# block 1

Block 1, drive-strength map:
Scale: 3 px per µm.
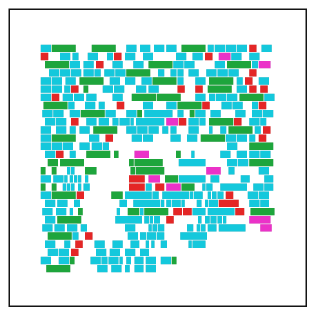
Block 1, the metal 3 layer:
Scale: 4 px per µm. Cells faint in the background.
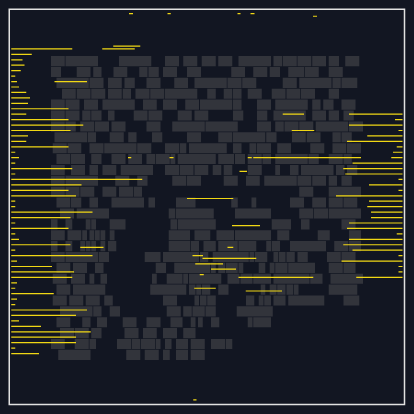
**config.mk**
```make
export PLATFORM = sky130hd
export DESIGN_NAME = fifo_stream_arbiter
export DESIGN_NICKNAME = d
export VERILOG_FILES = /design/src/rtl/fifo_stream_arbiter.sv
export SDC_FILE = /design/constraint.sdc
export NUM_CORES = 1
export LEC_CHECK = 0
export CORE_MARGIN = 10
export CORE_UTILIZATION = 29
export DETAILED_ROUTE_END_ITERATION = 7
export GPL_TIMING_DRIVEN = 0
export PLACE_DENSITY = 0.83
export SYNTH_ARGS = -nofsm -noshare
export SYNTH_HDL_FRONTEND = slang
export SYNTH_SLANG_ARGS = --single-unit
export TNS_END_PERCENT = 50
```
**constraint.sdc**
```tcl
create_clock -name clk -period 3.3 [get_ports clk]
set_input_delay 0.99 -clock clk [delete_from_list [all_inputs] [get_ports clk]]
set_output_delay 0.99 -clock clk [all_outputs]
set_load 0.1 [all_outputs]
```
**src/rtl/fifo_stream_arbiter.sv**
```systemverilog
// fifo_stream_arbiter
//   Packet-granular round-robin arbiter that shares one AXI-Stream FIFO write
//   port among NUM_SRC requesters. Whole packets are granted and the grant is
//   held until tlast. A packet is admitted only when the FIFO has at least
//   MAX_PKT free words, so a granted packet never stalls on FIFO full.
//   Packets longer than MAX_PKT beats are cut: tlast is forced on beat MAX_PKT
//   and trunc_err pulses once. The rest of that source's data then competes
//   for the port as a new packet.
//
// Ports
//   clk        clock, rising edge
//   rst        asynchronous, active-low reset
//   src_data   requester data, source i at [i*DATA_W +: DATA_W]
//   src_valid  requester tvalid
//   src_last   requester tlast
//   src_ready  requester tready
//   m_data     to FIFO s_data
//   m_valid    to FIFO s_valid
//   m_last     to FIFO s_last
//   m_ready    from FIFO s_ready
//   fifo_cnt   FIFO occupancy in words
//   grant      one-hot current owner, 0 when idle
//   busy       1 while a packet is being transferred
//   trunc_err  1-cycle pulse after a forced truncation
//   pkt_cnt    (only with FIFO_ARB_STATS_EN) per-source count of completed
//              packets, 16 bits per source, wrapping
//
// Configuration macro: FIFO_ARB_STATS_EN enables the pkt_cnt port and its counters.

module fifo_stream_arbiter #(
  parameter int NUM_SRC = 4,
  parameter int DATA_W  = 32,
  parameter int DEPTH   = 4096,
  parameter int MAX_PKT = 41,
  parameter int CNT_W   = $clog2(DEPTH) + 1
) (
  input  logic                      clk,
  input  logic                      rst,
  input  logic [NUM_SRC*DATA_W-1:0] src_data,
  input  logic [NUM_SRC-1:0]        src_valid,
  input  logic [NUM_SRC-1:0]        src_last,
  output logic [NUM_SRC-1:0]        src_ready,
  output logic [DATA_W-1:0]         m_data,
  output logic                      m_valid,
  output logic                      m_last,
  input  logic                      m_ready,
  input  logic [CNT_W-1:0]          fifo_cnt,
  output logic [NUM_SRC-1:0]        grant,
  output logic                      busy,
`ifdef FIFO_ARB_STATS_EN
  output logic [NUM_SRC*16-1:0]     pkt_cnt,
`endif
  output logic                      trunc_err
);

  localparam int IDX_W  = (NUM_SRC > 1) ? $clog2(NUM_SRC) : 1;
  localparam int BEAT_W = $clog2(MAX_PKT + 1);
  localparam int FREE_W = CNT_W + 1;

  typedef enum logic {IDLE, XFER} state_t;

  state_t            state, state_nxt;
  logic [IDX_W-1:0]  gnt_idx;
  logic [IDX_W-1:0]  rr_ptr;
  logic [IDX_W-1:0]  pick_idx;
  logic [IDX_W-1:0]  cand_idx;
  int                cand;
  logic              pick_found;
  logic [BEAT_W-1:0] beat_cnt;
  logic [FREE_W-1:0] free_words;
  logic              space_ok;
  logic [DATA_W-1:0] cur_data;
  logic              cur_valid;
  logic              cur_last;
  logic              at_max;
  logic              beat;
  logic              end_pkt;
  logic              force_trunc;

  // An occupancy above DEPTH is treated as "no space" so that the
  // unsigned subtraction can never wrap into a large free count.
  always_comb begin
    free_words = FREE_W'(DEPTH) - FREE_W'(fifo_cnt);
    space_ok   = (FREE_W'(fifo_cnt) <= FREE_W'(DEPTH)) &&
                 (free_words >= FREE_W'(MAX_PKT));
  end

  // Round-robin search starting one past the last owner.
  always_comb begin
    pick_idx   = '0;
    pick_found = 1'b0;
    cand       = 0;
    cand_idx   = '0;
    for (int k = 1; k <= NUM_SRC; k++) begin
      cand     = (int'(rr_ptr) + k) % NUM_SRC;
      cand_idx = IDX_W'(cand);
      if (!pick_found && src_valid[cand_idx]) begin
        pick_found = 1'b1;
        pick_idx   = cand_idx;
      end
    end
  end

  // Granted-source mux and beat/end-of-packet qualifiers.
  always_comb begin
    cur_data    = src_data[gnt_idx*DATA_W +: DATA_W];
    cur_valid   = src_valid[gnt_idx];
    cur_last    = src_last[gnt_idx];
    at_max      = (beat_cnt == BEAT_W'(MAX_PKT - 1));
    beat        = (state == XFER) && cur_valid && m_ready;
    end_pkt     = beat && (cur_last || at_max);
    force_trunc = beat && at_max && !cur_last;
  end

  // Outputs are a pure pass-through of the owner while in XFER. In IDLE
  // every output is held at zero, which gives the one-cycle bubble
  // between packets.
  always_comb begin
    m_data    = '0;
    m_valid   = 1'b0;
    m_last    = 1'b0;
    src_ready = '0;
    grant     = '0;
    busy      = 1'b0;
    if (state == XFER) begin
      m_data             = cur_data;
      m_valid            = cur_valid;
      m_last             = cur_valid && (cur_last || at_max);
      src_ready[gnt_idx] = m_ready;
      grant[gnt_idx]     = 1'b1;
      busy               = 1'b1;
    end
  end

  always_comb begin
    state_nxt = state;
    case (state)
      IDLE:    if (space_ok && pick_found) state_nxt = XFER;
      XFER:    if (end_pkt) state_nxt = IDLE;
      default: state_nxt = IDLE;
    endcase
  end

  // rr_ptr resets to the last source so that the first grant goes to source 0.
  always_ff @(posedge clk or negedge rst) begin
    if (!rst) begin
      state     <= IDLE;
      gnt_idx   <= '0;
      rr_ptr    <= IDX_W'(NUM_SRC - 1);
      beat_cnt  <= '0;
      trunc_err <= 1'b0;
    end else begin
      state     <= state_nxt;
      trunc_err <= force_trunc;
      if (state == IDLE) begin
        if (space_ok && pick_found) begin
          gnt_idx <= pick_idx;
        end
      end else if (beat) begin
        if (end_pkt) begin
          rr_ptr   <= gnt_idx;
          beat_cnt <= '0;
        end else begin
          beat_cnt <= beat_cnt + 1'b1;
        end
      end
    end
  end

`ifdef FIFO_ARB_STATS_EN
  logic [15:0] stat_cnt [NUM_SRC];

  // Counts both natural and truncated packet completions; wraps silently.
  always_ff @(posedge clk or negedge rst) begin
    if (!rst) begin
      for (int i = 0; i < NUM_SRC; i++) begin
        stat_cnt[i] <= '0;
      end
    end else if (end_pkt) begin
      stat_cnt[gnt_idx] <= stat_cnt[gnt_idx] + 16'd1;
    end
  end

  for (genvar gi = 0; gi < NUM_SRC; gi++) begin : g_stat
    assign pkt_cnt[gi*16 +: 16] = stat_cnt[gi];
  end
`endif

endmodule

```
==> results.txt <==
The flow completed. Number of register bits inferred by synthesis landed at 12. Input and output buffers added on the ports amount to 192. Worst hold-check slack landed at 0.543 ns.

beat_cnt holds more flip-flops than any other register. Sequential fraction of the synthesis area landed at between 10% and 20%. After detailed routing, the wire length on met1 is slightly above 3000 µm. In the final report, the number of hold violations comes to 0. Area figure in the yosys stat output landed at 1790 µm². Combinational share of cell area landed at 37.6%. Yosys attributes the largest share of cell area to mux4_2 39%, dfrtp_1 14%, and2_1 12%. For this design the total switching power over the nets is between 2 and 3 mW. Once placement finished, the instance area stood at 3800 µm². Detailed routing placed a total of 872 µm of wire on met3. Register cell area after layout landed at about 300 µm².

Required arrival time at the worst endpoint landed at about 2.3 ns. Non-clock buffering takes up 50.3% of total cell area after layout. The run finished with clean final reports.

Per STA, the worst path is made up of clkdlybuf4s50_1, mux4_2, and2_1, buf_2. Mapped cell area landed at 1790 µm². Number of instances resized during post-cts repair landed at 219. The worst setup path is of the in -> out kind.

As reported, the later end of the worst-skew pair has a clock insertion delay of 0.24 ns. By area, non-clock buffers come first. The number of cells on the worst reg-to-reg path is 6.

The library cell used most frequently in the layout, excluding fill and tap cells, is clkdlybuf4s50_1. Total combinational power landed at 4.08 mW. After synthesis, the largest family of logic cells by area is multiplexers.

Depth of the critical timing path with buffers and inverters included landed at 4. Total number of tap cells landed at 75. Relative area of clock buffers and inverters in the final design landed at approximately 1.2%. Inverter tally of the final layout excluding the clock network landed at 3. The internal portion of the total power is 1.51 mW. Via count of the first global-routing pass landed at 2,549.

Arrival time at the worst endpoint landed at 2.30 ns. Area share of the largest cell type after synthesis landed at 39.1%. The detailed router used layers up to and including met4.

Registers are responsible for under 10% of the overall power. The launch point of the critical path was reported as src_data[116]. The script computed a power per unit cell area of roughly 1200 nW/µm². Yosys reports the multiplexer fraction of the synthesized area as 46.5%.
Notes on 'drive-strength map' of block 1 above:
colour	size	cells
cyan	drive 1 or less	259
green	drive 2	54
magenta	drive 6 and up	9
red	drive 3 to 4	36
number of buffers other than clock buffers in the final layout: 206
area added between synthesis and finish: 111%
final worst slack: 0.0125 ns
finished layout cell area: 3770 µm²

Notes on 'the metal 3 layer' of block 1 above:
wire length on this layer	872 µm
share of all routed wire	9.7%
nets with wire on the layer	107
Global Route met3 Usage: 6.01%
overall via count from detail_route: 2,205
Total Wirelength: 9020 µm

==> worst min-delay path by stage <==
stage / from / slack, ns / depth (start not counted) / endpoint
after detailed placement: beat_cnt[5] / 0.53 / 2 / beat_cnt[5]
after global placement: beat_cnt[5] / 0.51 / 2 / beat_cnt[5]
after CTS: beat_cnt[5] / 0.54 / 2 / beat_cnt[5]
after floorplan: beat_cnt[5] / 0.49 / 2 / beat_cnt[5]
final: beat_cnt[4] / 0.54 / 1 / beat_cnt[4]
after global routing: beat_cnt[4] / 0.58 / 1 / beat_cnt[4]

# block 2

Block 2, clock nets:
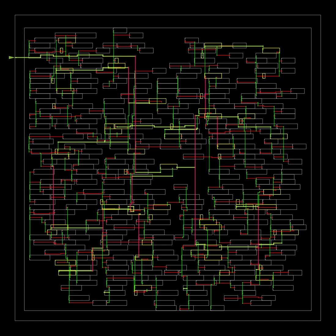
Block 2, cells coloured by class:
Scale: 3 px per µm.
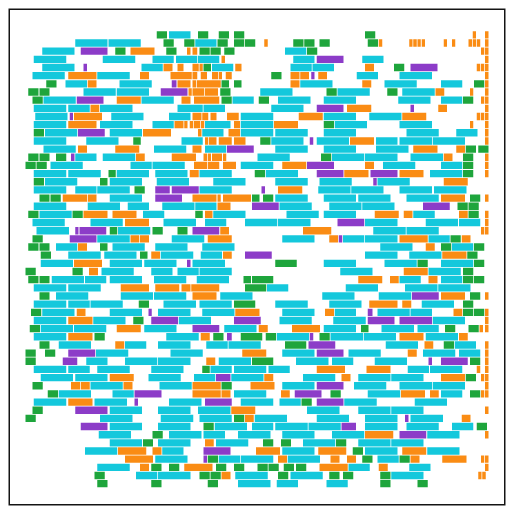
==> src/rtl/branch_update_ctrl.sv <==
// Branch-resolution update sequencer: FIFO-buffers resolved branches and issues one
// predictor/BTB update per cycle with freeze/flush control. Optional statistics: BRU_STATS_EN.
module branch_update_ctrl #(
  parameter int DATA_WIDTH = 32,
  parameter int DEPTH      = 4,
  parameter int CNT_WIDTH  = 32
) (
  input  logic                         clk,
  input  logic                         rst,
  input  logic                         in_valid,
  output logic                         in_ready,
  input  logic [DATA_WIDTH-1:0]        in_pc,
  input  logic [DATA_WIDTH-1:0]        in_target,
  input  logic                         in_taken,
  input  logic                         in_is_cond,
  input  logic                         in_mispredict,
  input  logic                         freeze,
  input  logic                         flush,
  output logic                         update_predictor,
  output logic                         update_btb,
  output logic                         actually_taken,
  output logic [DATA_WIDTH-1:0]        resolved_pc,
  output logic [DATA_WIDTH-1:0]        resolved_pc_target,
  output logic                         busy,
  output logic [$clog2(DEPTH+1)-1:0]   count,
  output logic [CNT_WIDTH-1:0]         stat_branches,
  output logic [CNT_WIDTH-1:0]         stat_mispredicts
);

  localparam int PW = $clog2(DEPTH);
  localparam int CW = $clog2(DEPTH+1);

  typedef struct packed {
    logic [DATA_WIDTH-1:0] pc;
    logic [DATA_WIDTH-1:0] target;
    logic                  taken;
    logic                  is_cond;
    logic                  mispredict;
  } entry_t;

  typedef enum logic [1:0] {
    S_IDLE  = 2'd0,
    S_ISSUE = 2'd1,
    S_HOLD  = 2'd2
  } state_t;

  entry_t                mem_q [DEPTH];
  entry_t                head_s;
  entry_t                wr_entry_s;
  logic [PW-1:0]         wr_ptr_q, wr_ptr_d;
  logic [PW-1:0]         rd_ptr_q, rd_ptr_d;
  logic [CW-1:0]         count_q, count_d;
  state_t                state_q, state_d;
  logic                  push_s;
  logic                  pop_s;

  logic                  upd_pred_q;
  logic                  upd_btb_q;
  logic                  taken_q;
  logic [DATA_WIDTH-1:0] pc_q;
  logic [DATA_WIDTH-1:0] target_q;

  // Ready depends only on registered occupancy, never on a same-cycle pop.
  assign in_ready   = (count_q < CW'(DEPTH));
  assign head_s     = mem_q[rd_ptr_q];
  assign wr_entry_s = '{pc: in_pc, target: in_target, taken: in_taken,
                        is_cond: in_is_cond, mispredict: in_mispredict};

  // Push/pop qualification and next pointer/occupancy values
  always_comb begin
    push_s   = in_valid && in_ready && !flush;
    pop_s    = 1'b0;
    wr_ptr_d = wr_ptr_q;
    rd_ptr_d = rd_ptr_q;
    count_d  = count_q;
    case (state_q)
      S_ISSUE: pop_s = !freeze && !flush;
      S_IDLE:  pop_s = 1'b0;
      S_HOLD:  pop_s = 1'b0;
      default: pop_s = 1'b0;
    endcase
    if (flush) begin
      wr_ptr_d = {PW{1'b0}};
      rd_ptr_d = {PW{1'b0}};
      count_d  = {CW{1'b0}};
    end else begin
      if (push_s) begin
        wr_ptr_d = wr_ptr_q + PW'(1);
      end else begin
        wr_ptr_d = wr_ptr_q;
      end
      if (pop_s) begin
        rd_ptr_d = rd_ptr_q + PW'(1);
      end else begin
        rd_ptr_d = rd_ptr_q;
      end
      count_d = count_q + CW'(push_s) - CW'(pop_s);
    end
  end

  // Next state from next occupancy and the current freeze level
  always_comb begin
    state_d = state_q;
    if (flush || (count_d == {CW{1'b0}})) begin
      state_d = S_IDLE;
    end else if (freeze) begin
      state_d = S_HOLD;
    end else begin
      state_d = S_ISSUE;
    end
  end

  // State, pointers, occupancy and registered update outputs
  always_ff @(posedge clk) begin
    if (rst) begin
      state_q    <= S_IDLE;
      wr_ptr_q   <= {PW{1'b0}};
      rd_ptr_q   <= {PW{1'b0}};
      count_q    <= {CW{1'b0}};
      upd_pred_q <= 1'b0;
      upd_btb_q  <= 1'b0;
      taken_q    <= 1'b0;
      pc_q       <= {DATA_WIDTH{1'b0}};
      target_q   <= {DATA_WIDTH{1'b0}};
    end else begin
      state_q    <= state_d;
      wr_ptr_q   <= wr_ptr_d;
      rd_ptr_q   <= rd_ptr_d;
      count_q    <= count_d;
      upd_pred_q <= pop_s && head_s.is_cond;
      upd_btb_q  <= pop_s && head_s.taken;
      if (pop_s) begin
        taken_q  <= head_s.taken;
        pc_q     <= head_s.pc;
        target_q <= head_s.target;
      end
    end
  end

  // Entry storage; contents are don't-care until written
  always_ff @(posedge clk) begin
    if (!rst && push_s) begin
      mem_q[wr_ptr_q] <= wr_entry_s;
    end
  end

  assign update_predictor   = upd_pred_q;
  assign update_btb         = upd_btb_q;
  assign actually_taken     = taken_q;
  assign resolved_pc        = pc_q;
  assign resolved_pc_target = target_q;
  assign busy               = (count_q != {CW{1'b0}});
  assign count              = count_q;

`ifdef BRU_STATS_EN
  logic [CNT_WIDTH-1:0] stat_br_q;
  logic [CNT_WIDTH-1:0] stat_mp_q;

  function automatic logic [CNT_WIDTH-1:0] sat_inc(input logic [CNT_WIDTH-1:0] v,
                                                   input logic en);
    if (en && (v != {CNT_WIDTH{1'b1}})) begin
      return v + {{(CNT_WIDTH-1){1'b0}}, 1'b1};
    end else begin
      return v;
    end
  endfunction

  // Saturating statistics; survive flush, cleared only by reset
  always_ff @(posedge clk) begin
    if (rst) begin
      stat_br_q <= {CNT_WIDTH{1'b0}};
      stat_mp_q <= {CNT_WIDTH{1'b0}};
    end else begin
      stat_br_q <= sat_inc(stat_br_q, pop_s);
      stat_mp_q <= sat_inc(stat_mp_q, pop_s && head_s.mispredict);
    end
  end

  assign stat_branches    = stat_br_q;
  assign stat_mispredicts = stat_mp_q;
`else
  logic unused_mispredict_s;

  assign unused_mispredict_s = head_s.mispredict;
  assign stat_branches       = {CNT_WIDTH{1'b0}};
  assign stat_mispredicts    = {CNT_WIDTH{1'b0}};
`endif

endmodule

==> config.mk <==
export PLATFORM = sky130hd
export DESIGN_NAME = branch_update_ctrl
export DESIGN_NICKNAME = d
export VERILOG_FILES = /design/src/rtl/branch_update_ctrl.sv
export SDC_FILE = /design/constraint.sdc
export NUM_CORES = 1
export LEC_CHECK = 0
export CAP_MARGIN = 20
export CORE_MARGIN = 5
export CORE_UTILIZATION = 53
export CTS_BUF_LIST = sky130_fd_sc_hd__clkbuf_8 sky130_fd_sc_hd__clkbuf_16
export DETAILED_ROUTE_END_ITERATION = 8
export PLACE_DENSITY_LB_ADDON = 0.2
export SYNTH_ARGS = -nofsm -noshare
export SYNTH_HDL_FRONTEND = slang
export SYNTH_SLANG_ARGS = --single-unit
==> constraint.sdc <==
create_clock -name clk -period 3.3 [get_ports clk]
set_clock_uncertainty 0.1 [all_clocks]
set_input_delay 0.33 -clock clk [delete_from_list [all_inputs] [get_ports clk]]
set_output_delay 0.33 -clock clk [all_outputs]
set_load 0.1 [all_outputs]
==> results.txt <==
The flow completed. Along the worst path, the maximum fanout reaches 5. Per Yosys stat, the portion of area used by sequential elements is 74.8%. The largest share of the power goes to sequential cells. After clock tree synthesis, the flow added hold-fix buffers numbering 0.

The flow inserted around 320 tap cells. The total overflow left after global routing is 0. Buffer count from post-CTS setup fixing landed at 0.

The post-synth count of flops with an enable pin is 264. In the per-layer breakdown of the detailed-route log, met1 shows 9170 µm. In this run the vertical extent of the chip is 165 µm. Number of distinct standard cells referenced by the synthesized netlist landed at 31.

TritonCTS built the clock tree. Wire length of the first global-routing pass landed at roughly 36,000 µm. By instance count after routing, the leading logic cell types are 264 x edfxtp_1, 140 x clkdlybuf4s50_1, 76 x dfxtp_1.

Length of routed met2 wiring landed at 12,400 µm. H-tree depth landed at 2. Synthesized-area fraction occupied by ao, oa, aoi and oai cells landed at 4.55%. The flow ran to the end, and the final reports show no timing, DRC or antenna violations.
Notes on 'clock nets' of block 2 above:
Clock net power: 3.74 mW
number of buffers created by CTS: 35

Notes on 'cells coloured by class' of block 2 above:
colour	class	cells
purple	clock drivers and dummy loads	63
orange	all other logic	242
cyan	flip-flops	342
green	other buffers and delay cells	161
finished layout cell area: 15,400 µm²
floorplan row count: 56
Floorplan Core Area: 23,500 µm²
sequential fraction of total cell area: 61.6%
Util after Layout: 65.5%

final timing paths:
kind,to,from
setup reg to reg,state_q[0],state_q[1]
hold / removal,mem_q[3][36],in_pc[1]
hold reg to reg,actually_taken,actually_taken
setup / recovery,busy,count[2]
flip-flops by register name (all words and copies together), names as in the netlist, named ones only:
name                flops
update_predictor        1
mem_q                 264
wr_ptr_q                2
update_btb              1
actually_taken          1
rd_ptr_q                2
resolved_pc_target     32
resolved_pc            32
state_q                 2
count                   3
critical path, cell delays in order (launching register included):
cell and delay (ns):
dfxtp_1 0.34, or3_1 0.38, clkdlybuf4s50_1 0.98

# block 3

[config.mk]
export PLATFORM = sky130hd
export DESIGN_NAME = prep_lut_sched
export DESIGN_NICKNAME = d
export VERILOG_FILES = /design/src/rtl/prep_lut_sched.sv
export SDC_FILE = /design/constraint.sdc
export NUM_CORES = 1
export LEC_CHECK = 0
export ABC_AREA = 1
export CAP_MARGIN = 15
export CORE_MARGIN = 2
export CORE_UTILIZATION = 53
export DETAILED_ROUTE_END_ITERATION = 8
export PLACE_DENSITY = 0.86
export SYNTH_ARGS = -nofsm -noshare
export SYNTH_HDL_FRONTEND = slang
export SYNTH_SLANG_ARGS = --single-unit
export TNS_END_PERCENT = 50
[constraint.sdc]
create_clock -name clk -period 4.15 [get_ports clk]
set_input_delay 0.415 -clock clk [delete_from_list [all_inputs] [get_ports clk]]
set_output_delay 0.415 -clock clk [all_outputs]
set_load 0.005 [all_outputs]
[src/rtl/prep_lut_sched.sv]
// Sequencing controller for the activation-LUT preprocessor: packs activations into triples,
// pulses the preprocessor register enable and holds the LUT-valid lookup window per group.
// Optional build macro: PREP_SCHED_PREFETCH_EN (load the next triple during the lookup window).
module prep_lut_sched #(
    parameter int ACT_W = 32,
    parameter int CNT_W = 16,
    parameter int LK_W  = 8
) (
    input  logic             clk,
    input  logic             rst_n_i,
    input  logic             start_i,
    input  logic [CNT_W-1:0] cfg_acts_i,
    input  logic [LK_W-1:0]  cfg_lookups_i,
    input  logic             act_valid_i,
    input  logic [ACT_W-1:0] act_data_i,
    output logic             act_ready_o,
    output logic [ACT_W-1:0] act0_o,
    output logic [ACT_W-1:0] act1_o,
    output logic [ACT_W-1:0] act2_o,
    output logic             dff_en_o,
    output logic             lut_valid_o,
    input  logic             lut_stall_i,
    output logic [LK_W-1:0]  lookup_idx_o,
    output logic [CNT_W-1:0] group_idx_o,
    output logic             busy_o,
    output logic             done_o
);

    typedef enum logic [2:0] {
        ST_IDLE   = 3'd0,
        ST_LOAD   = 3'd1,
        ST_LATCH  = 3'd2,
        ST_LOOKUP = 3'd3,
        ST_DONE   = 3'd4
    } state_t;

    state_t           state_q, state_d;
    logic [CNT_W-1:0] rem_q, rem_d;
    logic [1:0]       fill_q, fill_d;
    logic [LK_W-1:0]  lk_num_q, lk_num_d;
    logic [LK_W-1:0]  lk_idx_q, lk_idx_d;
    logic [CNT_W-1:0] grp_q, grp_d;
    logic [ACT_W-1:0] act0_q, act0_d;
    logic [ACT_W-1:0] act1_q, act1_d;
    logic [ACT_W-1:0] act2_q, act2_d;
    logic             ready_q, ready_d;
    logic             dff_en_q, dff_en_d;
    logic             lut_valid_q, lut_valid_d;
    logic             busy_q, busy_d;
    logic             done_q, done_d;
    logic             accept_s;
    logic             grp_full_s;
    logic             grp_left_s;
    logic             ready_win_s;

    // Next-state, datapath and registered-output computation
    always_comb begin
        state_d  = state_q;
        rem_d    = rem_q;
        fill_d   = fill_q;
        lk_num_d = lk_num_q;
        lk_idx_d = lk_idx_q;
        grp_d    = grp_q;
        act0_d   = act0_q;
        act1_d   = act1_q;
        act2_d   = act2_q;

        // ready_q is only ever set with fill < 3 and activations remaining
        accept_s = act_valid_i && ready_q;
        if (accept_s) begin
            if (fill_q == 2'd0) begin
                act0_d = act_data_i;
                act1_d = {ACT_W{1'b0}};
                act2_d = {ACT_W{1'b0}};
            end else if (fill_q == 2'd1) begin
                act1_d = act_data_i;
            end else begin
                act2_d = act_data_i;
            end
            fill_d = fill_q + 2'd1;
            if (rem_q != {CNT_W{1'b0}}) begin
                rem_d = rem_q - CNT_W'(1);
            end else begin
                rem_d = rem_q;
            end
        end else begin
            fill_d = fill_q;
        end

        // A group is complete when three lanes are filled or the vector ran out
        grp_full_s = (fill_d == 2'd3) || ((rem_d == {CNT_W{1'b0}}) && (fill_d != 2'd0));
        grp_left_s = (rem_d != {CNT_W{1'b0}}) || (fill_d != 2'd0);

        case (state_q)
            ST_IDLE: begin
                if (start_i) begin
                    rem_d    = cfg_acts_i;
                    fill_d   = 2'd0;
                    grp_d    = {CNT_W{1'b0}};
                    lk_idx_d = {LK_W{1'b0}};
                    act0_d   = {ACT_W{1'b0}};
                    act1_d   = {ACT_W{1'b0}};
                    act2_d   = {ACT_W{1'b0}};
                    lk_num_d = (cfg_lookups_i == {LK_W{1'b0}}) ? LK_W'(1) : cfg_lookups_i;
                    state_d  = (cfg_acts_i != {CNT_W{1'b0}}) ? ST_LOAD : ST_DONE;
                end else begin
                    state_d = ST_IDLE;
                end
            end
            ST_LOAD: begin
                if (grp_full_s) begin
                    state_d = ST_LATCH;
                end else begin
                    state_d = ST_LOAD;
                end
            end
            ST_LATCH: begin
                fill_d   = 2'd0;
                lk_idx_d = {LK_W{1'b0}};
                state_d  = ST_LOOKUP;
            end
            ST_LOOKUP: begin
                if (!lut_stall_i) begin
                    if (lk_idx_q == (lk_num_q - LK_W'(1))) begin
                        lk_idx_d = {LK_W{1'b0}};
                        if (grp_left_s) begin
                            grp_d   = grp_q + CNT_W'(1);
                            state_d = grp_full_s ? ST_LATCH : ST_LOAD;
                        end else begin
                            state_d = ST_DONE;
                        end
                    end else begin
                        lk_idx_d = lk_idx_q + LK_W'(1);
                    end
                end else begin
                    lk_idx_d = lk_idx_q;
                end
            end
            ST_DONE: begin
                state_d = ST_IDLE;
            end
            default: begin
                state_d = ST_IDLE;
            end
        endcase

`ifdef PREP_SCHED_PREFETCH_EN
        ready_win_s = (state_d == ST_LOAD) || (state_d == ST_LOOKUP);
`else
        ready_win_s = (state_d == ST_LOAD);
`endif
        ready_d     = ready_win_s && (fill_d != 2'd3) && (rem_d != {CNT_W{1'b0}});
        dff_en_d    = (state_d == ST_LATCH);
        lut_valid_d = (state_d == ST_LOOKUP);
        busy_d      = (state_d != ST_IDLE);
        done_d      = (state_d == ST_DONE);
    end

    // State, counter and output registers with synchronous active-low reset
    always_ff @(posedge clk) begin
        if (!rst_n_i) begin
            state_q     <= ST_IDLE;
            rem_q       <= {CNT_W{1'b0}};
            fill_q      <= 2'd0;
            lk_num_q    <= LK_W'(1);
            lk_idx_q    <= {LK_W{1'b0}};
            grp_q       <= {CNT_W{1'b0}};
            act0_q      <= {ACT_W{1'b0}};
            act1_q      <= {ACT_W{1'b0}};
            act2_q      <= {ACT_W{1'b0}};
            ready_q     <= 1'b0;
            dff_en_q    <= 1'b0;
            lut_valid_q <= 1'b0;
            busy_q      <= 1'b0;
            done_q      <= 1'b0;
        end else begin
            state_q     <= state_d;
            rem_q       <= rem_d;
            fill_q      <= fill_d;
            lk_num_q    <= lk_num_d;
            lk_idx_q    <= lk_idx_d;
            grp_q       <= grp_d;
            act0_q      <= act0_d;
            act1_q      <= act1_d;
            act2_q      <= act2_d;
            ready_q     <= ready_d;
            dff_en_q    <= dff_en_d;
            lut_valid_q <= lut_valid_d;
            busy_q      <= busy_d;
            done_q      <= done_d;
        end
    end

    assign act_ready_o  = ready_q;
    assign act0_o       = act0_q;
    assign act1_o       = act1_q;
    assign act2_o       = act2_q;
    assign dff_en_o     = dff_en_q;
    assign lut_valid_o  = lut_valid_q;
    assign lookup_idx_o = lk_idx_q;
    assign group_idx_o  = grp_q;
    assign busy_o       = busy_q;
    assign done_o       = done_q;

endmodule

Block 3, cells coloured by class:
Scale: 4 px per µm.
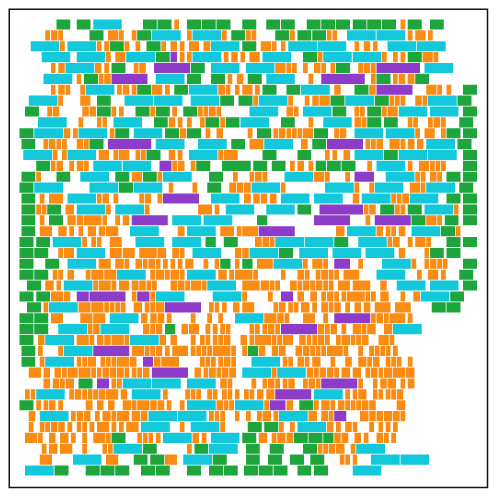
colour	class	cells
green	other buffers and delay cells	194
orange	all other logic	785
purple	clock drivers and dummy loads	32
cyan	flip-flops	154
floorplan row count: 42
finished layout cell area: 9660 µm²

Block 3, signal metal coverage by tile:
Scale: 3 px per µm. 24 x 24 tiles, from dark purple (low) to yellow (high), scaled to the fullest tile. Values are wire area over tile area, all layers added.
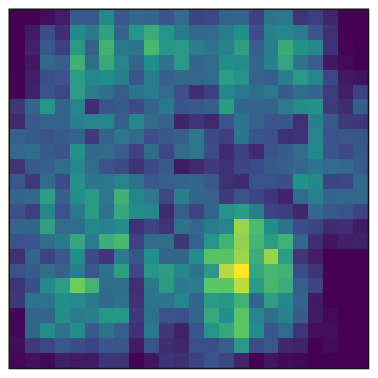
emptiest ninth of the die	south-east
nearly empty tiles	6.9%
mean over tiles	0.22
tiles over half the peak	14%
fullest tile	0.71
all-layer global routing usage: 26.8%
Total Wirelength: 19,100 µm

==> results.txt <==
The flow completed. The flow ran to the end, and the final reports show no timing, DRC or antenna violations. The share of total power dissipated in the clock network is 44.7%. The sequential cells in the finished layout cover a total of 3080 µm². The synthesized netlist occupies a cell area of between 7000 and 8000 µm². In the hold report, the worst path ends at act0_o[0]. Met1 demand-to-capacity share in global routing landed at about a third. Setup slack of the critical path after layout landed at 1.23 ns.

Broken down by cell family, the worst path's largest delay share belongs to buffers and inverters. The number of cells on the worst reg-to-reg path is 14. On met3, the global router reports a usage of ~6%. After global routing the overflow that remains totals 0. Final total power landed at 3.80 mW. The most common logic cells in the final layout are 189 x nor2_1, 185 x clkdlybuf4s50_1, 169 x nand2_1.

Maximum number of pins on one net before global-route repair landed at 60. The net switching power in the latest report is 1.01 mW. The final layout report lists a non-clock buffer count of 194. TritonCTS built the clock tree. Count of vias placed by the detailed router landed at 7,022.

Per the Yosys statistics, synthesis produced just under 1,000 cells. Total power density per cell area landed at 393 nW/µm². The layout report lists the clock-cell share of area as 6.69%.

H-tree depth landed at 4. The synthesis report lists the most area-consuming cells as dfxtp_1 44%, nor2_1 10%, nand2_1 9.1%. Synthesized-area fraction occupied by ao, oa, aoi and oai cells landed at between 10 and 15%. Number of detailed-route iterations in the first pass landed at 7.

At the pin with the least slew margin, the transition time is 0.652 ns. Depth of the critical timing path with buffers and inverters included landed at 15. Core utilization before placement landed at 53.8%. Average wire length per cell after detail routing landed at 14.3 µm. Final tally of max-slew violations landed at 0. Per the CTS log, the root buffer master is clkbuf_16. CTS reports a maximum clock tree buffer depth of 2. In the final timing run, aggregate negative setup slack is 0 ns. Placeable core region landed at 13,100 µm². In this run the post-CTS setup repair buffer count came out at 0. Traced cell by cell, the critical path runs through clkdlybuf4s50_1, nand2_2, inv_1, buf_4, nand2_1, o21bai_1, nand2_1, nor2_1, nand2_1, nor2_4, nand4_2, nand2_4, inv_2, o21ai_0, nor2_1. Per the synthesis report, the number of distinct cell types is 39. After synthesis, the largest family of logic cells by area is simple AND/OR/NAND/NOR gates. Detailed routing placed a total of 9140 µm of wire on met2. Number of clock buffers inserted by TritonCTS landed at 17.

Maximum clock rate landed at 342 MHz. Per the post-synthesis report, the nets total 1,050. Sequential share of cell area landed at 31.9%. Looking at the area split, the leading class of cells is logic gates. For met2 alone, demand over resource in global routing was between 40% and 50%. Setup slack on the worst path after placement came out at 0.933 ns. Counting flops with an async set or reset pin after synthesis yields a share of 0%. Detailed route wirelength on metal3 landed at 1210 µm. The clock arrives with 0.00945 ns of skew. Cell internal power was estimated by the tool at roughly 2.8 mW. Final core utilization landed at 73.8%.
registers in the layout, summed over array words and instances (netlist names):
signal / flops
busy_o: 1
dff_en_o: 1
act0_o: 32
state_q: 3
lut_valid_o: 1
act_ready_o: 1
lookup_idx_o: 8
act1_o: 32
act2_o: 32
lk_num_q: 8
done_o: 1
rem_q: 16
group_idx_o: 16
fill_q: 2
power groups by stage:
stage	Combinational [mW]	Clock [mW]	Sequential [mW]
floorplan	0.333	0	1.59
global placement	0.520	0	1.59
detailed placement	0.525	0	1.60
CTS	0.532	1.71	1.56
global route	0.594	1.77	1.57
finish	0.535	1.70	1.56

# block 4

**config.mk**
```make
export PLATFORM = sky130hd
export DESIGN_NAME = pipeline_hazard_ctrl_flat
export DESIGN_NICKNAME = d
export VERILOG_FILES = /design/src/rtl/pipeline_hazard_ctrl_if.sv /design/src/rtl/pipeline_hazard_ctrl.sv /design/src/flat_wrapper.sv
export SDC_FILE = /design/constraint.sdc
export NUM_CORES = 1
export LEC_CHECK = 0
export ABC_AREA = 1
export CORE_ASPECT_RATIO = 0.5
export CORE_UTILIZATION = 46
export CTS_CLUSTER_DIAMETER = 100
export DETAILED_ROUTE_END_ITERATION = 10
export GPL_TIMING_DRIVEN = 0
export MAX_ROUTING_LAYER = met4
export PLACE_DENSITY = 0.88
export SETUP_SLACK_MARGIN = 0.02
export SYNTH_ARGS = -nofsm -noshare
export SYNTH_HDL_FRONTEND = slang
export SYNTH_SLANG_ARGS = --single-unit
```
**constraint.sdc**
```tcl
create_clock -name clk -period 3.55 [get_ports clk]
set_clock_uncertainty 0.15 [all_clocks]
set_input_delay 0.355 -clock clk [delete_from_list [all_inputs] [get_ports clk]]
set_output_delay 0.355 -clock clk [all_outputs]
set_load 0.02 [all_outputs]
```
**src/rtl/pipeline_hazard_ctrl_if.sv**
```systemverilog
// Hazard-control bus shared between the pipeline datapath and the
// hazard controller. The datapath (master) supplies the stage register
// fields; the controller (slave) returns stall, flush and forward selects.
interface pipeline_hazard_ctrl_if;
  logic [3:0]  rf1_D;
  logic [3:0]  rf2_D;
  logic [3:0]  rf1_pipeDout;
  logic [3:0]  rf2_pipeDout;
  logic [3:0]  rdPipeD_Out;
  logic [1:0]  wEnRegPipeD_Out;
  logic        memoryMuxSelPipeD_Out;
  logic [3:0]  rdPipeE_Out;
  logic [1:0]  wEnRegPipeE_Out;
  logic [3:0]  rdPipeM_Out;
  logic [1:0]  wEnRegPipeM_Out;
  logic        jmpTaken_E;
  logic        memBusy;
  logic        stallF;
  logic        stallD;
  logic        stallE;
  logic        flushD;
  logic        flushE;
  logic [1:0]  fwdA_sel;
  logic [1:0]  fwdB_sel;
  logic [15:0] stallCount;

  modport master (
    output rf1_D, rf2_D, rf1_pipeDout, rf2_pipeDout,
    output rdPipeD_Out, wEnRegPipeD_Out, memoryMuxSelPipeD_Out,
    output rdPipeE_Out, wEnRegPipeE_Out, rdPipeM_Out, wEnRegPipeM_Out,
    output jmpTaken_E, memBusy,
    input  stallF, stallD, stallE, flushD, flushE,
    input  fwdA_sel, fwdB_sel, stallCount
  );

  modport slave (
    input  rf1_D, rf2_D, rf1_pipeDout, rf2_pipeDout,
    input  rdPipeD_Out, wEnRegPipeD_Out, memoryMuxSelPipeD_Out,
    input  rdPipeE_Out, wEnRegPipeE_Out, rdPipeM_Out, wEnRegPipeM_Out,
    input  jmpTaken_E, memBusy,
    output stallF, stallD, stallE, flushD, flushE,
    output fwdA_sel, fwdB_sel, stallCount
  );
endinterface

```
**src/rtl/pipeline_hazard_ctrl.sv**
```systemverilog
// Pipeline hazard controller: memory-wait stalls, jump flushes, load-use
// stalls, operand forwarding and a saturating stall-cycle counter.
// Optional feature macro HAZARD_FWD_EN: when defined, operands are
// forwarded and only a load-use case stalls; when undefined, forwarding is
// off and any in-flight write to a decode source register stalls.
module pipeline_hazard_ctrl (
  input logic                   clk,
  input logic                   rst,
  pipeline_hazard_ctrl_if.slave hz
);

  typedef enum logic [0:0] {RUN, MEM_WAIT} state_t;

  state_t      state;
  state_t      next_state;
  logic        ex_match;
  logic        mem_match;
  logic        wb_match;
  logic        load_use;
  logic [1:0]  fwd_a_raw;
  logic [1:0]  fwd_b_raw;
  logic        stall_f;
  logic        stall_d;
  logic        stall_e;
  logic        flush_d;
  logic        flush_e;
  logic [1:0]  fwd_a;
  logic [1:0]  fwd_b;
  logic [15:0] stall_count;

  // A stage only counts as a writer when it writes a register other than r0.
  assign ex_match  = (hz.wEnRegPipeD_Out != 2'b00) && (hz.rdPipeD_Out != 4'd0);
  assign mem_match = (hz.wEnRegPipeE_Out != 2'b00) && (hz.rdPipeE_Out != 4'd0);
  assign wb_match  = (hz.wEnRegPipeM_Out != 2'b00) && (hz.rdPipeM_Out != 4'd0);

`ifdef HAZARD_FWD_EN
  // Only a load in execute feeding decode needs a bubble; the rest forwards.
  assign load_use = hz.memoryMuxSelPipeD_Out && ex_match &&
                    ((hz.rdPipeD_Out == hz.rf1_D) || (hz.rdPipeD_Out == hz.rf2_D));

  // Forward select per operand, the younger memory-stage result winning.
  always_comb begin
    fwd_a_raw = 2'b00;
    fwd_b_raw = 2'b00;
    if (mem_match && (hz.rdPipeE_Out == hz.rf1_pipeDout))
      fwd_a_raw = 2'b01;
    else if (wb_match && (hz.rdPipeM_Out == hz.rf1_pipeDout))
      fwd_a_raw = 2'b10;
    if (mem_match && (hz.rdPipeE_Out == hz.rf2_pipeDout))
      fwd_b_raw = 2'b01;
    else if (wb_match && (hz.rdPipeM_Out == hz.rf2_pipeDout))
      fwd_b_raw = 2'b10;
  end
`else
  logic unused_fwd_inputs;

  // Without forwarding, any pending write to a decode source is a hazard.
  assign load_use =
    (ex_match  && ((hz.rdPipeD_Out == hz.rf1_D) || (hz.rdPipeD_Out == hz.rf2_D))) ||
    (mem_match && ((hz.rdPipeE_Out == hz.rf1_D) || (hz.rdPipeE_Out == hz.rf2_D))) ||
    (wb_match  && ((hz.rdPipeM_Out == hz.rf1_D) || (hz.rdPipeM_Out == hz.rf2_D)));

  assign fwd_a_raw = 2'b00;
  assign fwd_b_raw = 2'b00;
  assign unused_fwd_inputs = ^{hz.rf1_pipeDout, hz.rf2_pipeDout, hz.memoryMuxSelPipeD_Out};
`endif

  // State register, returned to RUN by a clocked low reset.
  always_ff @(posedge clk) begin
    if (!rst)
      state <= RUN;
    else
      state <= next_state;
  end

  // Stay in MEM_WAIT exactly as long as the data memory reports busy.
  always_comb begin
    next_state = state;
    case (state)
      RUN:      next_state = hz.memBusy ? MEM_WAIT : RUN;
      MEM_WAIT: next_state = hz.memBusy ? MEM_WAIT : RUN;
      default:  next_state = RUN;
    endcase
  end

  // Stall/flush/forward decode; everything is held at zero during reset.
  always_comb begin
    stall_f = 1'b0;
    stall_d = 1'b0;
    stall_e = 1'b0;
    flush_d = 1'b0;
    flush_e = 1'b0;
    fwd_a   = 2'b00;
    fwd_b   = 2'b00;
    if (rst) begin
      fwd_a = fwd_a_raw;
      fwd_b = fwd_b_raw;
      case (state)
        MEM_WAIT: begin
          if (hz.memBusy) begin
            stall_f = 1'b1;
            stall_d = 1'b1;
            stall_e = 1'b1;
          end else if (hz.jmpTaken_E) begin
            flush_d = 1'b1;
            flush_e = 1'b1;
          end else if (load_use) begin
            stall_f = 1'b1;
            stall_d = 1'b1;
            flush_e = 1'b1;
          end
        end
        default: begin
          if (hz.memBusy) begin
            stall_f = 1'b1;
            stall_d = 1'b1;
            stall_e = 1'b1;
          end else if (hz.jmpTaken_E) begin
            flush_d = 1'b1;
            flush_e = 1'b1;
          end else if (load_use) begin
            stall_f = 1'b1;
            stall_d = 1'b1;
            flush_e = 1'b1;
          end
        end
      endcase
    end
  end

  // Count cycles in which fetch is held, sticking at the top value.
  always_ff @(posedge clk) begin
    if (!rst)
      stall_count <= 16'd0;
    else if (stall_f && (stall_count != 16'hFFFF))
      stall_count <= stall_count + 16'd1;
  end

  assign hz.stallF     = stall_f;
  assign hz.stallD     = stall_d;
  assign hz.stallE     = stall_e;
  assign hz.flushD     = flush_d;
  assign hz.flushE     = flush_e;
  assign hz.fwdA_sel   = fwd_a;
  assign hz.fwdB_sel   = fwd_b;
  assign hz.stallCount = stall_count;

endmodule

```
**src/flat_wrapper.sv**
```systemverilog
// flat-port wrapper written by rule: the top's interface ports become plain ports
module pipeline_hazard_ctrl_flat 
  (clk, rst, hz_rf1_D, hz_rf2_D, hz_rf1_pipeDout, hz_rf2_pipeDout, hz_rdPipeD_Out, hz_wEnRegPipeD_Out, hz_memoryMuxSelPipeD_Out, hz_rdPipeE_Out, hz_wEnRegPipeE_Out, hz_rdPipeM_Out, hz_wEnRegPipeM_Out, hz_jmpTaken_E, hz_memBusy, hz_stallF, hz_stallD, hz_stallE, hz_flushD, hz_flushE, hz_fwdA_sel, hz_fwdB_sel, hz_stallCount);
  pipeline_hazard_ctrl_if hz_i ();
  input logic clk;
  input logic rst;
  input wire logic [$bits(hz_i.rf1_D)-1:0] hz_rf1_D;
  input wire logic [$bits(hz_i.rf2_D)-1:0] hz_rf2_D;
  input wire logic [$bits(hz_i.rf1_pipeDout)-1:0] hz_rf1_pipeDout;
  input wire logic [$bits(hz_i.rf2_pipeDout)-1:0] hz_rf2_pipeDout;
  input wire logic [$bits(hz_i.rdPipeD_Out)-1:0] hz_rdPipeD_Out;
  input wire logic [$bits(hz_i.wEnRegPipeD_Out)-1:0] hz_wEnRegPipeD_Out;
  input wire logic [$bits(hz_i.memoryMuxSelPipeD_Out)-1:0] hz_memoryMuxSelPipeD_Out;
  input wire logic [$bits(hz_i.rdPipeE_Out)-1:0] hz_rdPipeE_Out;
  input wire logic [$bits(hz_i.wEnRegPipeE_Out)-1:0] hz_wEnRegPipeE_Out;
  input wire logic [$bits(hz_i.rdPipeM_Out)-1:0] hz_rdPipeM_Out;
  input wire logic [$bits(hz_i.wEnRegPipeM_Out)-1:0] hz_wEnRegPipeM_Out;
  input wire logic [$bits(hz_i.jmpTaken_E)-1:0] hz_jmpTaken_E;
  input wire logic [$bits(hz_i.memBusy)-1:0] hz_memBusy;
  output wire logic [$bits(hz_i.stallF)-1:0] hz_stallF;
  output wire logic [$bits(hz_i.stallD)-1:0] hz_stallD;
  output wire logic [$bits(hz_i.stallE)-1:0] hz_stallE;
  output wire logic [$bits(hz_i.flushD)-1:0] hz_flushD;
  output wire logic [$bits(hz_i.flushE)-1:0] hz_flushE;
  output wire logic [$bits(hz_i.fwdA_sel)-1:0] hz_fwdA_sel;
  output wire logic [$bits(hz_i.fwdB_sel)-1:0] hz_fwdB_sel;
  output wire logic [$bits(hz_i.stallCount)-1:0] hz_stallCount;
  assign hz_i.rf1_D = hz_rf1_D;
  assign hz_i.rf2_D = hz_rf2_D;
  assign hz_i.rf1_pipeDout = hz_rf1_pipeDout;
  assign hz_i.rf2_pipeDout = hz_rf2_pipeDout;
  assign hz_i.rdPipeD_Out = hz_rdPipeD_Out;
  assign hz_i.wEnRegPipeD_Out = hz_wEnRegPipeD_Out;
  assign hz_i.memoryMuxSelPipeD_Out = hz_memoryMuxSelPipeD_Out;
  assign hz_i.rdPipeE_Out = hz_rdPipeE_Out;
  assign hz_i.wEnRegPipeE_Out = hz_wEnRegPipeE_Out;
  assign hz_i.rdPipeM_Out = hz_rdPipeM_Out;
  assign hz_i.wEnRegPipeM_Out = hz_wEnRegPipeM_Out;
  assign hz_i.jmpTaken_E = hz_jmpTaken_E;
  assign hz_i.memBusy = hz_memBusy;
  assign hz_stallF = hz_i.stallF;
  assign hz_stallD = hz_i.stallD;
  assign hz_stallE = hz_i.stallE;
  assign hz_flushD = hz_i.flushD;
  assign hz_flushE = hz_i.flushE;
  assign hz_fwdA_sel = hz_i.fwdA_sel;
  assign hz_fwdB_sel = hz_i.fwdB_sel;
  assign hz_stallCount = hz_i.stallCount;
  pipeline_hazard_ctrl u_core (.clk(clk), .rst(rst), .hz(hz_i));
endmodule
```
Block 4, signal metal coverage by tile:
Scale: 6 px per µm. 17 x 9 tiles, from dark purple (low) to yellow (high), scaled to the fullest tile. Values are wire area over tile area, all layers added.
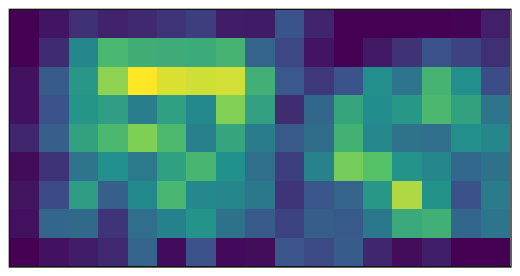
tiles over half the peak	28%
fullest tile	0.54
mean over tiles	0.19
densest ninth of the die	east
emptiest ninth of the die	north-east
nearly empty tiles	7.2%
average detailed-routed wire length per instance: 11.8 µm
Total Wirelength: 4150 µm

==> results.txt <==
The flow completed. Number of buffers inserted by hold repair at cts landed at 0. Sequential fraction of the synthesis area landed at 21.0%. Buffer count from post-CTS setup fixing landed at 0. Maximum clock rate landed at 299 MHz. Per report_power, the Clock row totals roughly 0.17 mW. The floorplan step set the die width to 83.4 µm. Relative area of clock buffers and inverters in the final design landed at 2.57%. The flow ran to the end, and the final reports show no timing, DRC or antenna violations. For this design, the slowest cell found on the critical path is clkdlybuf4s50_1. Detailed-routing wirelength on met1 landed at 1780 µm. Checking hold timing, the worst path is listed with class reg -> reg. Fraction of synthesis flops using an asynchronous set or reset pin landed at 0%. Overflow left after global routing landed at 0. Cell depth of the worst hold path landed at 2. After detailed placement, the total cell area comes to 2080 µm². By area the synthesized netlist is led by nand2_1 22%, dfxtp_1 21%, xor2_1 8.6%. For this run, the post-layout net count is 354. In this run the power spent charging and discharging nets is 0.156 mW. Length of routed met2 wiring landed at about 2000 µm. Worst slack after detailed placement landed at 0.247 ns. Number of buffers added on ports landed at 50. The kind of cell with the highest combined delay along the critical path is buffers and inverters. Per the timing report, the most critical flop-to-flop path finishes at u_core.hz.stallCount[2]. Sequential-cell power consumption landed at ~0.18 mW. Fraction of met3 tracks used by global routing landed at 5.25%. Per the synthesis report, the dominant area consumer among library cells is nand2_1.

Summing over every cut layer, the via total after detailed routing is 1,781. The clock period could shrink to 3.35 ns. Number of register bits inferred by synthesis landed at 16. Tap insertion was completed with 40 tapcells. The most numerous cell type found on the critical path is clkdlybuf4s50_1.

Signal routing reaches up to met4. For hold timing, the worst endpoint is u_core.hz.stallCount[15]. Post-CTS repair ended up resizing 0 cells. According to the timing report, the data required time at the worst endpoint equals 3.04 ns. Across all stage logs, warnings added up to 35. Count of cells along the worst register-to-register path landed at 9. Leakage component of the power landed at 0.966 nW.

Wire length of the first global-routing pass landed at 6890 µm. The initial antenna violation count was 0.
Block 4, cells coloured by class:
Scale: 8 px per µm.
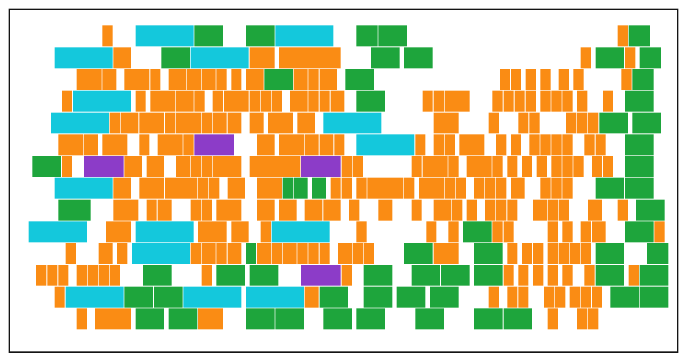
colour	class	cells
cyan	flip-flops	16
green	other buffers and delay cells	60
purple	clock drivers and dummy loads	4
orange	all other logic	233
floorplan row count: 14
finished layout cell area: 2140 µm²
Floorplan Core Area: 3080 µm²
sequential fraction of total cell area: 15.0%

==> per-stage QoR <==
step / utilization, % / std cells
floorplan: - / 259
global route: 69.4 / 353
CTS: 69.4 / 353
detailed placement: 67.6 / 349
global placement: 67.6 / 349
finish: 69.4 / 353
==> cells by family after synthesis <==
kind of cell	Yosys count	share of synthesized area [%]
xor gates and xnor gates	20	11.5
AOI/OAI and AO/OA	17	6.82
other	1	0.246
adders and majority gates	1	0.822
and+or+nand+nor	160	47.6
buffers and inverters	41	12.0
DFF	16	21.0

# block 5

Block 5, signal metal coverage by tile:
Scale: 3 px per µm. 27 x 27 tiles, from dark purple (low) to yellow (high), scaled to the fullest tile. Values are wire area over tile area, all layers added.
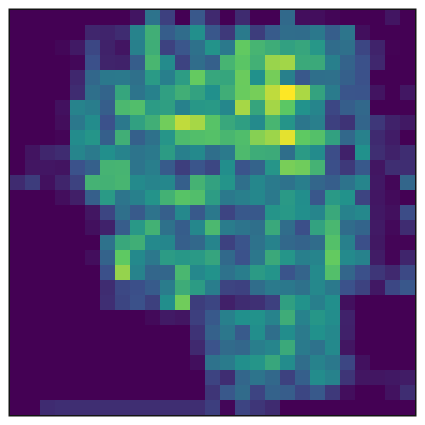
Block 5, drive-strength map:
Scale: 2 px per µm.
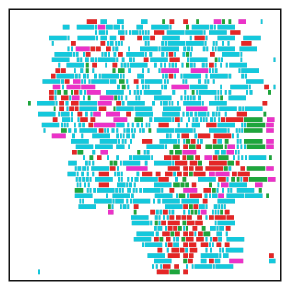
Block 5, cells coloured by class:
Scale: 3 px per µm.
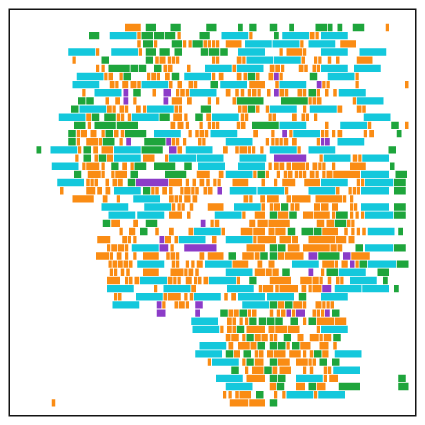
===== src/rtl/vm_disp_pkg.sv =====
// Shared types and constants for the vending-machine display: conversion FSM states,
// 7-segment numeral encodings and value widths.
package vm_disp_pkg;

    localparam int VAL_W      = 14;
    localparam int BCD_DIGITS = 4;
    localparam int BCD_W      = 4 * BCD_DIGITS;

    localparam logic [VAL_W-1:0] CLAMP_MAX = 14'd9999;

    typedef enum logic [1:0] {
        ST_IDLE   = 2'd0,
        ST_SHIFT  = 2'd1,
        ST_COMMIT = 2'd2
    } conv_state_t;

    localparam logic [6:0] SEG_0     = 7'h3F;
    localparam logic [6:0] SEG_1     = 7'h06;
    localparam logic [6:0] SEG_2     = 7'h5B;
    localparam logic [6:0] SEG_3     = 7'h4F;
    localparam logic [6:0] SEG_4     = 7'h66;
    localparam logic [6:0] SEG_5     = 7'h6D;
    localparam logic [6:0] SEG_6     = 7'h7D;
    localparam logic [6:0] SEG_7     = 7'h07;
    localparam logic [6:0] SEG_8     = 7'h7F;
    localparam logic [6:0] SEG_9     = 7'h6F;
    localparam logic [6:0] SEG_BLANK = 7'h00;

    function automatic logic [6:0] seg_decode(input logic [3:0] d);
        case (d)
            4'd0:    seg_decode = SEG_0;
            4'd1:    seg_decode = SEG_1;
            4'd2:    seg_decode = SEG_2;
            4'd3:    seg_decode = SEG_3;
            4'd4:    seg_decode = SEG_4;
            4'd5:    seg_decode = SEG_5;
            4'd6:    seg_decode = SEG_6;
            4'd7:    seg_decode = SEG_7;
            4'd8:    seg_decode = SEG_8;
            4'd9:    seg_decode = SEG_9;
            default: seg_decode = SEG_BLANK;
        endcase
    endfunction

    function automatic logic [VAL_W-1:0] clamp_value(input logic [VAL_W-1:0] v);
        return (v > CLAMP_MAX) ? CLAMP_MAX : v;
    endfunction

endpackage


===== src/rtl/bin2bcd_seq.sv =====
// Sequential shift-add-3 binary to BCD converter; one shift per clock, result
// presented for a single COMMIT cycle.
//   state     | meaning
//   ST_IDLE   | waiting for start
//   ST_SHIFT  | adjust-and-shift, VAL_W cycles
//   ST_COMMIT | bcd valid, done high; may restart directly
module bin2bcd_seq
    import vm_disp_pkg::*;
(
    input  logic             clk,
    input  logic             rst,
    input  logic             start,
    input  logic [VAL_W-1:0] value,
    output logic             busy,
    output logic             done,
    output logic [BCD_W-1:0] bcd
);

    localparam int SH_W = BCD_W + VAL_W;

    conv_state_t     state;
    conv_state_t     state_nxt;
    logic [SH_W-1:0] sh;
    logic [SH_W-1:0] sh_adj;
    logic [3:0]      shift_cnt;

    always_ff @(posedge clk or negedge rst) begin
        if (!rst) state <= ST_IDLE;
        else      state <= state_nxt;
    end

    always_comb begin
        state_nxt = state;
        case (state)
            ST_IDLE:   if (start) state_nxt = ST_SHIFT;
            ST_SHIFT:  if (shift_cnt == 4'd1) state_nxt = ST_COMMIT;
            ST_COMMIT: state_nxt = start ? ST_SHIFT : ST_IDLE;
            default:   state_nxt = ST_IDLE;
        endcase
    end

    always_comb begin
        busy = (state != ST_IDLE);
        done = (state == ST_COMMIT);
    end

    always_comb begin
        sh_adj = sh;
        for (int i = 0; i < BCD_DIGITS; i++)
            if (sh[VAL_W+4*i +: 4] >= 4'd5)
                sh_adj[VAL_W+4*i +: 4] = sh[VAL_W+4*i +: 4] + 4'd3;
    end

    // shift_cnt counts down the remaining shifts; terminal count 1 ends SHIFT
    always_ff @(posedge clk or negedge rst) begin
        if (!rst) begin
            sh        <= '0;
            shift_cnt <= '0;
        end else if (start && (state != ST_SHIFT)) begin
            sh        <= {{BCD_W{1'b0}}, value};
            shift_cnt <= 4'(VAL_W);
        end else if (state == ST_SHIFT) begin
            sh        <= {sh_adj[SH_W-2:0], 1'b0};
            shift_cnt <= shift_cnt - 4'd1;
        end
    end

    assign bcd = sh[SH_W-1 -: BCD_W];

endmodule


===== src/rtl/seg_scan_display.sv =====
// Four-digit multiplexed 7-segment display of a clamped binary amount.
// Optional SEG_LEADING_ZERO_BLANK_EN blanks leading zero digits (digit 0 always shown).
module seg_scan_display
    import vm_disp_pkg::*;
#(
    parameter int unsigned SCAN_DIV = 1000
) (
    input  logic             clk,
    input  logic             rst,
    input  logic [VAL_W-1:0] value,
    input  logic             value_vld,
    output logic             busy,
    output logic [7:0]       DIGIT,
    output logic [6:0]       SEG,
    output logic [9:0]       LED
);

    logic             armed;
    logic             vld;
    logic             start;
    logic [VAL_W-1:0] start_val;
    logic             pend_vld;
    logic [VAL_W-1:0] pend_val;
    logic [9:0]       run_led;
    logic             conv_busy;
    logic             conv_done;
    logic [BCD_W-1:0] conv_bcd;
    logic [BCD_W-1:0] disp_bcd;
    logic [15:0]      scan_cnt;
    logic             scan_wrap;
    logic [1:0]       idx;
    logic [1:0]       idx_nxt;
    logic [3:0]       digit_sel;
    logic [3:0]       lead_zero;
    logic [6:0]       seg_nxt;

    // A strobe on the very first edge after reset release is not trusted.
    always_ff @(posedge clk or negedge rst) begin
        if (!rst) armed <= 1'b0;
        else      armed <= 1'b1;
    end

    assign vld       = value_vld & armed;
    assign start     = (vld | pend_vld) & (~conv_busy | conv_done);
    assign start_val = vld ? clamp_value(value) : pend_val;
    assign busy      = conv_busy | pend_vld;

    always_ff @(posedge clk or negedge rst) begin
        if (!rst) begin
            pend_vld <= 1'b0;
            pend_val <= '0;
        end else if (start) begin
            pend_vld <= 1'b0;
        end else if (vld) begin
            pend_vld <= 1'b1;
            pend_val <= clamp_value(value);
        end
    end

    bin2bcd_seq u_bin2bcd (
        .clk   (clk),
        .rst   (rst),
        .start (start),
        .value (start_val),
        .busy  (conv_busy),
        .done  (conv_done),
        .bcd   (conv_bcd)
    );

    // run_led follows the conversion in flight so LED and digits commit together
    always_ff @(posedge clk or negedge rst) begin
        if (!rst) begin
            run_led  <= '0;
            disp_bcd <= '0;
            LED      <= '0;
        end else begin
            if (start) run_led <= start_val[9:0];
            if (conv_done) begin
                disp_bcd <= conv_bcd;
                LED      <= run_led;
            end
        end
    end

    assign scan_wrap = (scan_cnt == 16'(SCAN_DIV - 1));
    assign idx_nxt   = scan_wrap ? idx + 2'd1 : idx;
    assign digit_sel = disp_bcd[4*idx_nxt +: 4];

    always_comb begin
        lead_zero = '0;
`ifdef SEG_LEADING_ZERO_BLANK_EN
        lead_zero[3] = (disp_bcd[15:12] == 4'd0);
        lead_zero[2] = lead_zero[3] & (disp_bcd[11:8] == 4'd0);
        lead_zero[1] = lead_zero[2] & (disp_bcd[7:4] == 4'd0);
`endif
        seg_nxt = lead_zero[idx_nxt] ? SEG_BLANK : seg_decode(digit_sel);
    end

    always_ff @(posedge clk or negedge rst) begin
        if (!rst) begin
            scan_cnt <= '0;
            idx      <= '0;
            DIGIT    <= 8'h01;
            SEG      <= SEG_0;
        end else begin
            scan_cnt <= scan_wrap ? 16'd0 : scan_cnt + 16'd1;
            idx      <= idx_nxt;
            DIGIT    <= {4'b0000, 4'b0001 << idx_nxt};
            SEG      <= seg_nxt;
        end
    end

endmodule


===== config.mk =====
export PLATFORM = sky130hd
export DESIGN_NAME = seg_scan_display
export DESIGN_NICKNAME = d
export VERILOG_FILES = /design/src/rtl/vm_disp_pkg.sv /design/src/rtl/bin2bcd_seq.sv /design/src/rtl/seg_scan_display.sv
export SDC_FILE = /design/constraint.sdc
export NUM_CORES = 1
export LEC_CHECK = 0
export ABC_AREA = 1
export CAP_MARGIN = 15
export CORE_MARGIN = 2
export CORE_UTILIZATION = 35
export CTS_BUF_LIST = sky130_fd_sc_hd__clkbuf_2
export CTS_CLUSTER_SIZE = 10
export DETAILED_ROUTE_END_ITERATION = 6
export SYNTH_ARGS = -nofsm -noshare
export SYNTH_HDL_FRONTEND = slang
export SYNTH_HIERARCHICAL = 1
export SYNTH_SLANG_ARGS = --single-unit

===== constraint.sdc =====
create_clock -name clk -period 1.9 [get_ports clk]
set_clock_uncertainty 0.05 [all_clocks]
set_input_delay 0.57 -clock clk [delete_from_list [all_inputs] [get_ports clk]]
set_output_delay 0.57 -clock clk [all_outputs]
set_load 0.01 [all_outputs]

==> results.txt <==
The flow completed. The run finished, with violations left. The final reports fail on negative setup slack. The registers reported with the highest flop counts are u_bin2bcd/sh x30, disp_bcd x16, scan_cnt x16. Sum of buffers and inverters on the critical path landed at 3. In the synthesized netlist the async set-or-reset flop fraction comes to 100%. The number of antenna diodes in the final layout is 1. Entering global routing, the biggest net connects 39 pins. The setup path with the least slack is of type reg -> out. Ranked by flip-flop count, first place goes to u_bin2bcd/sh. Combinational share of cell area landed at between 30 and 40%. Register-to-register setup slack landed at -0.23 ns. The Yosys step of the flow raised 6 warnings. Per the synthesis report, the dominant area consumer among library cells is dfrtp_1. Total of endpoints with negative setup slack in the final report landed at 87. In the finished layout, the clock tree contains a buffer count of 17. The tree is rooted in a clkbuf_2. Longest individual stage delay on the worst path landed at around 0.42 ns.

Share of synthesized cell area in full adder, half adder and majority cells landed at under 10%. Area figure in the yosys stat output landed at roughly 6000 µm². Clock-pin slew of the registers on the worst-case setup and hold paths landed at 0.21 ns. Count of antenna-violating nets left after detailed routing landed at 0. The most critical min-delay path falls under in -> async. The multi-input combinational cells in the finished layout cover a total of 2870 µm². After synthesis, flip-flops and latches occupy 48.9% of the total area. The finished layout holds 1,075 standard cells, fillers aside. The fraction of final cell area spent on clock buffers and inverters in this run is approximately 3.3%.

Per STA, the worst path accumulates the most delay in the family flip-flops. The cell count after synthesis came out at 708. Buffer count from post-CTS setup fixing landed at 15. The worst VDD IR drop from the latest analysis is 0.000617 V. Flip-flop count of the largest register, all copies and words added landed at 30. Total power density per cell area landed at 1320 nW/µm².

The commonest register cell is dfrtp_1. Number of design rule violations left after detail routing landed at 0. Per STA, the worst path is made up of inv_1, nand2_1, inv_1, nand2_1, buf_2. Portion of the clock cycle consumed by the worst path in the final layout landed at 112%. Cell count in the Yosys report landed at 708. Number of combinational gates with multiple inputs landed at around 480. The pre-antenna-repair detailed-routing pass consisted of 4 iterations. By area the synthesized netlist is led by dfrtp_1 46%, nand2_1 13%, inv_1 4.5%. The gate-level netlist out of Yosys references 42 unique cell types. Horizontal extent of the die landed at 135 µm. Per the timing report, the most critical flop-to-flop path finishes at SEG[3]. Area share of the largest cell type after synthesis landed at 45.8%.

Inverter tally of the final layout excluding the clock network landed at 80. Prior to clock tree synthesis, the placed netlist has a worst setup slack of -0.338 ns. The number of placed instances, taps included, is 1,003.

Number of vias per cell landed at roughly 4.5. Number of top-level pins landed at 43. The initial antenna violation count was 1.

The portion of synthesized area spent on multiplexers is 2.62%. Count of cells along the worst register-to-register path landed at 15. Number of clock buffers inserted by TritonCTS landed at 17. The critical path in the final layout is reported with a setup slack of -0.227 ns. OpenSTA lists the critical path startpoint as u_bin2bcd/state[0].

Hold is met by 0.280 ns. Depth of the critical timing path with buffers and inverters included landed at 5.
Notes on 'signal metal coverage by tile' of block 5 above:
nearly empty tiles	30%
tiles over half the peak	18%
fullest tile	0.44
densest ninth of the die	north
mean over tiles	0.12
emptiest ninth of the die	south-west
Total Wirelength: 13,500 µm
average detailed-routed wire length per instance: 12.6 µm
all-layer global routing usage: 15.3%

Notes on 'drive-strength map' of block 5 above:
colour	size	cells
red	drive 3 to 4	152
cyan	drive 1 or less	573
green	drive 2	86
magenta	drive 6 and up	43
final worst slack: -0.227 ns
number of buffers other than clock buffers in the final layout: 150
finished layout cell area: 8060 µm²
area added between synthesis and finish: 34.1%

Notes on 'cells coloured by class' of block 5 above:
colour	class	cells
green	other buffers and delay cells	150
orange	all other logic	555
purple	clock drivers and dummy loads	32
cyan	flip-flops	117
Floorplan Core Area: 16,700 µm²
floorplan row count: 47
Util after Layout: 48.3%
sequential fraction of total cell area: 36.4%

-- routing by layer --
layer	global-route usage (%)	vias up	part of all wire, %
met3	3.45	9	3.8
met1	21.5	2285	50
met5	0	-	0
met2	22.9	75	45
met4	5.90	0	1.2
li1	-	2482	-
-- power by group --
group | switching, mW | internal (mW) | total [mW] | leakage, nW
Sequential | 0.556 | 3.45 | 4.00 | 1.45
Clock | 1.04 | 0.741 | 1.78 | 0.145
Combinational | 2.67 | 2.22 | 4.89 | 2.43
Total | 4.27 | 6.41 | 10.7 | 4.02

# block 6

`config.mk`:
```
export PLATFORM = sky130hd
export DESIGN_NAME = spectro_frame_receiver
export DESIGN_NICKNAME = d
export VERILOG_FILES = /design/src/rtl/spectro_frame_receiver_pkg.sv /design/src/rtl/spectro_word_shifter.sv /design/src/rtl/spectro_frame_receiver.sv
export SDC_FILE = /design/constraint.sdc
export NUM_CORES = 1
export LEC_CHECK = 0
export CELL_PAD_IN_SITES_DETAIL_PLACEMENT = 0
export CELL_PAD_IN_SITES_GLOBAL_PLACEMENT = 1
export CORE_MARGIN = 2
export CORE_UTILIZATION = 43
export DETAILED_ROUTE_END_ITERATION = 7
export PLACE_DENSITY_LB_ADDON = 0.1
export SYNTH_ARGS = -nofsm -noshare
export SYNTH_HDL_FRONTEND = slang
export SYNTH_SLANG_ARGS = --single-unit
```
`constraint.sdc`:
```
create_clock -name clk -period 4.4 [get_ports clk]
set_clock_uncertainty 0.2 [all_clocks]
set_input_delay 0.88 -clock clk [delete_from_list [all_inputs] [get_ports clk]]
set_output_delay 0.88 -clock clk [all_outputs]
set_load 0.005 [all_outputs]
```
`src/rtl/spectro_frame_receiver_pkg.sv`:
```
// Shared constants and state encoding for the spectrogram readout link.
`default_nettype none

package spectro_frame_receiver_pkg;
  localparam int WORD_W    = 12;
  localparam int N_WORDS   = 16;
  localparam int RTC_INDEX = 0;
  localparam int IDX_W     = 4;
  localparam int CNT_W     = 4;

  localparam logic [2:0] ST_IDLE     = 3'd0;
  localparam logic [2:0] ST_SHIFT    = 3'd1;
  localparam logic [2:0] ST_NEXT     = 3'd2;
  localparam logic [2:0] ST_WAIT_EOF = 3'd3;
  localparam logic [2:0] ST_RESYNC   = 3'd4;

  typedef enum logic [2:0] {
    S_IDLE     = ST_IDLE,
    S_SHIFT    = ST_SHIFT,
    S_NEXT     = ST_NEXT,
    S_WAIT_EOF = ST_WAIT_EOF,
    S_RESYNC   = ST_RESYNC
  } state_t;
endpackage

`default_nettype wire

```
`src/rtl/spectro_word_shifter.sv`:
```
// Word shift register and bit counter; o_done flags the sample that completes a word.
`default_nettype none

module spectro_word_shifter #(
  parameter int WORD_W    = 12,
  parameter bit MSB_FIRST = 1'b1
) (
  input  logic              clk,
  input  logic              reset,
  input  logic              i_start,
  input  logic              i_shift,
  input  logic              i_sdata,
  output logic [WORD_W-1:0] o_word_next,
  output logic              o_done
);
  logic [WORD_W-1:0] r_shreg;
  logic [3:0]        r_bit_cnt;
  logic [WORD_W-1:0] w_base;

  // A start bit begins from an empty register so stale bits never leak in.
  assign w_base = i_start ? '0 : r_shreg;

  generate
    if (MSB_FIRST) begin : g_msb_first
      assign o_word_next = {w_base[WORD_W-2:0], i_sdata};
    end else begin : g_lsb_first
      assign o_word_next = {i_sdata, w_base[WORD_W-1:1]};
    end
  endgenerate

  assign o_done = i_shift && (r_bit_cnt == 4'(WORD_W - 1));

  always_ff @(posedge clk) begin
    if (reset) begin
      r_shreg   <= '0;
      r_bit_cnt <= '0;
    end else if (i_start) begin
      r_shreg   <= o_word_next;
      r_bit_cnt <= 4'd1;
    end else if (i_shift) begin
      r_shreg   <= o_word_next;
      r_bit_cnt <= o_done ? 4'd0 : r_bit_cnt + 4'd1;
    end else begin
      r_shreg   <= '0;
      r_bit_cnt <= '0;
    end
  end
endmodule

`default_nettype wire

```
`src/rtl/spectro_frame_receiver.sv`:
```
// Deserialises 16-word spectrogram frames into indexed words behind a valid/ready port.
`default_nettype none

module spectro_frame_receiver #(
  parameter int WORD_W    = spectro_frame_receiver_pkg::WORD_W,
  parameter int N_WORDS   = spectro_frame_receiver_pkg::N_WORDS,
  parameter bit MSB_FIRST = 1'b1
) (
  input  logic              clk,
  input  logic              reset,
  input  logic              sl_in,
  input  logic              sdata_in,
  input  logic              eof_in,
  output logic [WORD_W-1:0] word_data,
  output logic [3:0]        word_index,
  output logic              word_valid,
  input  logic              word_ready,
  output logic              frame_start,
  output logic              frame_done,
  output logic              frame_err,
  output logic              overrun_err
);
  import spectro_frame_receiver_pkg::*;

  state_t            r_state;
  logic [3:0]        r_word_idx;
  logic              w_start;
  logic              w_shift;
  logic              w_done;
  logic [WORD_W-1:0] w_word_next;

  // Any strobe inside a word is a framing fault, so such a cycle never shifts.
  assign w_start = ((r_state == S_IDLE) || (r_state == S_NEXT)) && sl_in;
  assign w_shift = (r_state == S_SHIFT) && !sl_in && !eof_in;

  spectro_word_shifter #(
    .WORD_W    (WORD_W),
    .MSB_FIRST (MSB_FIRST)
  ) u_shifter (
    .clk         (clk),
    .reset       (reset),
    .i_start     (w_start),
    .i_shift     (w_shift),
    .i_sdata     (sdata_in),
    .o_word_next (w_word_next),
    .o_done      (w_done)
  );

  always_ff @(posedge clk) begin
    if (reset) begin
      r_state     <= S_IDLE;
      r_word_idx  <= '0;
      word_data   <= '0;
      word_index  <= '0;
      word_valid  <= 1'b0;
      frame_start <= 1'b0;
      frame_done  <= 1'b0;
      frame_err   <= 1'b0;
      overrun_err <= 1'b0;
    end else begin
      frame_start <= 1'b0;
      frame_done  <= 1'b0;
      frame_err   <= 1'b0;
      overrun_err <= 1'b0;

      case (r_state)
        S_IDLE: begin
          if (sl_in) begin
            r_word_idx  <= 4'(RTC_INDEX);
            frame_start <= 1'b1;
            r_state     <= S_SHIFT;
          end
        end
        S_SHIFT: begin
          if (sl_in || eof_in) begin
            frame_err <= 1'b1;
            r_state   <= S_RESYNC;
          end else if (w_done) begin
            r_state <= (r_word_idx < 4'(N_WORDS - 1)) ? S_NEXT : S_WAIT_EOF;
          end
        end
        S_NEXT: begin
          if (sl_in) begin
            r_word_idx <= r_word_idx + 4'd1;
            r_state    <= S_SHIFT;
          end else begin
            frame_err <= 1'b1;
            r_state   <= S_RESYNC;
          end
        end
        S_WAIT_EOF: begin
          if (eof_in) begin
            frame_done <= 1'b1;
            r_state    <= S_IDLE;
          end else begin
            frame_err <= 1'b1;
            r_state   <= S_RESYNC;
          end
        end
        S_RESYNC: begin
          if (eof_in) r_state <= S_IDLE;
        end
        default: r_state <= S_IDLE;
      endcase

      // Single-entry holding register: the newest word always wins.
      if (w_done) begin
        word_data   <= w_word_next;
        word_index  <= r_word_idx;
        word_valid  <= 1'b1;
        overrun_err <= word_valid && !word_ready;
      end else if (word_ready) begin
        word_valid <= 1'b0;
      end
    end
  end
endmodule

`default_nettype wire

```
Block 6, the metal 3 layer:
Scale: 6 px per µm. Cells faint in the background.
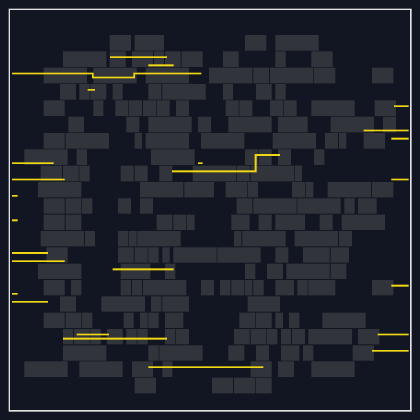
nets with wire on the layer	20
longest straight run	18.9 µm
main direction	horizontal
Global Route met3 Usage: 4.73%
Total Wirelength: 3630 µm
overall via count from detail_route: 1,377

==> results.txt <==
The flow completed. Looking at the gate-level netlist, the highest instance count belongs to dfxtp_1. The synthesized netlist occupies a cell area of 1690 µm². Multi-input combinational cell area landed at 734 µm². Once detail routing completed, the nets flagged for antenna violations numbered 0. During tapcell insertion the tool placed 48 well taps. Detailed route wirelength on metal3 landed at around 180 µm. The group that draws the most power in this run is sequential cells. Relative area of clock buffers and inverters in the final design landed at 4.21%.

Portion of total power attributed to combinational logic landed at 5.8%. The timing report shows that the slowest cell on the worst path is nor3_2. TritonRoute reported its final design rule violation total as 0.

Die area landed at 4450 µm². The first global-routing pass estimated slightly above 6000 µm of wire. Number of violations of the max-capacitance limit landed at 0.

Number of antenna cells inserted landed at 0. Length of routed met2 wiring landed at 1660 µm. The register with the most flip-flops in the layout has 12 of them. Average wire length per cell after detail routing landed at 14.8 µm. Final core utilization landed at between 50% and 60%. For this run, the post-layout net count is a little over 200.

XOR/XNOR share of the synthesized area landed at about 1.0%. Met1 demand-to-capacity share in global routing landed at 23.8%. Buffers added to address setup during post-CTS repair amount to 0. The run finished with clean final reports. Yosys reports that the most numerous cell types are 43 x dfxtp_1, 24 x a21oi_1, 16 x o31ai_1, 12 x clkbuf_1, 12 x nand4_1. Measured along the y axis, the die boundary spans 66.7 µm. Sequential share of cell area landed at between 40% and 50%. Area figure in the yosys stat output landed at about 1700 µm². Setup total negative slack on the finished layout was measured at 0 ns. Non-clock buffering takes up 13.6% of total cell area after layout.

Simple-gate area share of the yosys netlist landed at 24.7%. Net switching power landed at 0.161 mW. Maximum vdd drop landed at 0.000163 V. Worst hold-check slack landed at 0.256 ns.

The initial antenna violation count came to 0. For this run, the leading register cell type out of synthesis is dfxtp_1. The critical path goes through clkdlybuf4s50_1, or3_1, nor3_2, and3_1. Sorting the synthesized cells by area gives the leading types as dfxtp_1 51%, a21oi_1 7.1%, o31ai_1 7.1%. Recorded from the global router log, the overflow total was 0.

Layout clock buffer count landed at 6. Multi-input logic gates represent a cell area share of between 30% and 40%. Number of cells produced by synthesis landed at about 180. In the finished design the tool counted flip-flops and latches totalling 43.

Global route summary, busiest routing layer listed as met2. TritonCTS built the clock tree. Total combinational power landed at 0.0396 mW.

Sum of buffers and inverters on the critical path landed at 1. Ranked by flip-flop count, first place goes to word_data. Transition time of the tightest slew-check pin landed at 0.898 ns. The region available for standard cell placement spans 3720 µm². Overall track demand over capacity in global routing landed at a little under a fifth. STA classifies the critical path endpoint as a flop. Layout-stage area growth over the synthesis result landed at 19.8%. Maximum number of pins on one net before global-route repair landed at 31.

The kind of cell with the highest combined delay along the critical path is simple AND/OR/NAND/NOR gates. Per the CTS log, the root buffer master is clkbuf_8. Number of vias per cell landed at between 5 and 6. Setup slack of the critical path after layout landed at 1.46 ns. Number of detailed-route iterations in the first pass landed at 4. In this run, synthesis inferred 0 flip-flops with an integrated enable. The power report lists cell-internal power as 0.517 mW. According to the timing report, the arrival time at the worst endpoint equals 2.97 ns. Synthesis inferred roughly 43 register bits.

Met2 track demand over resource landed at 29.0%. Total number of clock tree sinks landed at ~43.
## path summary, 6_finish.rpt
check / slack (ns) / to / depth (start not counted) / start
worst max register to register: 2.05 / u_shifter.r_bit_cnt[3] / 3 / r_state[1]
worst max-delay path: 1.46 / u_shifter.r_bit_cnt[3] / 4 / sl_in
worst min-delay path: 0.26 / u_shifter.r_shreg[6] / 1 / u_shifter.r_shreg[5]
worst min register to register: 0.26 / u_shifter.r_shreg[6] / 1 / u_shifter.r_shreg[5]

# block 7

Block 7, cells coloured by class:
Scale: 4 px per µm.
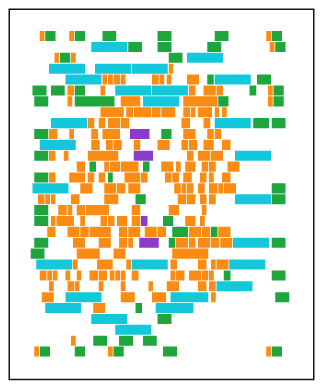
Block 7, drive-strength map:
Scale: 3 px per µm.
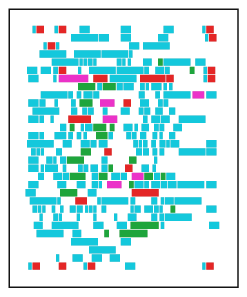
[config.mk]
export PLATFORM = sky130hd
export DESIGN_NAME = vga_timing_gen_flat
export DESIGN_NICKNAME = d
export VERILOG_FILES = /design/src/rtl/vga_pkg.sv /design/src/rtl/vga_if.sv /design/src/rtl/vga_timing_gen.sv /design/src/flat_wrapper.sv
export SDC_FILE = /design/constraint.sdc
export NUM_CORES = 1
export LEC_CHECK = 0
export ABC_CLOCK_PERIOD_IN_PS = 2500
export CAP_MARGIN = 20
export CORE_ASPECT_RATIO = 1.25
export CORE_MARGIN = 5
export CORE_UTILIZATION = 36
export DETAILED_ROUTE_END_ITERATION = 6
export GPL_TIMING_DRIVEN = 0
export SYNTH_ARGS = -nofsm -noshare
export SYNTH_HDL_FRONTEND = slang
export SYNTH_SLANG_ARGS = --single-unit
export TNS_END_PERCENT = 1
[constraint.sdc]
create_clock -name clk -period 2.5 [get_ports clk]
set_input_delay 0.5 -clock clk [delete_from_list [all_inputs] [get_ports clk]]
set_output_delay 0.5 -clock clk [all_outputs]
set_load 0.005 [all_outputs]
[src/rtl/vga_pkg.sv]
// Shared VGA constants: counter width and the default 800x600@60 (40 MHz) timing mode.
package vga_pkg;

   localparam int VGA_CNT_W = 11;
   localparam int VGA_RGB_W = 12;

   localparam int HOR_TOTAL       = 1056;
   localparam int HOR_BLANK_START = 800;
   localparam int HOR_SYNC_START  = 840;
   localparam int HOR_SYNC_TIME   = 128;

   localparam int VER_TOTAL       = 628;
   localparam int VER_BLANK_START = 600;
   localparam int VER_SYNC_START  = 601;
   localparam int VER_SYNC_TIME   = 4;

   typedef logic [VGA_CNT_W-1:0] vga_cnt_t;
   typedef logic [VGA_RGB_W-1:0] vga_rgb_t;

endpackage

[src/rtl/vga_if.sv]
// Pixel bus passed between draw-pipeline stages: position, sync, blanking and colour.
interface vga_if;
   import vga_pkg::*;

   vga_cnt_t hcount;
   vga_cnt_t vcount;
   logic     hsync;
   logic     vsync;
   logic     hblnk;
   logic     vblnk;
   vga_rgb_t rgb;

   modport out (output hcount, vcount, hsync, vsync, hblnk, vblnk, rgb);
   modport in  (input  hcount, vcount, hsync, vsync, hblnk, vblnk, rgb);

endinterface

[src/rtl/vga_timing_gen.sv]
// Head of the draw pipeline: free-running h/v counters with registered sync/blank flags.
// Define VGA_TIMING_FRAME_CNT_EN to add the 16-bit frame_cnt output.
module vga_timing_gen
   import vga_pkg::*;
#(
   parameter int   H_TOTAL       = HOR_TOTAL,
   parameter int   H_BLANK_START = HOR_BLANK_START,
   parameter int   H_SYNC_START  = HOR_SYNC_START,
   parameter int   H_SYNC_TIME   = HOR_SYNC_TIME,
   parameter int   V_TOTAL       = VER_TOTAL,
   parameter int   V_BLANK_START = VER_BLANK_START,
   parameter int   V_SYNC_START  = VER_SYNC_START,
   parameter int   V_SYNC_TIME   = VER_SYNC_TIME,
   parameter logic SYNC_POL      = 1'b1
) (
   input  logic        clk,
   input  logic        rst_n,
   input  logic        en,
   vga_if.out          out,
`ifdef VGA_TIMING_FRAME_CNT_EN
   output logic [15:0] frame_cnt,
`endif
   output logic        frame_start
);

   localparam int       CNT_MAX = (1 << VGA_CNT_W) - 1;
   localparam vga_cnt_t H_LAST  = vga_cnt_t'(H_TOTAL - 1);
   localparam vga_cnt_t V_LAST  = vga_cnt_t'(V_TOTAL - 1);

   if (H_TOTAL < 1 || H_TOTAL > CNT_MAX || V_TOTAL < 1 || V_TOTAL > CNT_MAX ||
       H_BLANK_START > CNT_MAX || H_SYNC_START > CNT_MAX || H_SYNC_TIME > CNT_MAX ||
       V_BLANK_START > CNT_MAX || V_SYNC_START > CNT_MAX || V_SYNC_TIME > CNT_MAX)
   begin : g_bad_param
      $error("vga_timing_gen: timing parameters must fit in %0d bits", VGA_CNT_W);
   end

   function automatic logic in_window(input vga_cnt_t cnt, input int start, input int len);
      return (int'(cnt) >= start) && (int'(cnt) < start + len);
   endfunction

   vga_cnt_t h_nxt, v_nxt;
   vga_cnt_t hcount_d, hcount_q;
   vga_cnt_t vcount_d, vcount_q;
   logic     hsync_d, hsync_q;
   logic     vsync_d, vsync_q;
   logic     hblnk_d, hblnk_q;
   logic     vblnk_d, vblnk_q;
   logic     frame_start_d, frame_start_q;

   always_comb begin
      // NOTE: every signal gets a default before any branch so no path leaves it unassigned (no latch).
      h_nxt         = (hcount_q == H_LAST) ? '0 : hcount_q + vga_cnt_t'(1);
      v_nxt         = vcount_q;
      hcount_d      = hcount_q;
      vcount_d      = vcount_q;
      hsync_d       = hsync_q;
      vsync_d       = vsync_q;
      hblnk_d       = hblnk_q;
      vblnk_d       = vblnk_q;
      frame_start_d = 1'b0;

      if (hcount_q == H_LAST) begin
         v_nxt = (vcount_q == V_LAST) ? '0 : vcount_q + vga_cnt_t'(1);
      end

      // Flags decode the next position so they land in the same cycle as the counts.
      if (en) begin
         hcount_d      = h_nxt;
         vcount_d      = v_nxt;
         hblnk_d       = int'(h_nxt) >= H_BLANK_START;
         vblnk_d       = int'(v_nxt) >= V_BLANK_START;
         hsync_d       = in_window(h_nxt, H_SYNC_START, H_SYNC_TIME) ? SYNC_POL : ~SYNC_POL;
         vsync_d       = in_window(v_nxt, V_SYNC_START, V_SYNC_TIME) ? SYNC_POL : ~SYNC_POL;
         frame_start_d = (h_nxt == '0) && (v_nxt == '0);
      end
   end

   // NOTE: state registers use non-blocking assignments so all flops update together at the edge.
   always_ff @(posedge clk or negedge rst_n) begin
      if (!rst_n) begin
         hcount_q      <= '0;
         vcount_q      <= '0;
         hsync_q       <= ~SYNC_POL;
         vsync_q       <= ~SYNC_POL;
         hblnk_q       <= 1'b0;
         vblnk_q       <= 1'b0;
         frame_start_q <= 1'b0;
      end else begin
         hcount_q      <= hcount_d;
         vcount_q      <= vcount_d;
         hsync_q       <= hsync_d;
         vsync_q       <= vsync_d;
         hblnk_q       <= hblnk_d;
         vblnk_q       <= vblnk_d;
         frame_start_q <= frame_start_d;
      end
   end

`ifdef VGA_TIMING_FRAME_CNT_EN
   logic [15:0] frame_cnt_d, frame_cnt_q;

   always_comb begin
      frame_cnt_d = frame_start_d ? frame_cnt_q + 16'd1 : frame_cnt_q;
   end

   always_ff @(posedge clk or negedge rst_n) begin
      if (!rst_n) frame_cnt_q <= '0;
      else        frame_cnt_q <= frame_cnt_d;
   end

   assign frame_cnt = frame_cnt_q;
`endif

   assign out.hcount  = hcount_q;
   assign out.vcount  = vcount_q;
   assign out.hsync   = hsync_q;
   assign out.vsync   = vsync_q;
   assign out.hblnk   = hblnk_q;
   assign out.vblnk   = vblnk_q;
   assign out.rgb     = '0;
   assign frame_start = frame_start_q;

endmodule

[src/flat_wrapper.sv]
// flat-port wrapper written by rule: the top's interface ports become plain ports
module vga_timing_gen_flat import vga_pkg::*;
#(
   parameter int   H_TOTAL       = HOR_TOTAL,
   parameter int   H_BLANK_START = HOR_BLANK_START,
   parameter int   H_SYNC_START  = HOR_SYNC_START,
   parameter int   H_SYNC_TIME   = HOR_SYNC_TIME,
   parameter int   V_TOTAL       = VER_TOTAL,
   parameter int   V_BLANK_START = VER_BLANK_START,
   parameter int   V_SYNC_START  = VER_SYNC_START,
   parameter int   V_SYNC_TIME   = VER_SYNC_TIME,
   parameter logic SYNC_POL      = 1'b1
)
  (clk, rst_n, en, frame_start, out_hcount, out_vcount, out_hsync, out_vsync, out_hblnk, out_vblnk, out_rgb);
  vga_if out_i ();
  input  logic clk;
  input  logic rst_n;
  input  logic en;
  output logic frame_start;
  output wire logic [$bits(out_i.hcount)-1:0] out_hcount;
  output wire logic [$bits(out_i.vcount)-1:0] out_vcount;
  output wire logic [$bits(out_i.hsync)-1:0] out_hsync;
  output wire logic [$bits(out_i.vsync)-1:0] out_vsync;
  output wire logic [$bits(out_i.hblnk)-1:0] out_hblnk;
  output wire logic [$bits(out_i.vblnk)-1:0] out_vblnk;
  output wire logic [$bits(out_i.rgb)-1:0] out_rgb;
  assign out_hcount = out_i.hcount;
  assign out_vcount = out_i.vcount;
  assign out_hsync = out_i.hsync;
  assign out_vsync = out_i.vsync;
  assign out_hblnk = out_i.hblnk;
  assign out_vblnk = out_i.vblnk;
  assign out_rgb = out_i.rgb;
  vga_timing_gen #(.H_TOTAL(H_TOTAL), .H_BLANK_START(H_BLANK_START), .H_SYNC_START(H_SYNC_START), .H_SYNC_TIME(H_SYNC_TIME), .V_TOTAL(V_TOTAL), .V_BLANK_START(V_BLANK_START), .V_SYNC_START(V_SYNC_START), .V_SYNC_TIME(V_SYNC_TIME), .SYNC_POL(SYNC_POL)) u_core (.clk(clk), .rst_n(rst_n), .en(en), .out(out_i), .frame_start(frame_start));
endmodule
==> results.txt <==
The flow completed. Final wirelength landed at approximately 5100 µm. The first global-routing pass estimated 8330 µm of wire. By area, the combinational part of the netlist is dominated by simple AND/OR/NAND/NOR gates.

Post-route setup TNS landed at 0 ns. Of all the cell area in the finished design, non-clock buffers hold between 20% and 30%. During synthesis, Yosys emitted a total of 0 warnings. In the Yosys report the total cell count is 225. The power report lists cell-internal power as 1.03 mW. Entering global routing, the biggest net connects 17 pins. Post-CTS repair changed the size of 3 cells. Detailed-routing wirelength on met1 landed at 2110 µm.

Total combinational power landed at about 0.76 mW. In this run, CTS created clock tree buffers numbering 3. All stages included, the depth of the critical timing path comes to 9.

The most common logic cells in the final layout are 29 x clkdlybuf4s50_1, 25 x dfrtp_1, 19 x nand2_1. Combinational share of cell area landed at 46.8%. The slowest stage of the critical path is the dfrtp_2 cell. Leakage component of the power landed at 0.989 nW. Number of vias per cell landed at 5.47. Number of violations of the max-capacitance limit landed at 0.

Floorplan die height landed at 92.2 µm. Before placement the cells fill 36.5% of the core. In this run the most critical hold path is launched from u_core.out.vsync. The share of the Yosys chip area taken by registers is 34.7%. The flow ran to the end, and the final reports show no timing, DRC or antenna violations. For reference, the most critical setup path is categorized as reg -> reg. Number of buffers added on ports landed at 29.

Tightest slew margin relative to the limit landed at 55.7%. In this run the clock root is driven by a clkbuf_8. The final route contains 1,844 vias. Worst hold-check slack landed at 0.506 ns. The worst register-to-register path ends at u_core.frame_start. Registers take 678 µm². Counting the fill cells in the layout gives approximately 550. The launch point of the worst register-to-register path is recorded as u_core.out.hcount[0].

Pins over their slew limit in the final report were tallied at 0. Total of endpoints with negative setup slack in the final report landed at 0. Simple-gate area share of the yosys netlist landed at 26.4%. Count of cells along the worst register-to-register path landed at 9. Layout net count landed at between 200 and 300.
Notes on 'cells coloured by class' of block 7 above:
colour	class	cells
cyan	flip-flops	27
green	other buffers and delay cells	57
purple	clock drivers and dummy loads	4
orange	all other logic	185
Floorplan Core Area: 5330 µm²
floorplan row count: 30
finished layout cell area: 2510 µm²
sequential fraction of total cell area: 27.0%

Notes on 'drive-strength map' of block 7 above:
colour	size	cells
magenta	drive 6 and up	6
cyan	drive 1 or less	223
red	drive 3 to 4	21
green	drive 2	23
number of buffers other than clock buffers in the final layout: 57
area added between synthesis and finish: 29.0%
final worst slack: 0.0971 ns

-- how the worst min path moves through the flow --
stage                         endpoint  slack [ns]  cells past startpoint
floorplan           u_core.frame_start        0.20                      0
global placement      u_core.out.vsync        0.49                      2
detailed placement    u_core.out.vsync        0.49                      2
CTS                   u_core.out.vsync        0.52                      2
global route          u_core.out.vsync        0.53                      2
finish                u_core.out.vsync        0.51                      2
-- sequential cells by signal (all words and copies together) (netlist names) --
signal / cells
u_core.out.hsync: 1
u_core.out.hblnk: 1
u_core.out.hcount: 11
u_core.frame_start: 1
u_core.out.vsync: 1
u_core.out.vblnk: 1
u_core.out.vcount: 11

# block 8

Block 8, drive-strength map:
Scale: 3 px per µm.
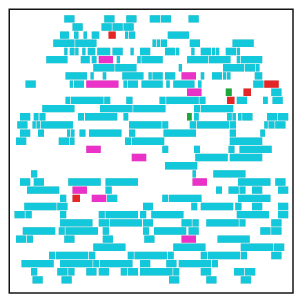
Block 8, clock nets:
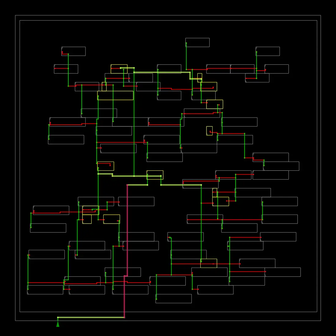
Block 8, signal metal coverage by tile:
Scale: 4 px per µm. 19 x 19 tiles, from dark purple (low) to yellow (high), scaled to the fullest tile. Values are wire area over tile area, all layers added.
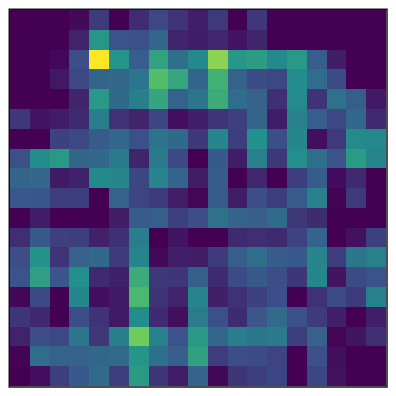
### src/rtl/fpu_dest_tracker.sv
// fpu_dest_tracker
//   Destination-tag pipeline for the FPU. Every issued op's destination FPR,
//   write-enable and result latency move through six in-flight stages in
//   lock-step with the FPU datapath. From these stages the block drives the
//   per-stage forwarding tags, the issue-stall busy tags, the FPR writeback
//   strobe and an in-flight op count.
//
// Ports
//   clk                    clock, all state changes on the rising edge
//   rstn                   synchronous active-low reset
//   issue_valid            an FPU op issues this cycle
//   issue_rd               destination FPR of the issuing op
//   issue_wen              issuing op writes an FPR
//   issue_lat              result latency in stages (0 -> 1, 7 -> 6)
//   stall                  pipeline freeze, all stages hold
//   flush                  kill every in-flight op
//   rdi_buf_1..6           destination tag held in stage k
//   legal_1..6             stage k result is computed and forwardable
//   busy_1..6              stage k result is still being computed
//   wb_valid / wb_rd       FPR write strobe and its destination
//   inflight               number of valid stages, 0..6
module fpu_dest_tracker #(
  parameter int REG_W = 5
) (
  input  logic             clk,
  input  logic             rstn,
  input  logic             issue_valid,
  input  logic [REG_W-1:0] issue_rd,
  input  logic             issue_wen,
  input  logic [2:0]       issue_lat,
  input  logic             stall,
  input  logic             flush,
  output logic [REG_W-1:0] rdi_buf_1,
  output logic [REG_W-1:0] rdi_buf_2,
  output logic [REG_W-1:0] rdi_buf_3,
  output logic [REG_W-1:0] rdi_buf_4,
  output logic [REG_W-1:0] rdi_buf_5,
  output logic [REG_W-1:0] rdi_buf_6,
  output logic             legal_1,
  output logic             legal_2,
  output logic             legal_3,
  output logic             legal_4,
  output logic             legal_5,
  output logic             legal_6,
  output logic             busy_1,
  output logic             busy_2,
  output logic             busy_3,
  output logic             busy_4,
  output logic             busy_5,
  output logic             busy_6,
  output logic             wb_valid,
  output logic [REG_W-1:0] wb_rd,
  output logic [2:0]       inflight
);

  logic [6:1]       v;
  logic [6:1]       wen;
  logic [REG_W-1:0] rd  [1:6];
  logic [2:0]       lat [1:6];
  logic [2:0]       cnt;
  logic [6:1]       legal;
  logic [6:1]       busy;

  // Latencies outside 1..6 are folded onto the nearest legal value.
  function automatic logic [2:0] clamp_lat(input logic [2:0] l);
    logic [2:0] r;
    r = l;
    if (l == 3'd0) r = 3'd1;
    if (l == 3'd7) r = 3'd6;
    return r;
  endfunction

  // Stage 1..6 registers: reset/flush clears everything, stall holds.
  always_ff @(posedge clk) begin
    if (!rstn || flush) begin
      v   <= '0;
      wen <= '0;
      for (int k = 1; k <= 6; k++) begin
        rd[k]  <= '0;
        lat[k] <= '0;
      end
      cnt <= '0;
    end else if (!stall) begin
      v[1]   <= issue_valid;
      wen[1] <= issue_wen;
      rd[1]  <= issue_rd;
      lat[1] <= clamp_lat(issue_lat);
      for (int k = 2; k <= 6; k++) begin
        v[k]   <= v[k-1];
        wen[k] <= wen[k-1];
        rd[k]  <= rd[k-1];
        lat[k] <= lat[k-1];
      end
      // Entry and retire in the same cycle cancel out.
      if (issue_valid && !v[6])
        cnt <= cnt + 3'd1;
      else if (!issue_valid && v[6])
        cnt <= cnt - 3'd1;
    end
  end

  // A writing op is busy before its latency stage and legal from it onward.
  always_comb begin
    legal = '0;
    busy  = '0;
    for (int k = 1; k <= 6; k++) begin
      legal[k] = v[k] & wen[k] & (3'(k) >= lat[k]);
      busy[k]  = v[k] & wen[k] & (3'(k) <  lat[k]);
    end
  end

  assign rdi_buf_1 = rd[1];
  assign rdi_buf_2 = rd[2];
  assign rdi_buf_3 = rd[3];
  assign rdi_buf_4 = rd[4];
  assign rdi_buf_5 = rd[5];
  assign rdi_buf_6 = rd[6];

  assign legal_1 = legal[1];
  assign legal_2 = legal[2];
  assign legal_3 = legal[3];
  assign legal_4 = legal[4];
  assign legal_5 = legal[5];
  assign legal_6 = legal[6];

  assign busy_1 = busy[1];
  assign busy_2 = busy[2];
  assign busy_3 = busy[3];
  assign busy_4 = busy[4];
  assign busy_5 = busy[5];
  assign busy_6 = busy[6];

  // The stage-6 op only writes on the cycle it actually leaves, so a stall
  // defers the strobe rather than repeating it.
  assign wb_valid = v[6] & wen[6] & ~stall & ~flush;
  assign wb_rd    = rd[6];
  assign inflight = cnt;

endmodule
### config.mk
export PLATFORM = sky130hd
export DESIGN_NAME = fpu_dest_tracker
export DESIGN_NICKNAME = d
export VERILOG_FILES = /design/src/rtl/fpu_dest_tracker.sv
export SDC_FILE = /design/constraint.sdc
export NUM_CORES = 1
export LEC_CHECK = 0
export CORE_UTILIZATION = 30
export DETAILED_ROUTE_END_ITERATION = 16
export PLACE_DENSITY_LB_ADDON = 0.15
export SLEW_MARGIN = 20
export SYNTH_ARGS = -nofsm -noshare
export SYNTH_HDL_FRONTEND = slang
export SYNTH_SLANG_ARGS = --single-unit
### constraint.sdc
create_clock -name clk -period 5.6 [get_ports clk]
set_input_delay 0.84 -clock clk [delete_from_list [all_inputs] [get_ports clk]]
set_output_delay 0.84 -clock clk [all_outputs]
set_load 0.01 [all_outputs]
==> results.txt <==
The flow completed. Including well taps, the total number of placed cells is 351. Net switching power landed at 0.201 mW. Counting along the longest clock path gives a buffer depth of 2. Portion of total power attributed to combinational logic landed at 7.0%.

Per the run summary, max-cap violations total 0. Final core utilization landed at a little over two fifths. Count of cells along the worst register-to-register path landed at 7. For reference, the final report shows the max-slew violation count at 0. During I/O placement, the number of pins put on the boundary was 65. STA classifies the critical path endpoint as a primary output. The power report lists cell-internal power as about 0.76 mW. Simple-gate area share of the yosys netlist landed at roughly a fifth. Cell depth of the worst hold path landed at 2. Maximum number of pins on one net before global-route repair landed at 49.

The worst setup path is of the in -> out kind. The flow ran to the end, and the final reports show no timing, DRC or antenna violations. The library cells used most frequently in the layout, excluding fill and tap cells, are 64 x clkdlybuf4s50_1, 48 x edfxtp_1, 47 x and2_1. The post-synth register bit count is 63.

Length of routed met2 wiring landed at ~1900 µm. Total number of tap cells landed at approximately 110. Total combinational power landed at 0.0672 mW. More flip-flops sit in one register than any other, and that register is rd. Number of standard cells in the layout, taps in and fillers out landed at roughly 370. 0 antenna diodes ended up in the layout. Count of library flops with an enable pin landed at approximately 48. The number of multi-input combinational cells in the layout is 114. Initial antenna violation count landed at 0. By area, sequential cells come first.

Total of endpoints with negative setup slack in the final report landed at 0. Looking at the global route congestion table, the highest-usage layer is met2. Detailed route wirelength on metal3 landed at roughly 230 µm. Proportion of total power due to net switching landed at a little over a fifth. Relative area of clock buffers and inverters in the final design landed at 5.19%. Final total power landed at 0.956 mW. Per the layout report, the design carries 780 filler cells. Share of synthesized area spent on multiplexers landed at 4.72%. The worst-case max-slew headroom was logged as 59.1%. Final weighted congestion in routability-driven placement landed at 0.708.

Placement row count landed at 33. Number of buffers added on ports landed at 64. Setup repair after global routing left no endpoint under its margin. Multi-input combinational cell area landed at between 700 and 800 µm². STA shows the worst min-delay path finishing at inflight[2]. The largest registers in the layout are rd x30, lat x18.

The number of nets in the synthesized netlist is 209. According to the timing report, the data required time at the worst endpoint equals 4.76 ns. Arrival time at the worst endpoint landed at roughly 2.2 ns. For this run, the leading register cell type out of synthesis is edfxtp_1.
Notes on 'drive-strength map' of block 8 above:
colour	size	cells
cyan	drive 1 or less	244
magenta	drive 6 and up	10
green	drive 2	2
red	drive 3 to 4	5
finished layout cell area: 3420 µm²
final worst slack: 2.53 ns
number of buffers other than clock buffers in the final layout: 67
area added between synthesis and finish: 34.7%

Notes on 'clock nets' of block 8 above:
worst-skew pair later-pin latency: 0.32 ns
clock buffer instance count of the final layout: 10
number of buffers created by CTS: 9
flop count: 63
Worst Skew: 0.00666 ns

Notes on 'signal metal coverage by tile' of block 8 above:
mean over tiles	0.073
densest ninth of the die	north
nearly empty tiles	19%
overall via count from detail_route: 1,498
all-layer global routing usage: 10.6%
Total Wirelength: 4110 µm
average detailed-routed wire length per instance: 11.2 µm

synthesized netlist by cell type, types with 2 or more instances:
cell | instances | area [µm²]
a21oi_1 | 5 | 25.0
and2_1 | 47 | 294
buf_2 | 2 | 10.0
buf_4 | 5 | 37.5
buf_6 | 2 | 22.5
clkbuf_1 | 2 | 7.51
clkbuf_2 | 3 | 15.0
dfxtp_1 | 15 | 300
edfxtp_1 | 48 | 1440
inv_1 | 2 | 7.51
mux2i_1 | 12 | 120
nand2_1 | 9 | 33.8
nor2_1 | 23 | 86.3
nor2b_1 | 3 | 18.8
nor3_1 | 3 | 15.0
o21ai_0 | 2 | 10.0

# block 9

Block 9, cells coloured by class:
Scale: 1 px per µm.
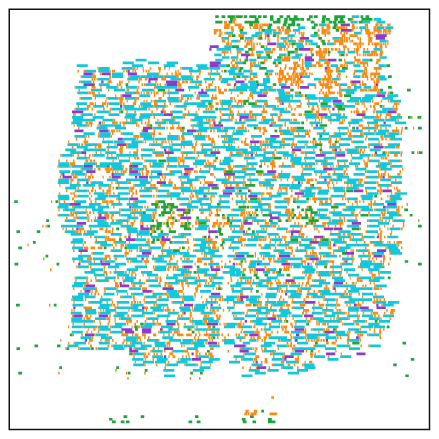
Block 9, signal metal coverage by tile:
Scale: 1 px per µm. 21 x 21 tiles, from dark purple (low) to yellow (high), scaled to the fullest tile. Values are wire area over tile area, all layers added.
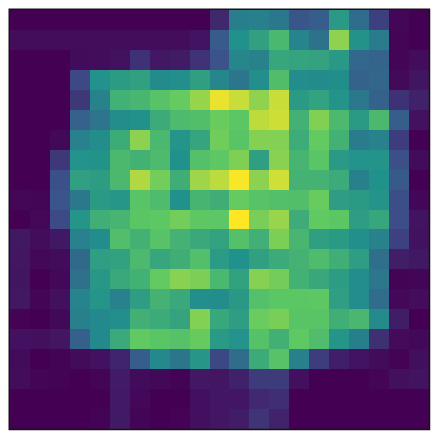
--- src/rtl/regwrite_scoreboard_pkg.sv ---
// Shared definitions for the register-writeback scoreboard.
// Holds the controller state encoding, the default parameter widths and the
// saturating increment used by the mismatch counter.
package regwrite_scoreboard_pkg;

    typedef enum logic [1:0] {
        IDLE  = 2'd0,
        RUN   = 2'd1,
        CHECK = 2'd2,
        DONE  = 2'd3
    } state_t;

    localparam int DEF_DATA_W   = 32;
    localparam int DEF_ADDR_W   = 5;
    localparam int DEF_NUM_REGS = 32;
    localparam int DEF_CYC_W    = 16;
    localparam int DEF_ERR_W    = 8;

    // Widest counter sat_inc can handle; callers zero-extend into this width
    // and truncate the result back to their own counter width.
    localparam int SAT_MAX_W = 32;

    // Increment value, holding at the all-ones value of a 'width'-bit counter.
    function automatic logic [SAT_MAX_W-1:0] sat_inc(input logic [SAT_MAX_W-1:0] value,
                                                     input int width);
        logic [SAT_MAX_W-1:0] max_val;
        if (width >= SAT_MAX_W) begin
            max_val = '1;
        end else begin
            max_val = (SAT_MAX_W'(1) << width) - SAT_MAX_W'(1);
        end
        if (value >= max_val) begin
            return max_val;
        end
        return value + SAT_MAX_W'(1);
    endfunction

endpackage

--- src/rtl/regwrite_scoreboard_shadow_regfile.sv ---
// Shadow copy of the processor register file.
// One write port, one registered read port, a synchronous clear of every
// entry, and register 0 hardwired to zero (writes to it are dropped).
// Ports:
//   clock, reset      - system clock, synchronous active-high reset
//   clear             - synchronous clear of all entries and the read data
//   wr_en/addr/data   - write port; out-of-range and register-0 writes ignored
//   rd_addr           - read address, data appears on rd_data next cycle
//   rd_data           - registered read data (0 for register 0 / out of range)
module shadow_regfile
    import regwrite_scoreboard_pkg::*;
#(
    parameter int DATA_W   = DEF_DATA_W,
    parameter int ADDR_W   = DEF_ADDR_W,
    parameter int NUM_REGS = DEF_NUM_REGS
) (
    input  logic              clock,
    input  logic              reset,
    input  logic              clear,
    input  logic              wr_en,
    input  logic [ADDR_W-1:0] wr_addr,
    input  logic [DATA_W-1:0] wr_data,
    input  logic [ADDR_W-1:0] rd_addr,
    output logic [DATA_W-1:0] rd_data
);

    localparam logic [ADDR_W:0] REG_LIMIT = (ADDR_W+1)'(NUM_REGS);

    logic [DATA_W-1:0] regs [NUM_REGS];
    logic              wr_ok;
    logic              rd_ok;

    assign wr_ok = wr_en && (wr_addr != '0) && ({1'b0, wr_addr} < REG_LIMIT);
    assign rd_ok = (rd_addr != '0) && ({1'b0, rd_addr} < REG_LIMIT);

    // Storage and registered read; register 0 is never written so it stays 0.
    always_ff @(posedge clock) begin
        if (reset || clear) begin
            for (int i = 0; i < NUM_REGS; i++) begin
                regs[i] <= '0;
            end
            rd_data <= '0;
        end else begin
            if (wr_ok) begin
                regs[wr_addr] <= wr_data;
            end
            rd_data <= rd_ok ? regs[rd_addr] : '0;
        end
    end

endmodule

--- src/rtl/regwrite_scoreboard.sv ---
// Register-writeback scoreboard.
// Snoops the register-file write port during a run, then sweeps an external
// expected-value table and compares every cared-for register against the
// shadow copy. Reports mismatch count, first mismatch and pass/fail.
// Ports:
//   clock, reset        - system clock, synchronous active-high reset
//   start               - pulse that begins a run (accepted in IDLE or DONE)
//   cycle_limit         - run length in cycles, sampled on start (0 means 1)
//   halt                - ends the run early
//   wb_en/addr/data     - snooped register writeback
//   exp_addr, exp_rd    - expected-table read request
//   exp_data, exp_care  - table response, valid one cycle after exp_rd
//   busy, done, pass    - status
//   error_count         - saturating mismatch count
//   first_err_*         - index and shadow value of the first mismatch
//   cycles_run          - number of RUN cycles executed
module regwrite_scoreboard
    import regwrite_scoreboard_pkg::*;
#(
    parameter int DATA_W   = DEF_DATA_W,
    parameter int ADDR_W   = DEF_ADDR_W,
    parameter int NUM_REGS = DEF_NUM_REGS,
    parameter int CYC_W    = DEF_CYC_W,
    parameter int ERR_W    = DEF_ERR_W
) (
    input  logic              clock,
    input  logic              reset,
    input  logic              start,
    input  logic [CYC_W-1:0]  cycle_limit,
    input  logic              halt,
    input  logic              wb_en,
    input  logic [ADDR_W-1:0] wb_addr,
    input  logic [DATA_W-1:0] wb_data,
    output logic [ADDR_W-1:0] exp_addr,
    output logic              exp_rd,
    input  logic [DATA_W-1:0] exp_data,
    input  logic              exp_care,
    output logic              busy,
    output logic              done,
    output logic              pass,
    output logic [ERR_W-1:0]  error_count,
    output logic              first_err_valid,
    output logic [ADDR_W-1:0] first_err_reg,
    output logic [DATA_W-1:0] first_err_got,
    output logic [CYC_W-1:0]  cycles_run
);

    // The sweep issues NUM_REGS reads and needs one extra cycle to compare
    // the last returned value, so the check counter runs 0..NUM_REGS.
    localparam logic [ADDR_W:0] CHK_LAST = (ADDR_W+1)'(NUM_REGS);

    state_t            state;
    logic [CYC_W-1:0]  limit;
    logic [ADDR_W:0]   chk_cnt;
    logic              cmp_valid;
    logic [ADDR_W-1:0] cmp_idx;
    logic [DATA_W-1:0] shadow_q;

    logic              start_ok;
    logic              run_last;
    logic              more_reads;
    logic              mismatch;
    logic [ERR_W-1:0]  err_next;

    assign start_ok   = start && ((state == IDLE) || (state == DONE));
    assign run_last   = ((cycles_run + CYC_W'(1)) == limit) || halt;
    assign more_reads = (chk_cnt + 1'b1) < CHK_LAST;
    assign mismatch   = (state == CHECK) && cmp_valid && exp_care && (exp_data != shadow_q);
    assign err_next   = mismatch ? ERR_W'(sat_inc(SAT_MAX_W'(error_count), ERR_W)) : error_count;

    // The shadow is read at exp_addr, so its registered output lines up with
    // exp_data one cycle later without any extra delay stage.
    shadow_regfile #(
        .DATA_W   (DATA_W),
        .ADDR_W   (ADDR_W),
        .NUM_REGS (NUM_REGS)
    ) u_shadow (
        .clock   (clock),
        .reset   (reset),
        .clear   (start_ok),
        .wr_en   ((state == RUN) && wb_en),
        .wr_addr (wb_addr),
        .wr_data (wb_data),
        .rd_addr (exp_addr),
        .rd_data (shadow_q)
    );

    // Run controller: all status and table-request outputs are registered.
    always_ff @(posedge clock) begin
        if (reset) begin
            state           <= IDLE;
            limit           <= '0;
            chk_cnt         <= '0;
            cmp_valid       <= 1'b0;
            cmp_idx         <= '0;
            exp_addr        <= '0;
            exp_rd          <= 1'b0;
            busy            <= 1'b0;
            done            <= 1'b0;
            pass            <= 1'b0;
            error_count     <= '0;
            first_err_valid <= 1'b0;
            first_err_reg   <= '0;
            first_err_got   <= '0;
            cycles_run      <= '0;
        end else begin
            cmp_valid <= 1'b0;
            case (state)
                IDLE, DONE: begin
                    if (start) begin
                        state           <= RUN;
                        busy            <= 1'b1;
                        done            <= 1'b0;
                        pass            <= 1'b0;
                        error_count     <= '0;
                        first_err_valid <= 1'b0;
                        first_err_reg   <= '0;
                        first_err_got   <= '0;
                        cycles_run      <= '0;
                        limit           <= (cycle_limit == '0) ? CYC_W'(1) : cycle_limit;
                    end
                end
                RUN: begin
                    cycles_run <= cycles_run + CYC_W'(1);
                    if (run_last) begin
                        state    <= CHECK;
                        chk_cnt  <= '0;
                        exp_rd   <= 1'b1;
                        exp_addr <= '0;
                    end
                end
                CHECK: begin
                    chk_cnt   <= chk_cnt + 1'b1;
                    cmp_valid <= exp_rd;
                    cmp_idx   <= exp_addr;
                    if (more_reads) begin
                        exp_rd   <= 1'b1;
                        exp_addr <= ADDR_W'(chk_cnt + 1'b1);
                    end else begin
                        exp_rd   <= 1'b0;
                        exp_addr <= '0;
                    end
                    error_count <= err_next;
                    if (mismatch && !first_err_valid) begin
                        first_err_valid <= 1'b1;
                        first_err_reg   <= cmp_idx;
                        first_err_got   <= shadow_q;
                    end
                    if (chk_cnt == CHK_LAST) begin
                        state <= DONE;
                        busy  <= 1'b0;
                        done  <= 1'b1;
                        pass  <= (err_next == '0);
                    end
                end
                default: state <= IDLE;
            endcase
        end
    end

endmodule

--- config.mk ---
export PLATFORM = sky130hd
export DESIGN_NAME = regwrite_scoreboard
export DESIGN_NICKNAME = d
export VERILOG_FILES = /design/src/rtl/regwrite_scoreboard_pkg.sv /design/src/rtl/regwrite_scoreboard_shadow_regfile.sv /design/src/rtl/regwrite_scoreboard.sv
export SDC_FILE = /design/constraint.sdc
export NUM_CORES = 2
export LEC_CHECK = 0
export ABC_AREA = 1
export CAP_MARGIN = 20
export CORE_MARGIN = 4
export CORE_UTILIZATION = 30
export DETAILED_ROUTE_END_ITERATION = 16
export PLACE_DENSITY = 0.52
export REMOVE_ABC_BUFFERS = 1
export SETUP_SLACK_MARGIN = 0.02
export SLEW_MARGIN = 40
export SYNTH_ARGS = -nofsm -noshare
export SYNTH_HDL_FRONTEND = slang
export SYNTH_SLANG_ARGS = --single-unit
--- constraint.sdc ---
create_clock -name clock -period 4 [get_ports clock]
set_input_delay 0.4 -clock clock [delete_from_list [all_inputs] [get_ports clock]]
set_output_delay 0.4 -clock clock [all_outputs]
set_load 0.05 [all_outputs]
==> results.txt <==
The flow completed. The number of setup buffers added after CTS is 0. Number of combinational gates with multiple inputs landed at roughly 3,300. The floorplan step defined a core boundary enclosing 167,000 µm². Across all setup checks in the final design, the least slack found is approximately 0.74 ns. Internal power comes to 26.9 mW. Looking at the reg2reg group, the worst path starts from u_shadow.rd_data[14].

Entering global routing, the biggest net connects 102 pins. Inverter tally of the final layout excluding the clock network landed at 121. Number of detailed-route iterations in the first pass landed at 6. The tool warning count for the run is 33. Share of synthesized cell area in full adder, half adder and majority cells landed at 0.173%. H-tree depth landed at 3.

Count of library flops with an enable pin landed at approximately 1,000. For reference, the final report shows the max-slew violation count at 0. Area share of the largest cell type after synthesis landed at between 60% and 70%.

Number of cells produced by synthesis landed at roughly 5,000. Timing would allow up to 307 MHz. The critical path ends at first_err_got[11].

Of all flip-flops after synthesis, the portion carrying an async set or reset was 0%. The commonest register cell is edfxtp_1. The post-route utilization of the core is recorded as 35.6%. The final layout contains 5,210 nets. In this design, the critical path's most frequently occurring cell is nand2_1. Number of top-level pins landed at 162. Count of plain and timing-repair buffers landed at 363. The worst VDD IR drop from the latest analysis is about 0.00048 V. Counting along the longest clock path gives a buffer depth of 3. Longest individual stage delay on the worst path landed at approximately 0.53 ns. In the routed layout, each cell is associated on average with a via count of 5.15. Worst hold-check slack landed at 0.297 ns. Synthesized area divided by synthesized cell count landed at about 10 µm². In the final design, more cell area goes to sequential cells than to any other class.

Overflow left after global routing landed at 0. The flow ran to the end, and the final reports show no timing, DRC or antenna violations. After layout, the design draws a total of 43.3 mW. Sum of buffers and inverters on the critical path landed at 1. The number of clock sinks came to 1,157. Looking at the setup timing report, the critical path kind is reg -> reg. Layout clock buffer count landed at 150.

Buffers inserted to repair hold after CTS numbered 0. Number of register bits inferred by synthesis landed at 1,157. Number of antenna cells inserted landed at 6.

In the post-synthesis netlist, the biggest area contributors are edfxtp_1 61%, nor2_1 12%, o21ai_0 5.5%. Post-placement cell count landed at 7,193. The commonest cells after synthesis are 1,597 x nor2_1, 1,024 x edfxtp_1, 560 x o21ai_0, 509 x nand2_1, 316 x clkbuf_1. Initial antenna violation count landed at 9. Final weighted congestion in routability-driven placement landed at 0.834. Transition time of the tightest slew-check pin landed at 0.839 ns. In this run the remaining antenna-violating nets after routing total 0.
About 'cells coloured by class' of block 9:
colour	class	cells
green	other buffers and delay cells	363
purple	clock drivers and dummy loads	227
cyan	flip-flops	1,157
orange	all other logic	3,469
sequential fraction of total cell area: 56.2%
floorplan row count: 150

About 'signal metal coverage by tile' of block 9:
densest ninth of the die	centre
nearly empty tiles	20%
emptiest ninth of the die	south-west
mean over tiles	0.16
Total Wirelength: 175,000 µm
overall via count from detail_route: 38,200
average detailed-routed wire length per instance: 23.6 µm
all-layer global routing usage: 19.5%

==> how the worst min path moves through the flow <==
stage / startpoint / to / cells past startpoint
6_report: reset / cycles_run[11] / 3
5_1_grt: reset / cycles_run[8] / 3
3_5_place_dp: cmp_idx[1] / first_err_reg[1] / 2
2_1_floorplan: cmp_idx[0] / first_err_reg[0] / 2
4_1_cts: cycle_limit[15] / limit[15] / 3
3_3_place_gp: cmp_idx[0] / first_err_reg[0] / 2
==> routing by layer <==
layer,track usage [%],share of wire [%]
met1,26.3,42
met2,31.8,47
met3,3.13,7.3
met4,7.25,3.5
met5,0,0

# block 10

Block 10, signal metal coverage by tile:
Scale: 2 px per µm. 29 x 29 tiles, from dark purple (low) to yellow (high), scaled to the fullest tile. Values are wire area over tile area, all layers added.
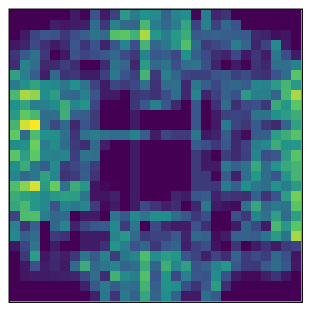
<file path="config.mk">
export PLATFORM = sky130hd
export DESIGN_NAME = mem_wb_pipe
export DESIGN_NICKNAME = d
export VERILOG_FILES = /design/src/rtl/riscv_pkg.sv /design/src/rtl/pipe_skid_buf.sv /design/src/rtl/mem_wb_pipe.sv
export SDC_FILE = /design/constraint.sdc
export NUM_CORES = 1
export LEC_CHECK = 0
export CORE_MARGIN = 4
export CORE_UTILIZATION = 25
export DETAILED_ROUTE_END_ITERATION = 12
export GPL_TIMING_DRIVEN = 0
export PLACE_DENSITY = 0.52
export SETUP_SLACK_MARGIN = 0.4
export SYNTH_ARGS = -nofsm -noshare
export SYNTH_HDL_FRONTEND = slang
export SYNTH_HIERARCHICAL = 1
export SYNTH_SLANG_ARGS = --single-unit
export TNS_END_PERCENT = 100
</file>
<file path="constraint.sdc">
create_clock -name clk -period 2.6 [get_ports clk]
set_input_delay 0.39 -clock clk [delete_from_list [all_inputs] [get_ports clk]]
set_output_delay 0.39 -clock clk [all_outputs]
set_load 0.05 [all_outputs]
</file>
<file path="src/rtl/riscv_pkg.sv">
// Shared pipeline types: the MEM->WB payload record and the stage-register occupancy states.
package riscv_pkg;

    localparam int MW_XLEN = 32;
    localparam int MW_RW   = 5;
    localparam int MW_RSW  = 2;

    typedef struct packed {
        logic [MW_XLEN-1:0] aluresult;
        logic [MW_XLEN-1:0] readdata;
        logic [MW_RW-1:0]   rd;
        logic [MW_XLEN-1:0] pcplus4;
        logic               regwrite;
        logic [MW_RSW-1:0]  resultsrc;
    } mw_payload_t;

    typedef enum logic [1:0] {
        MW_EMPTY = 2'd0,
        MW_FULL  = 2'd1,
        MW_SKID  = 2'd2
    } mw_state_e;

    // Flattened payload width for arbitrary datapath parameters, same field order as mw_payload_t.
    function automatic int mw_payload_bits(input int xlen, input int rw, input int rsw);
        return 3 * xlen + rw + 1 + rsw;
    endfunction

endpackage

</file>
<file path="src/rtl/pipe_skid_buf.sv">
// Generic width-parametrised holding register used as the overflow slot of stage registers.
module pipe_skid_buf #(
    parameter int W = 8
) (
    input  logic         clk,
    input  logic         rst_n,
    input  logic         load_i,
    input  logic [W-1:0] d_i,
    output logic [W-1:0] q_o
);

    logic [W-1:0] data_q;

    always_ff @(posedge clk or negedge rst_n) begin
        if (!rst_n) begin
            data_q <= '0;
        end else if (load_i) begin
            data_q <= d_i;
        end
    end

    assign q_o = data_q;

endmodule

</file>
<file path="src/rtl/mem_wb_pipe.sv">
// MEM->WB stage register with valid/ready handshake; outputs always come from the main register.
// Define MEM_WB_SKID_EN for a two-entry skid version with registered readyM; default is single-entry.
module mem_wb_pipe
    import riscv_pkg::*;
#(
    parameter int XLEN = 32,
    parameter int RW   = 5,
    parameter int RSW  = 2
) (
    input  logic            clk,
    input  logic            reset,
    input  logic            flush,
    input  logic            validM,
    output logic            readyM,
    input  logic [XLEN-1:0] aluresultM,
    input  logic [XLEN-1:0] readdataM,
    input  logic [XLEN-1:0] pcplus4M,
    input  logic [RW-1:0]   rdM,
    input  logic            regwriteM,
    input  logic [RSW-1:0]  resultsrcM,
    output logic            validW,
    input  logic            readyW,
    output logic [XLEN-1:0] aluresultW,
    output logic [XLEN-1:0] readdataW,
    output logic [XLEN-1:0] pcplus4W,
    output logic [RW-1:0]   rdW,
    output logic            regwriteW,
    output logic [RSW-1:0]  resultsrcW
);

    localparam int PW = mw_payload_bits(XLEN, RW, RSW);

    mw_state_e      state_q, state_d;
    logic [PW-1:0]  main_q, main_d;
    logic [PW-1:0]  inBeat;
    logic           accept, deliver;
    logic           storedRegwrite;

    assign inBeat  = {aluresultM, readdataM, rdM, pcplus4M, regwriteM, resultsrcM};
    assign validW  = (state_q != MW_EMPTY);
    assign deliver = validW && readyW;
    assign accept  = validM && readyM;

`ifdef MEM_WB_SKID_EN
    logic          readyM_q, readyM_d;
    logic          skidLoad;
    logic [PW-1:0] skidData;

    pipe_skid_buf #(.W(PW)) u_skid (
        .clk    (clk),
        .rst_n  (reset),
        .load_i (skidLoad),
        .d_i    (inBeat),
        .q_o    (skidData)
    );

    assign readyM = readyM_q;

    // Flush wins over any simultaneous accept/deliver; readyM is precomputed from the next state.
    always_comb begin
        state_d  = state_q;
        main_d   = main_q;
        skidLoad = 1'b0;
        unique case (state_q)
            MW_EMPTY: begin
                if (accept) begin
                    state_d = MW_FULL;
                    main_d  = inBeat;
                end
            end
            MW_FULL: begin
                if (accept && deliver) begin
                    main_d = inBeat;
                end else if (accept) begin
                    state_d  = MW_SKID;
                    skidLoad = 1'b1;
                end else if (deliver) begin
                    state_d = MW_EMPTY;
                end
            end
            MW_SKID: begin
                if (deliver) begin
                    state_d = MW_FULL;
                    main_d  = skidData;
                end
            end
            default: state_d = MW_EMPTY;
        endcase
        if (flush) begin
            state_d  = MW_EMPTY;
            main_d   = main_q;
            skidLoad = 1'b0;
        end
        readyM_d = (state_d != MW_SKID);
    end

    always_ff @(posedge clk or negedge reset) begin
        if (!reset) begin
            readyM_q <= 1'b0;
        end else begin
            readyM_q <= readyM_d;
        end
    end
`else
    logic started_q;

    // Single entry: a new beat can only enter when the held one leaves on the same edge.
    assign readyM = started_q && (readyW || !validW);

    always_comb begin
        state_d = state_q;
        main_d  = main_q;
        unique case (state_q)
            MW_EMPTY: begin
                if (accept) begin
                    state_d = MW_FULL;
                    main_d  = inBeat;
                end
            end
            MW_FULL: begin
                if (accept) begin
                    main_d = inBeat;
                end else if (deliver) begin
                    state_d = MW_EMPTY;
                end
            end
            default: state_d = MW_EMPTY;
        endcase
        if (flush) begin
            state_d = MW_EMPTY;
            main_d  = main_q;
        end
    end

    always_ff @(posedge clk or negedge reset) begin
        if (!reset) begin
            started_q <= 1'b0;
        end else begin
            started_q <= 1'b1;
        end
    end
`endif

    always_ff @(posedge clk or negedge reset) begin
        if (!reset) begin
            state_q <= MW_EMPTY;
            main_q  <= '0;
        end else begin
            state_q <= state_d;
            main_q  <= main_d;
        end
    end

    assign {aluresultW, readdataW, rdW, pcplus4W, storedRegwrite, resultsrcW} = main_q;
    assign regwriteW = validW && storedRegwrite;

endmodule

</file>
==> results.txt <==
The flow completed. Of the total synthesized cell area, the portion taken by XOR and XNOR cells is 0%. The floorplan report lists the tap cell count as 234. According to the floorplan report, the total die area is 21,200 µm². Register cell area after layout landed at 2650 µm². Among the non-sequential cells, multiplexers take the most area. The initial antenna violation count came to 0. Fraction of final layout cells sized beyond drive strength 1 landed at between 30% and 40%. Number of violations of the max-capacitance limit landed at 0. Final core utilization landed at 40.2%. On the worst setup and hold paths after CTS, the clock-pin slew comes to 0.07 ns. After routing, the total negative slack on setup checks comes to 0 ns. Number of nets produced by synthesis landed at about 440. In the synthesis report, Yosys lists the chip area as 4740 µm².

Clock tree synthesis selected as its root buffer the cell clkbuf_16. By instance count, the leading cell after synthesis is dfrtp_1. Leakage component of the power landed at between 3 and 4 nW.

Wire segments on met2 add up to roughly 5400 µm in the final route. The critical path in this run is classified as reg -> out. The multi-input combinational cells in the finished layout cover a total of 1220 µm². Met1 demand-to-capacity share in global routing landed at 12.3%.

Share of synthesized cell area in full adder, half adder and majority cells landed at 0%. Final tally of max-slew violations landed at 0. The clock network consumes a total of 1.44 mW.

Overall power consumption after layout is estimated at 6.48 mW. There are between 100 and 150 flip-flops and latches. STA classifies the critical path startpoint as a flop. Looking at the max-slew report, the worst-margin pin has a slew of 0.724 ns.

Leaving out the clock tree, the finished layout contains an inverter count of 0. The run finished with clean final reports. HPWL after detailed placement landed at a little under 9000 µm.

After layout, the buffer instance count without clock buffers stands at 329. After layout, the clock buffer instance count stands at 10. The worst setup path is captured at a primary output.

Listed in order, past its start point the critical path passes and2_1, clkdlybuf4s50_1. Entering global routing, the biggest net connects 55 pins. Number of register bits inferred by synthesis landed at 106.

The die is 146 µm tall. Detailed route wirelength on metal3 landed at roughly 1200 µm. The first global-routing pass estimated 18,300 µm of wire. Required arrival time at the worst endpoint landed at 2.21 ns.

During I/O placement, the number of pins put on the boundary was 215.
Notes on 'signal metal coverage by tile' of block 10 above:
nearly empty tiles	18%
emptiest ninth of the die	centre
mean over tiles	0.087
fullest tile	0.34
tiles over half the peak	14%
overall via count from detail_route: 3,068
average detailed-routed wire length per instance: 14.3 µm
all-layer global routing usage: 10.8%
Total Wirelength: 11,300 µm

[worst paths after layout]
check / start / end / cells past startpoint
worst max-delay path: state_q[0] / regwriteW / 2
worst min-delay path: reset / main_q[50] / 1
worst max register to register: state_q[0] / main_q[70] / 5
worst min register to register: main_q[75] / main_q[75] / 1
max in group asynchronous: reset / main_q[16] / 2
min in group clk: main_q[75] / main_q[75] / 1
[worst register-to-register path, stage by stage, from the launching register on]
cell and delay, ns:
dfrtp_1 0.41, nand2b_2 0.12, nand4b_4 0.17, buf_6 0.20
buf_6 0.16, mux2_1 0.32


==> gallery <==
Signal metal coverage by tile.
image #1
Scale: 4 px per µm. 15 x 18 tiles, from dark purple (low) to yellow (high), scaled to the fullest tile. Values are wire area over tile area, all layers added.
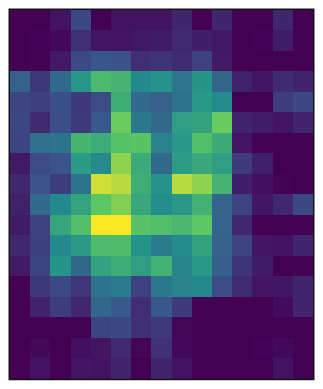
image #2
Scale: 2 px per µm. 33 x 33 tiles, from dark purple (low) to yellow (high), scaled to the fullest tile. Values are wire area over tile area, all layers added.
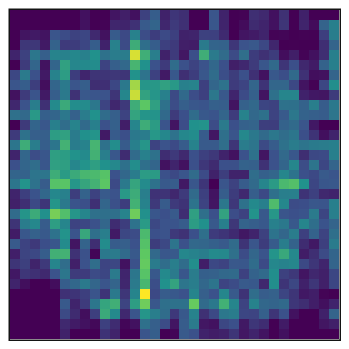
image #3
Scale: 6 px per µm. 13 x 13 tiles, from dark purple (low) to yellow (high), scaled to the fullest tile. Values are wire area over tile area, all layers added.
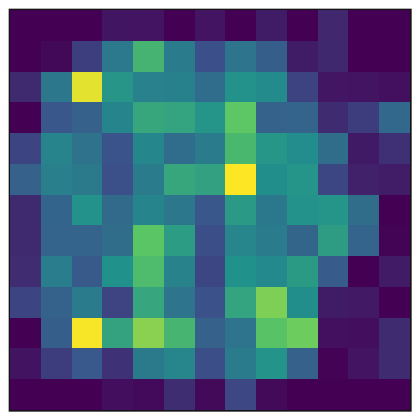
image #4
Scale: 4 px per µm. 20 x 20 tiles, from dark purple (low) to yellow (high), scaled to the fullest tile. Values are wire area over tile area, all layers added.
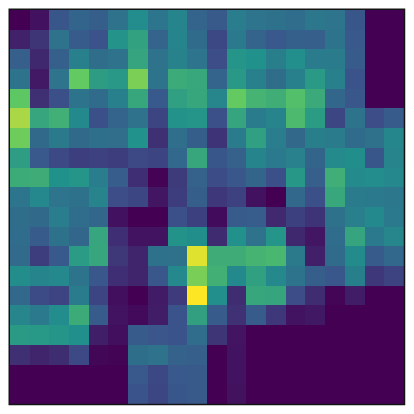
Of these, largest die: image #2
Image #1 comes from block 7.
Image #2 comes from block 2.
Image #4 comes from block 1.
Image #3 comes from block 6.


==> layout pictures side by side <==
Drive-strength map.
(a)
Scale: 4 px per µm.
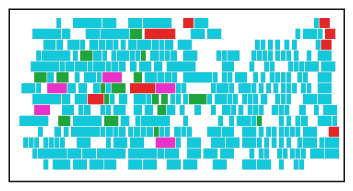
(b)
Scale: 2 px per µm.
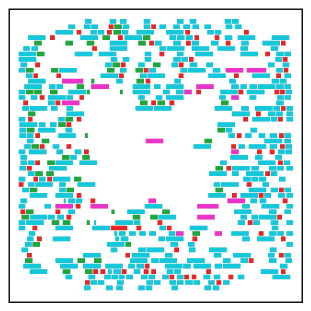
(c)
Scale: 1.5 px per µm.
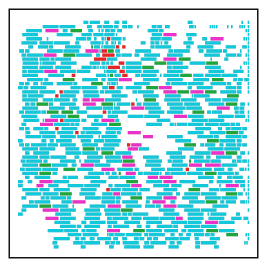
(d)
Scale: 2 px per µm.
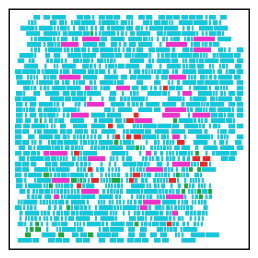
(e)
Scale: 4 px per µm.
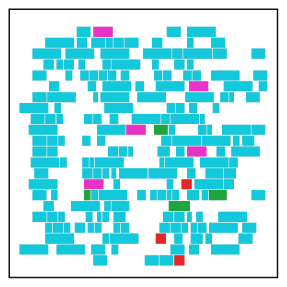
block 3 -> (d)
block 2 -> (c)
block 6 -> (e)
block 4 -> (a)
block 10 -> (b)
Of these, most cells: (d)
Of these, largest die: (c)

Key to (c):
colour	size	cells
magenta	drive 6 and up	50
cyan	drive 1 or less	686
green	drive 2	50
red	drive 3 to 4	22

No activity file was given, so power comes from the tool's default toggle rates.
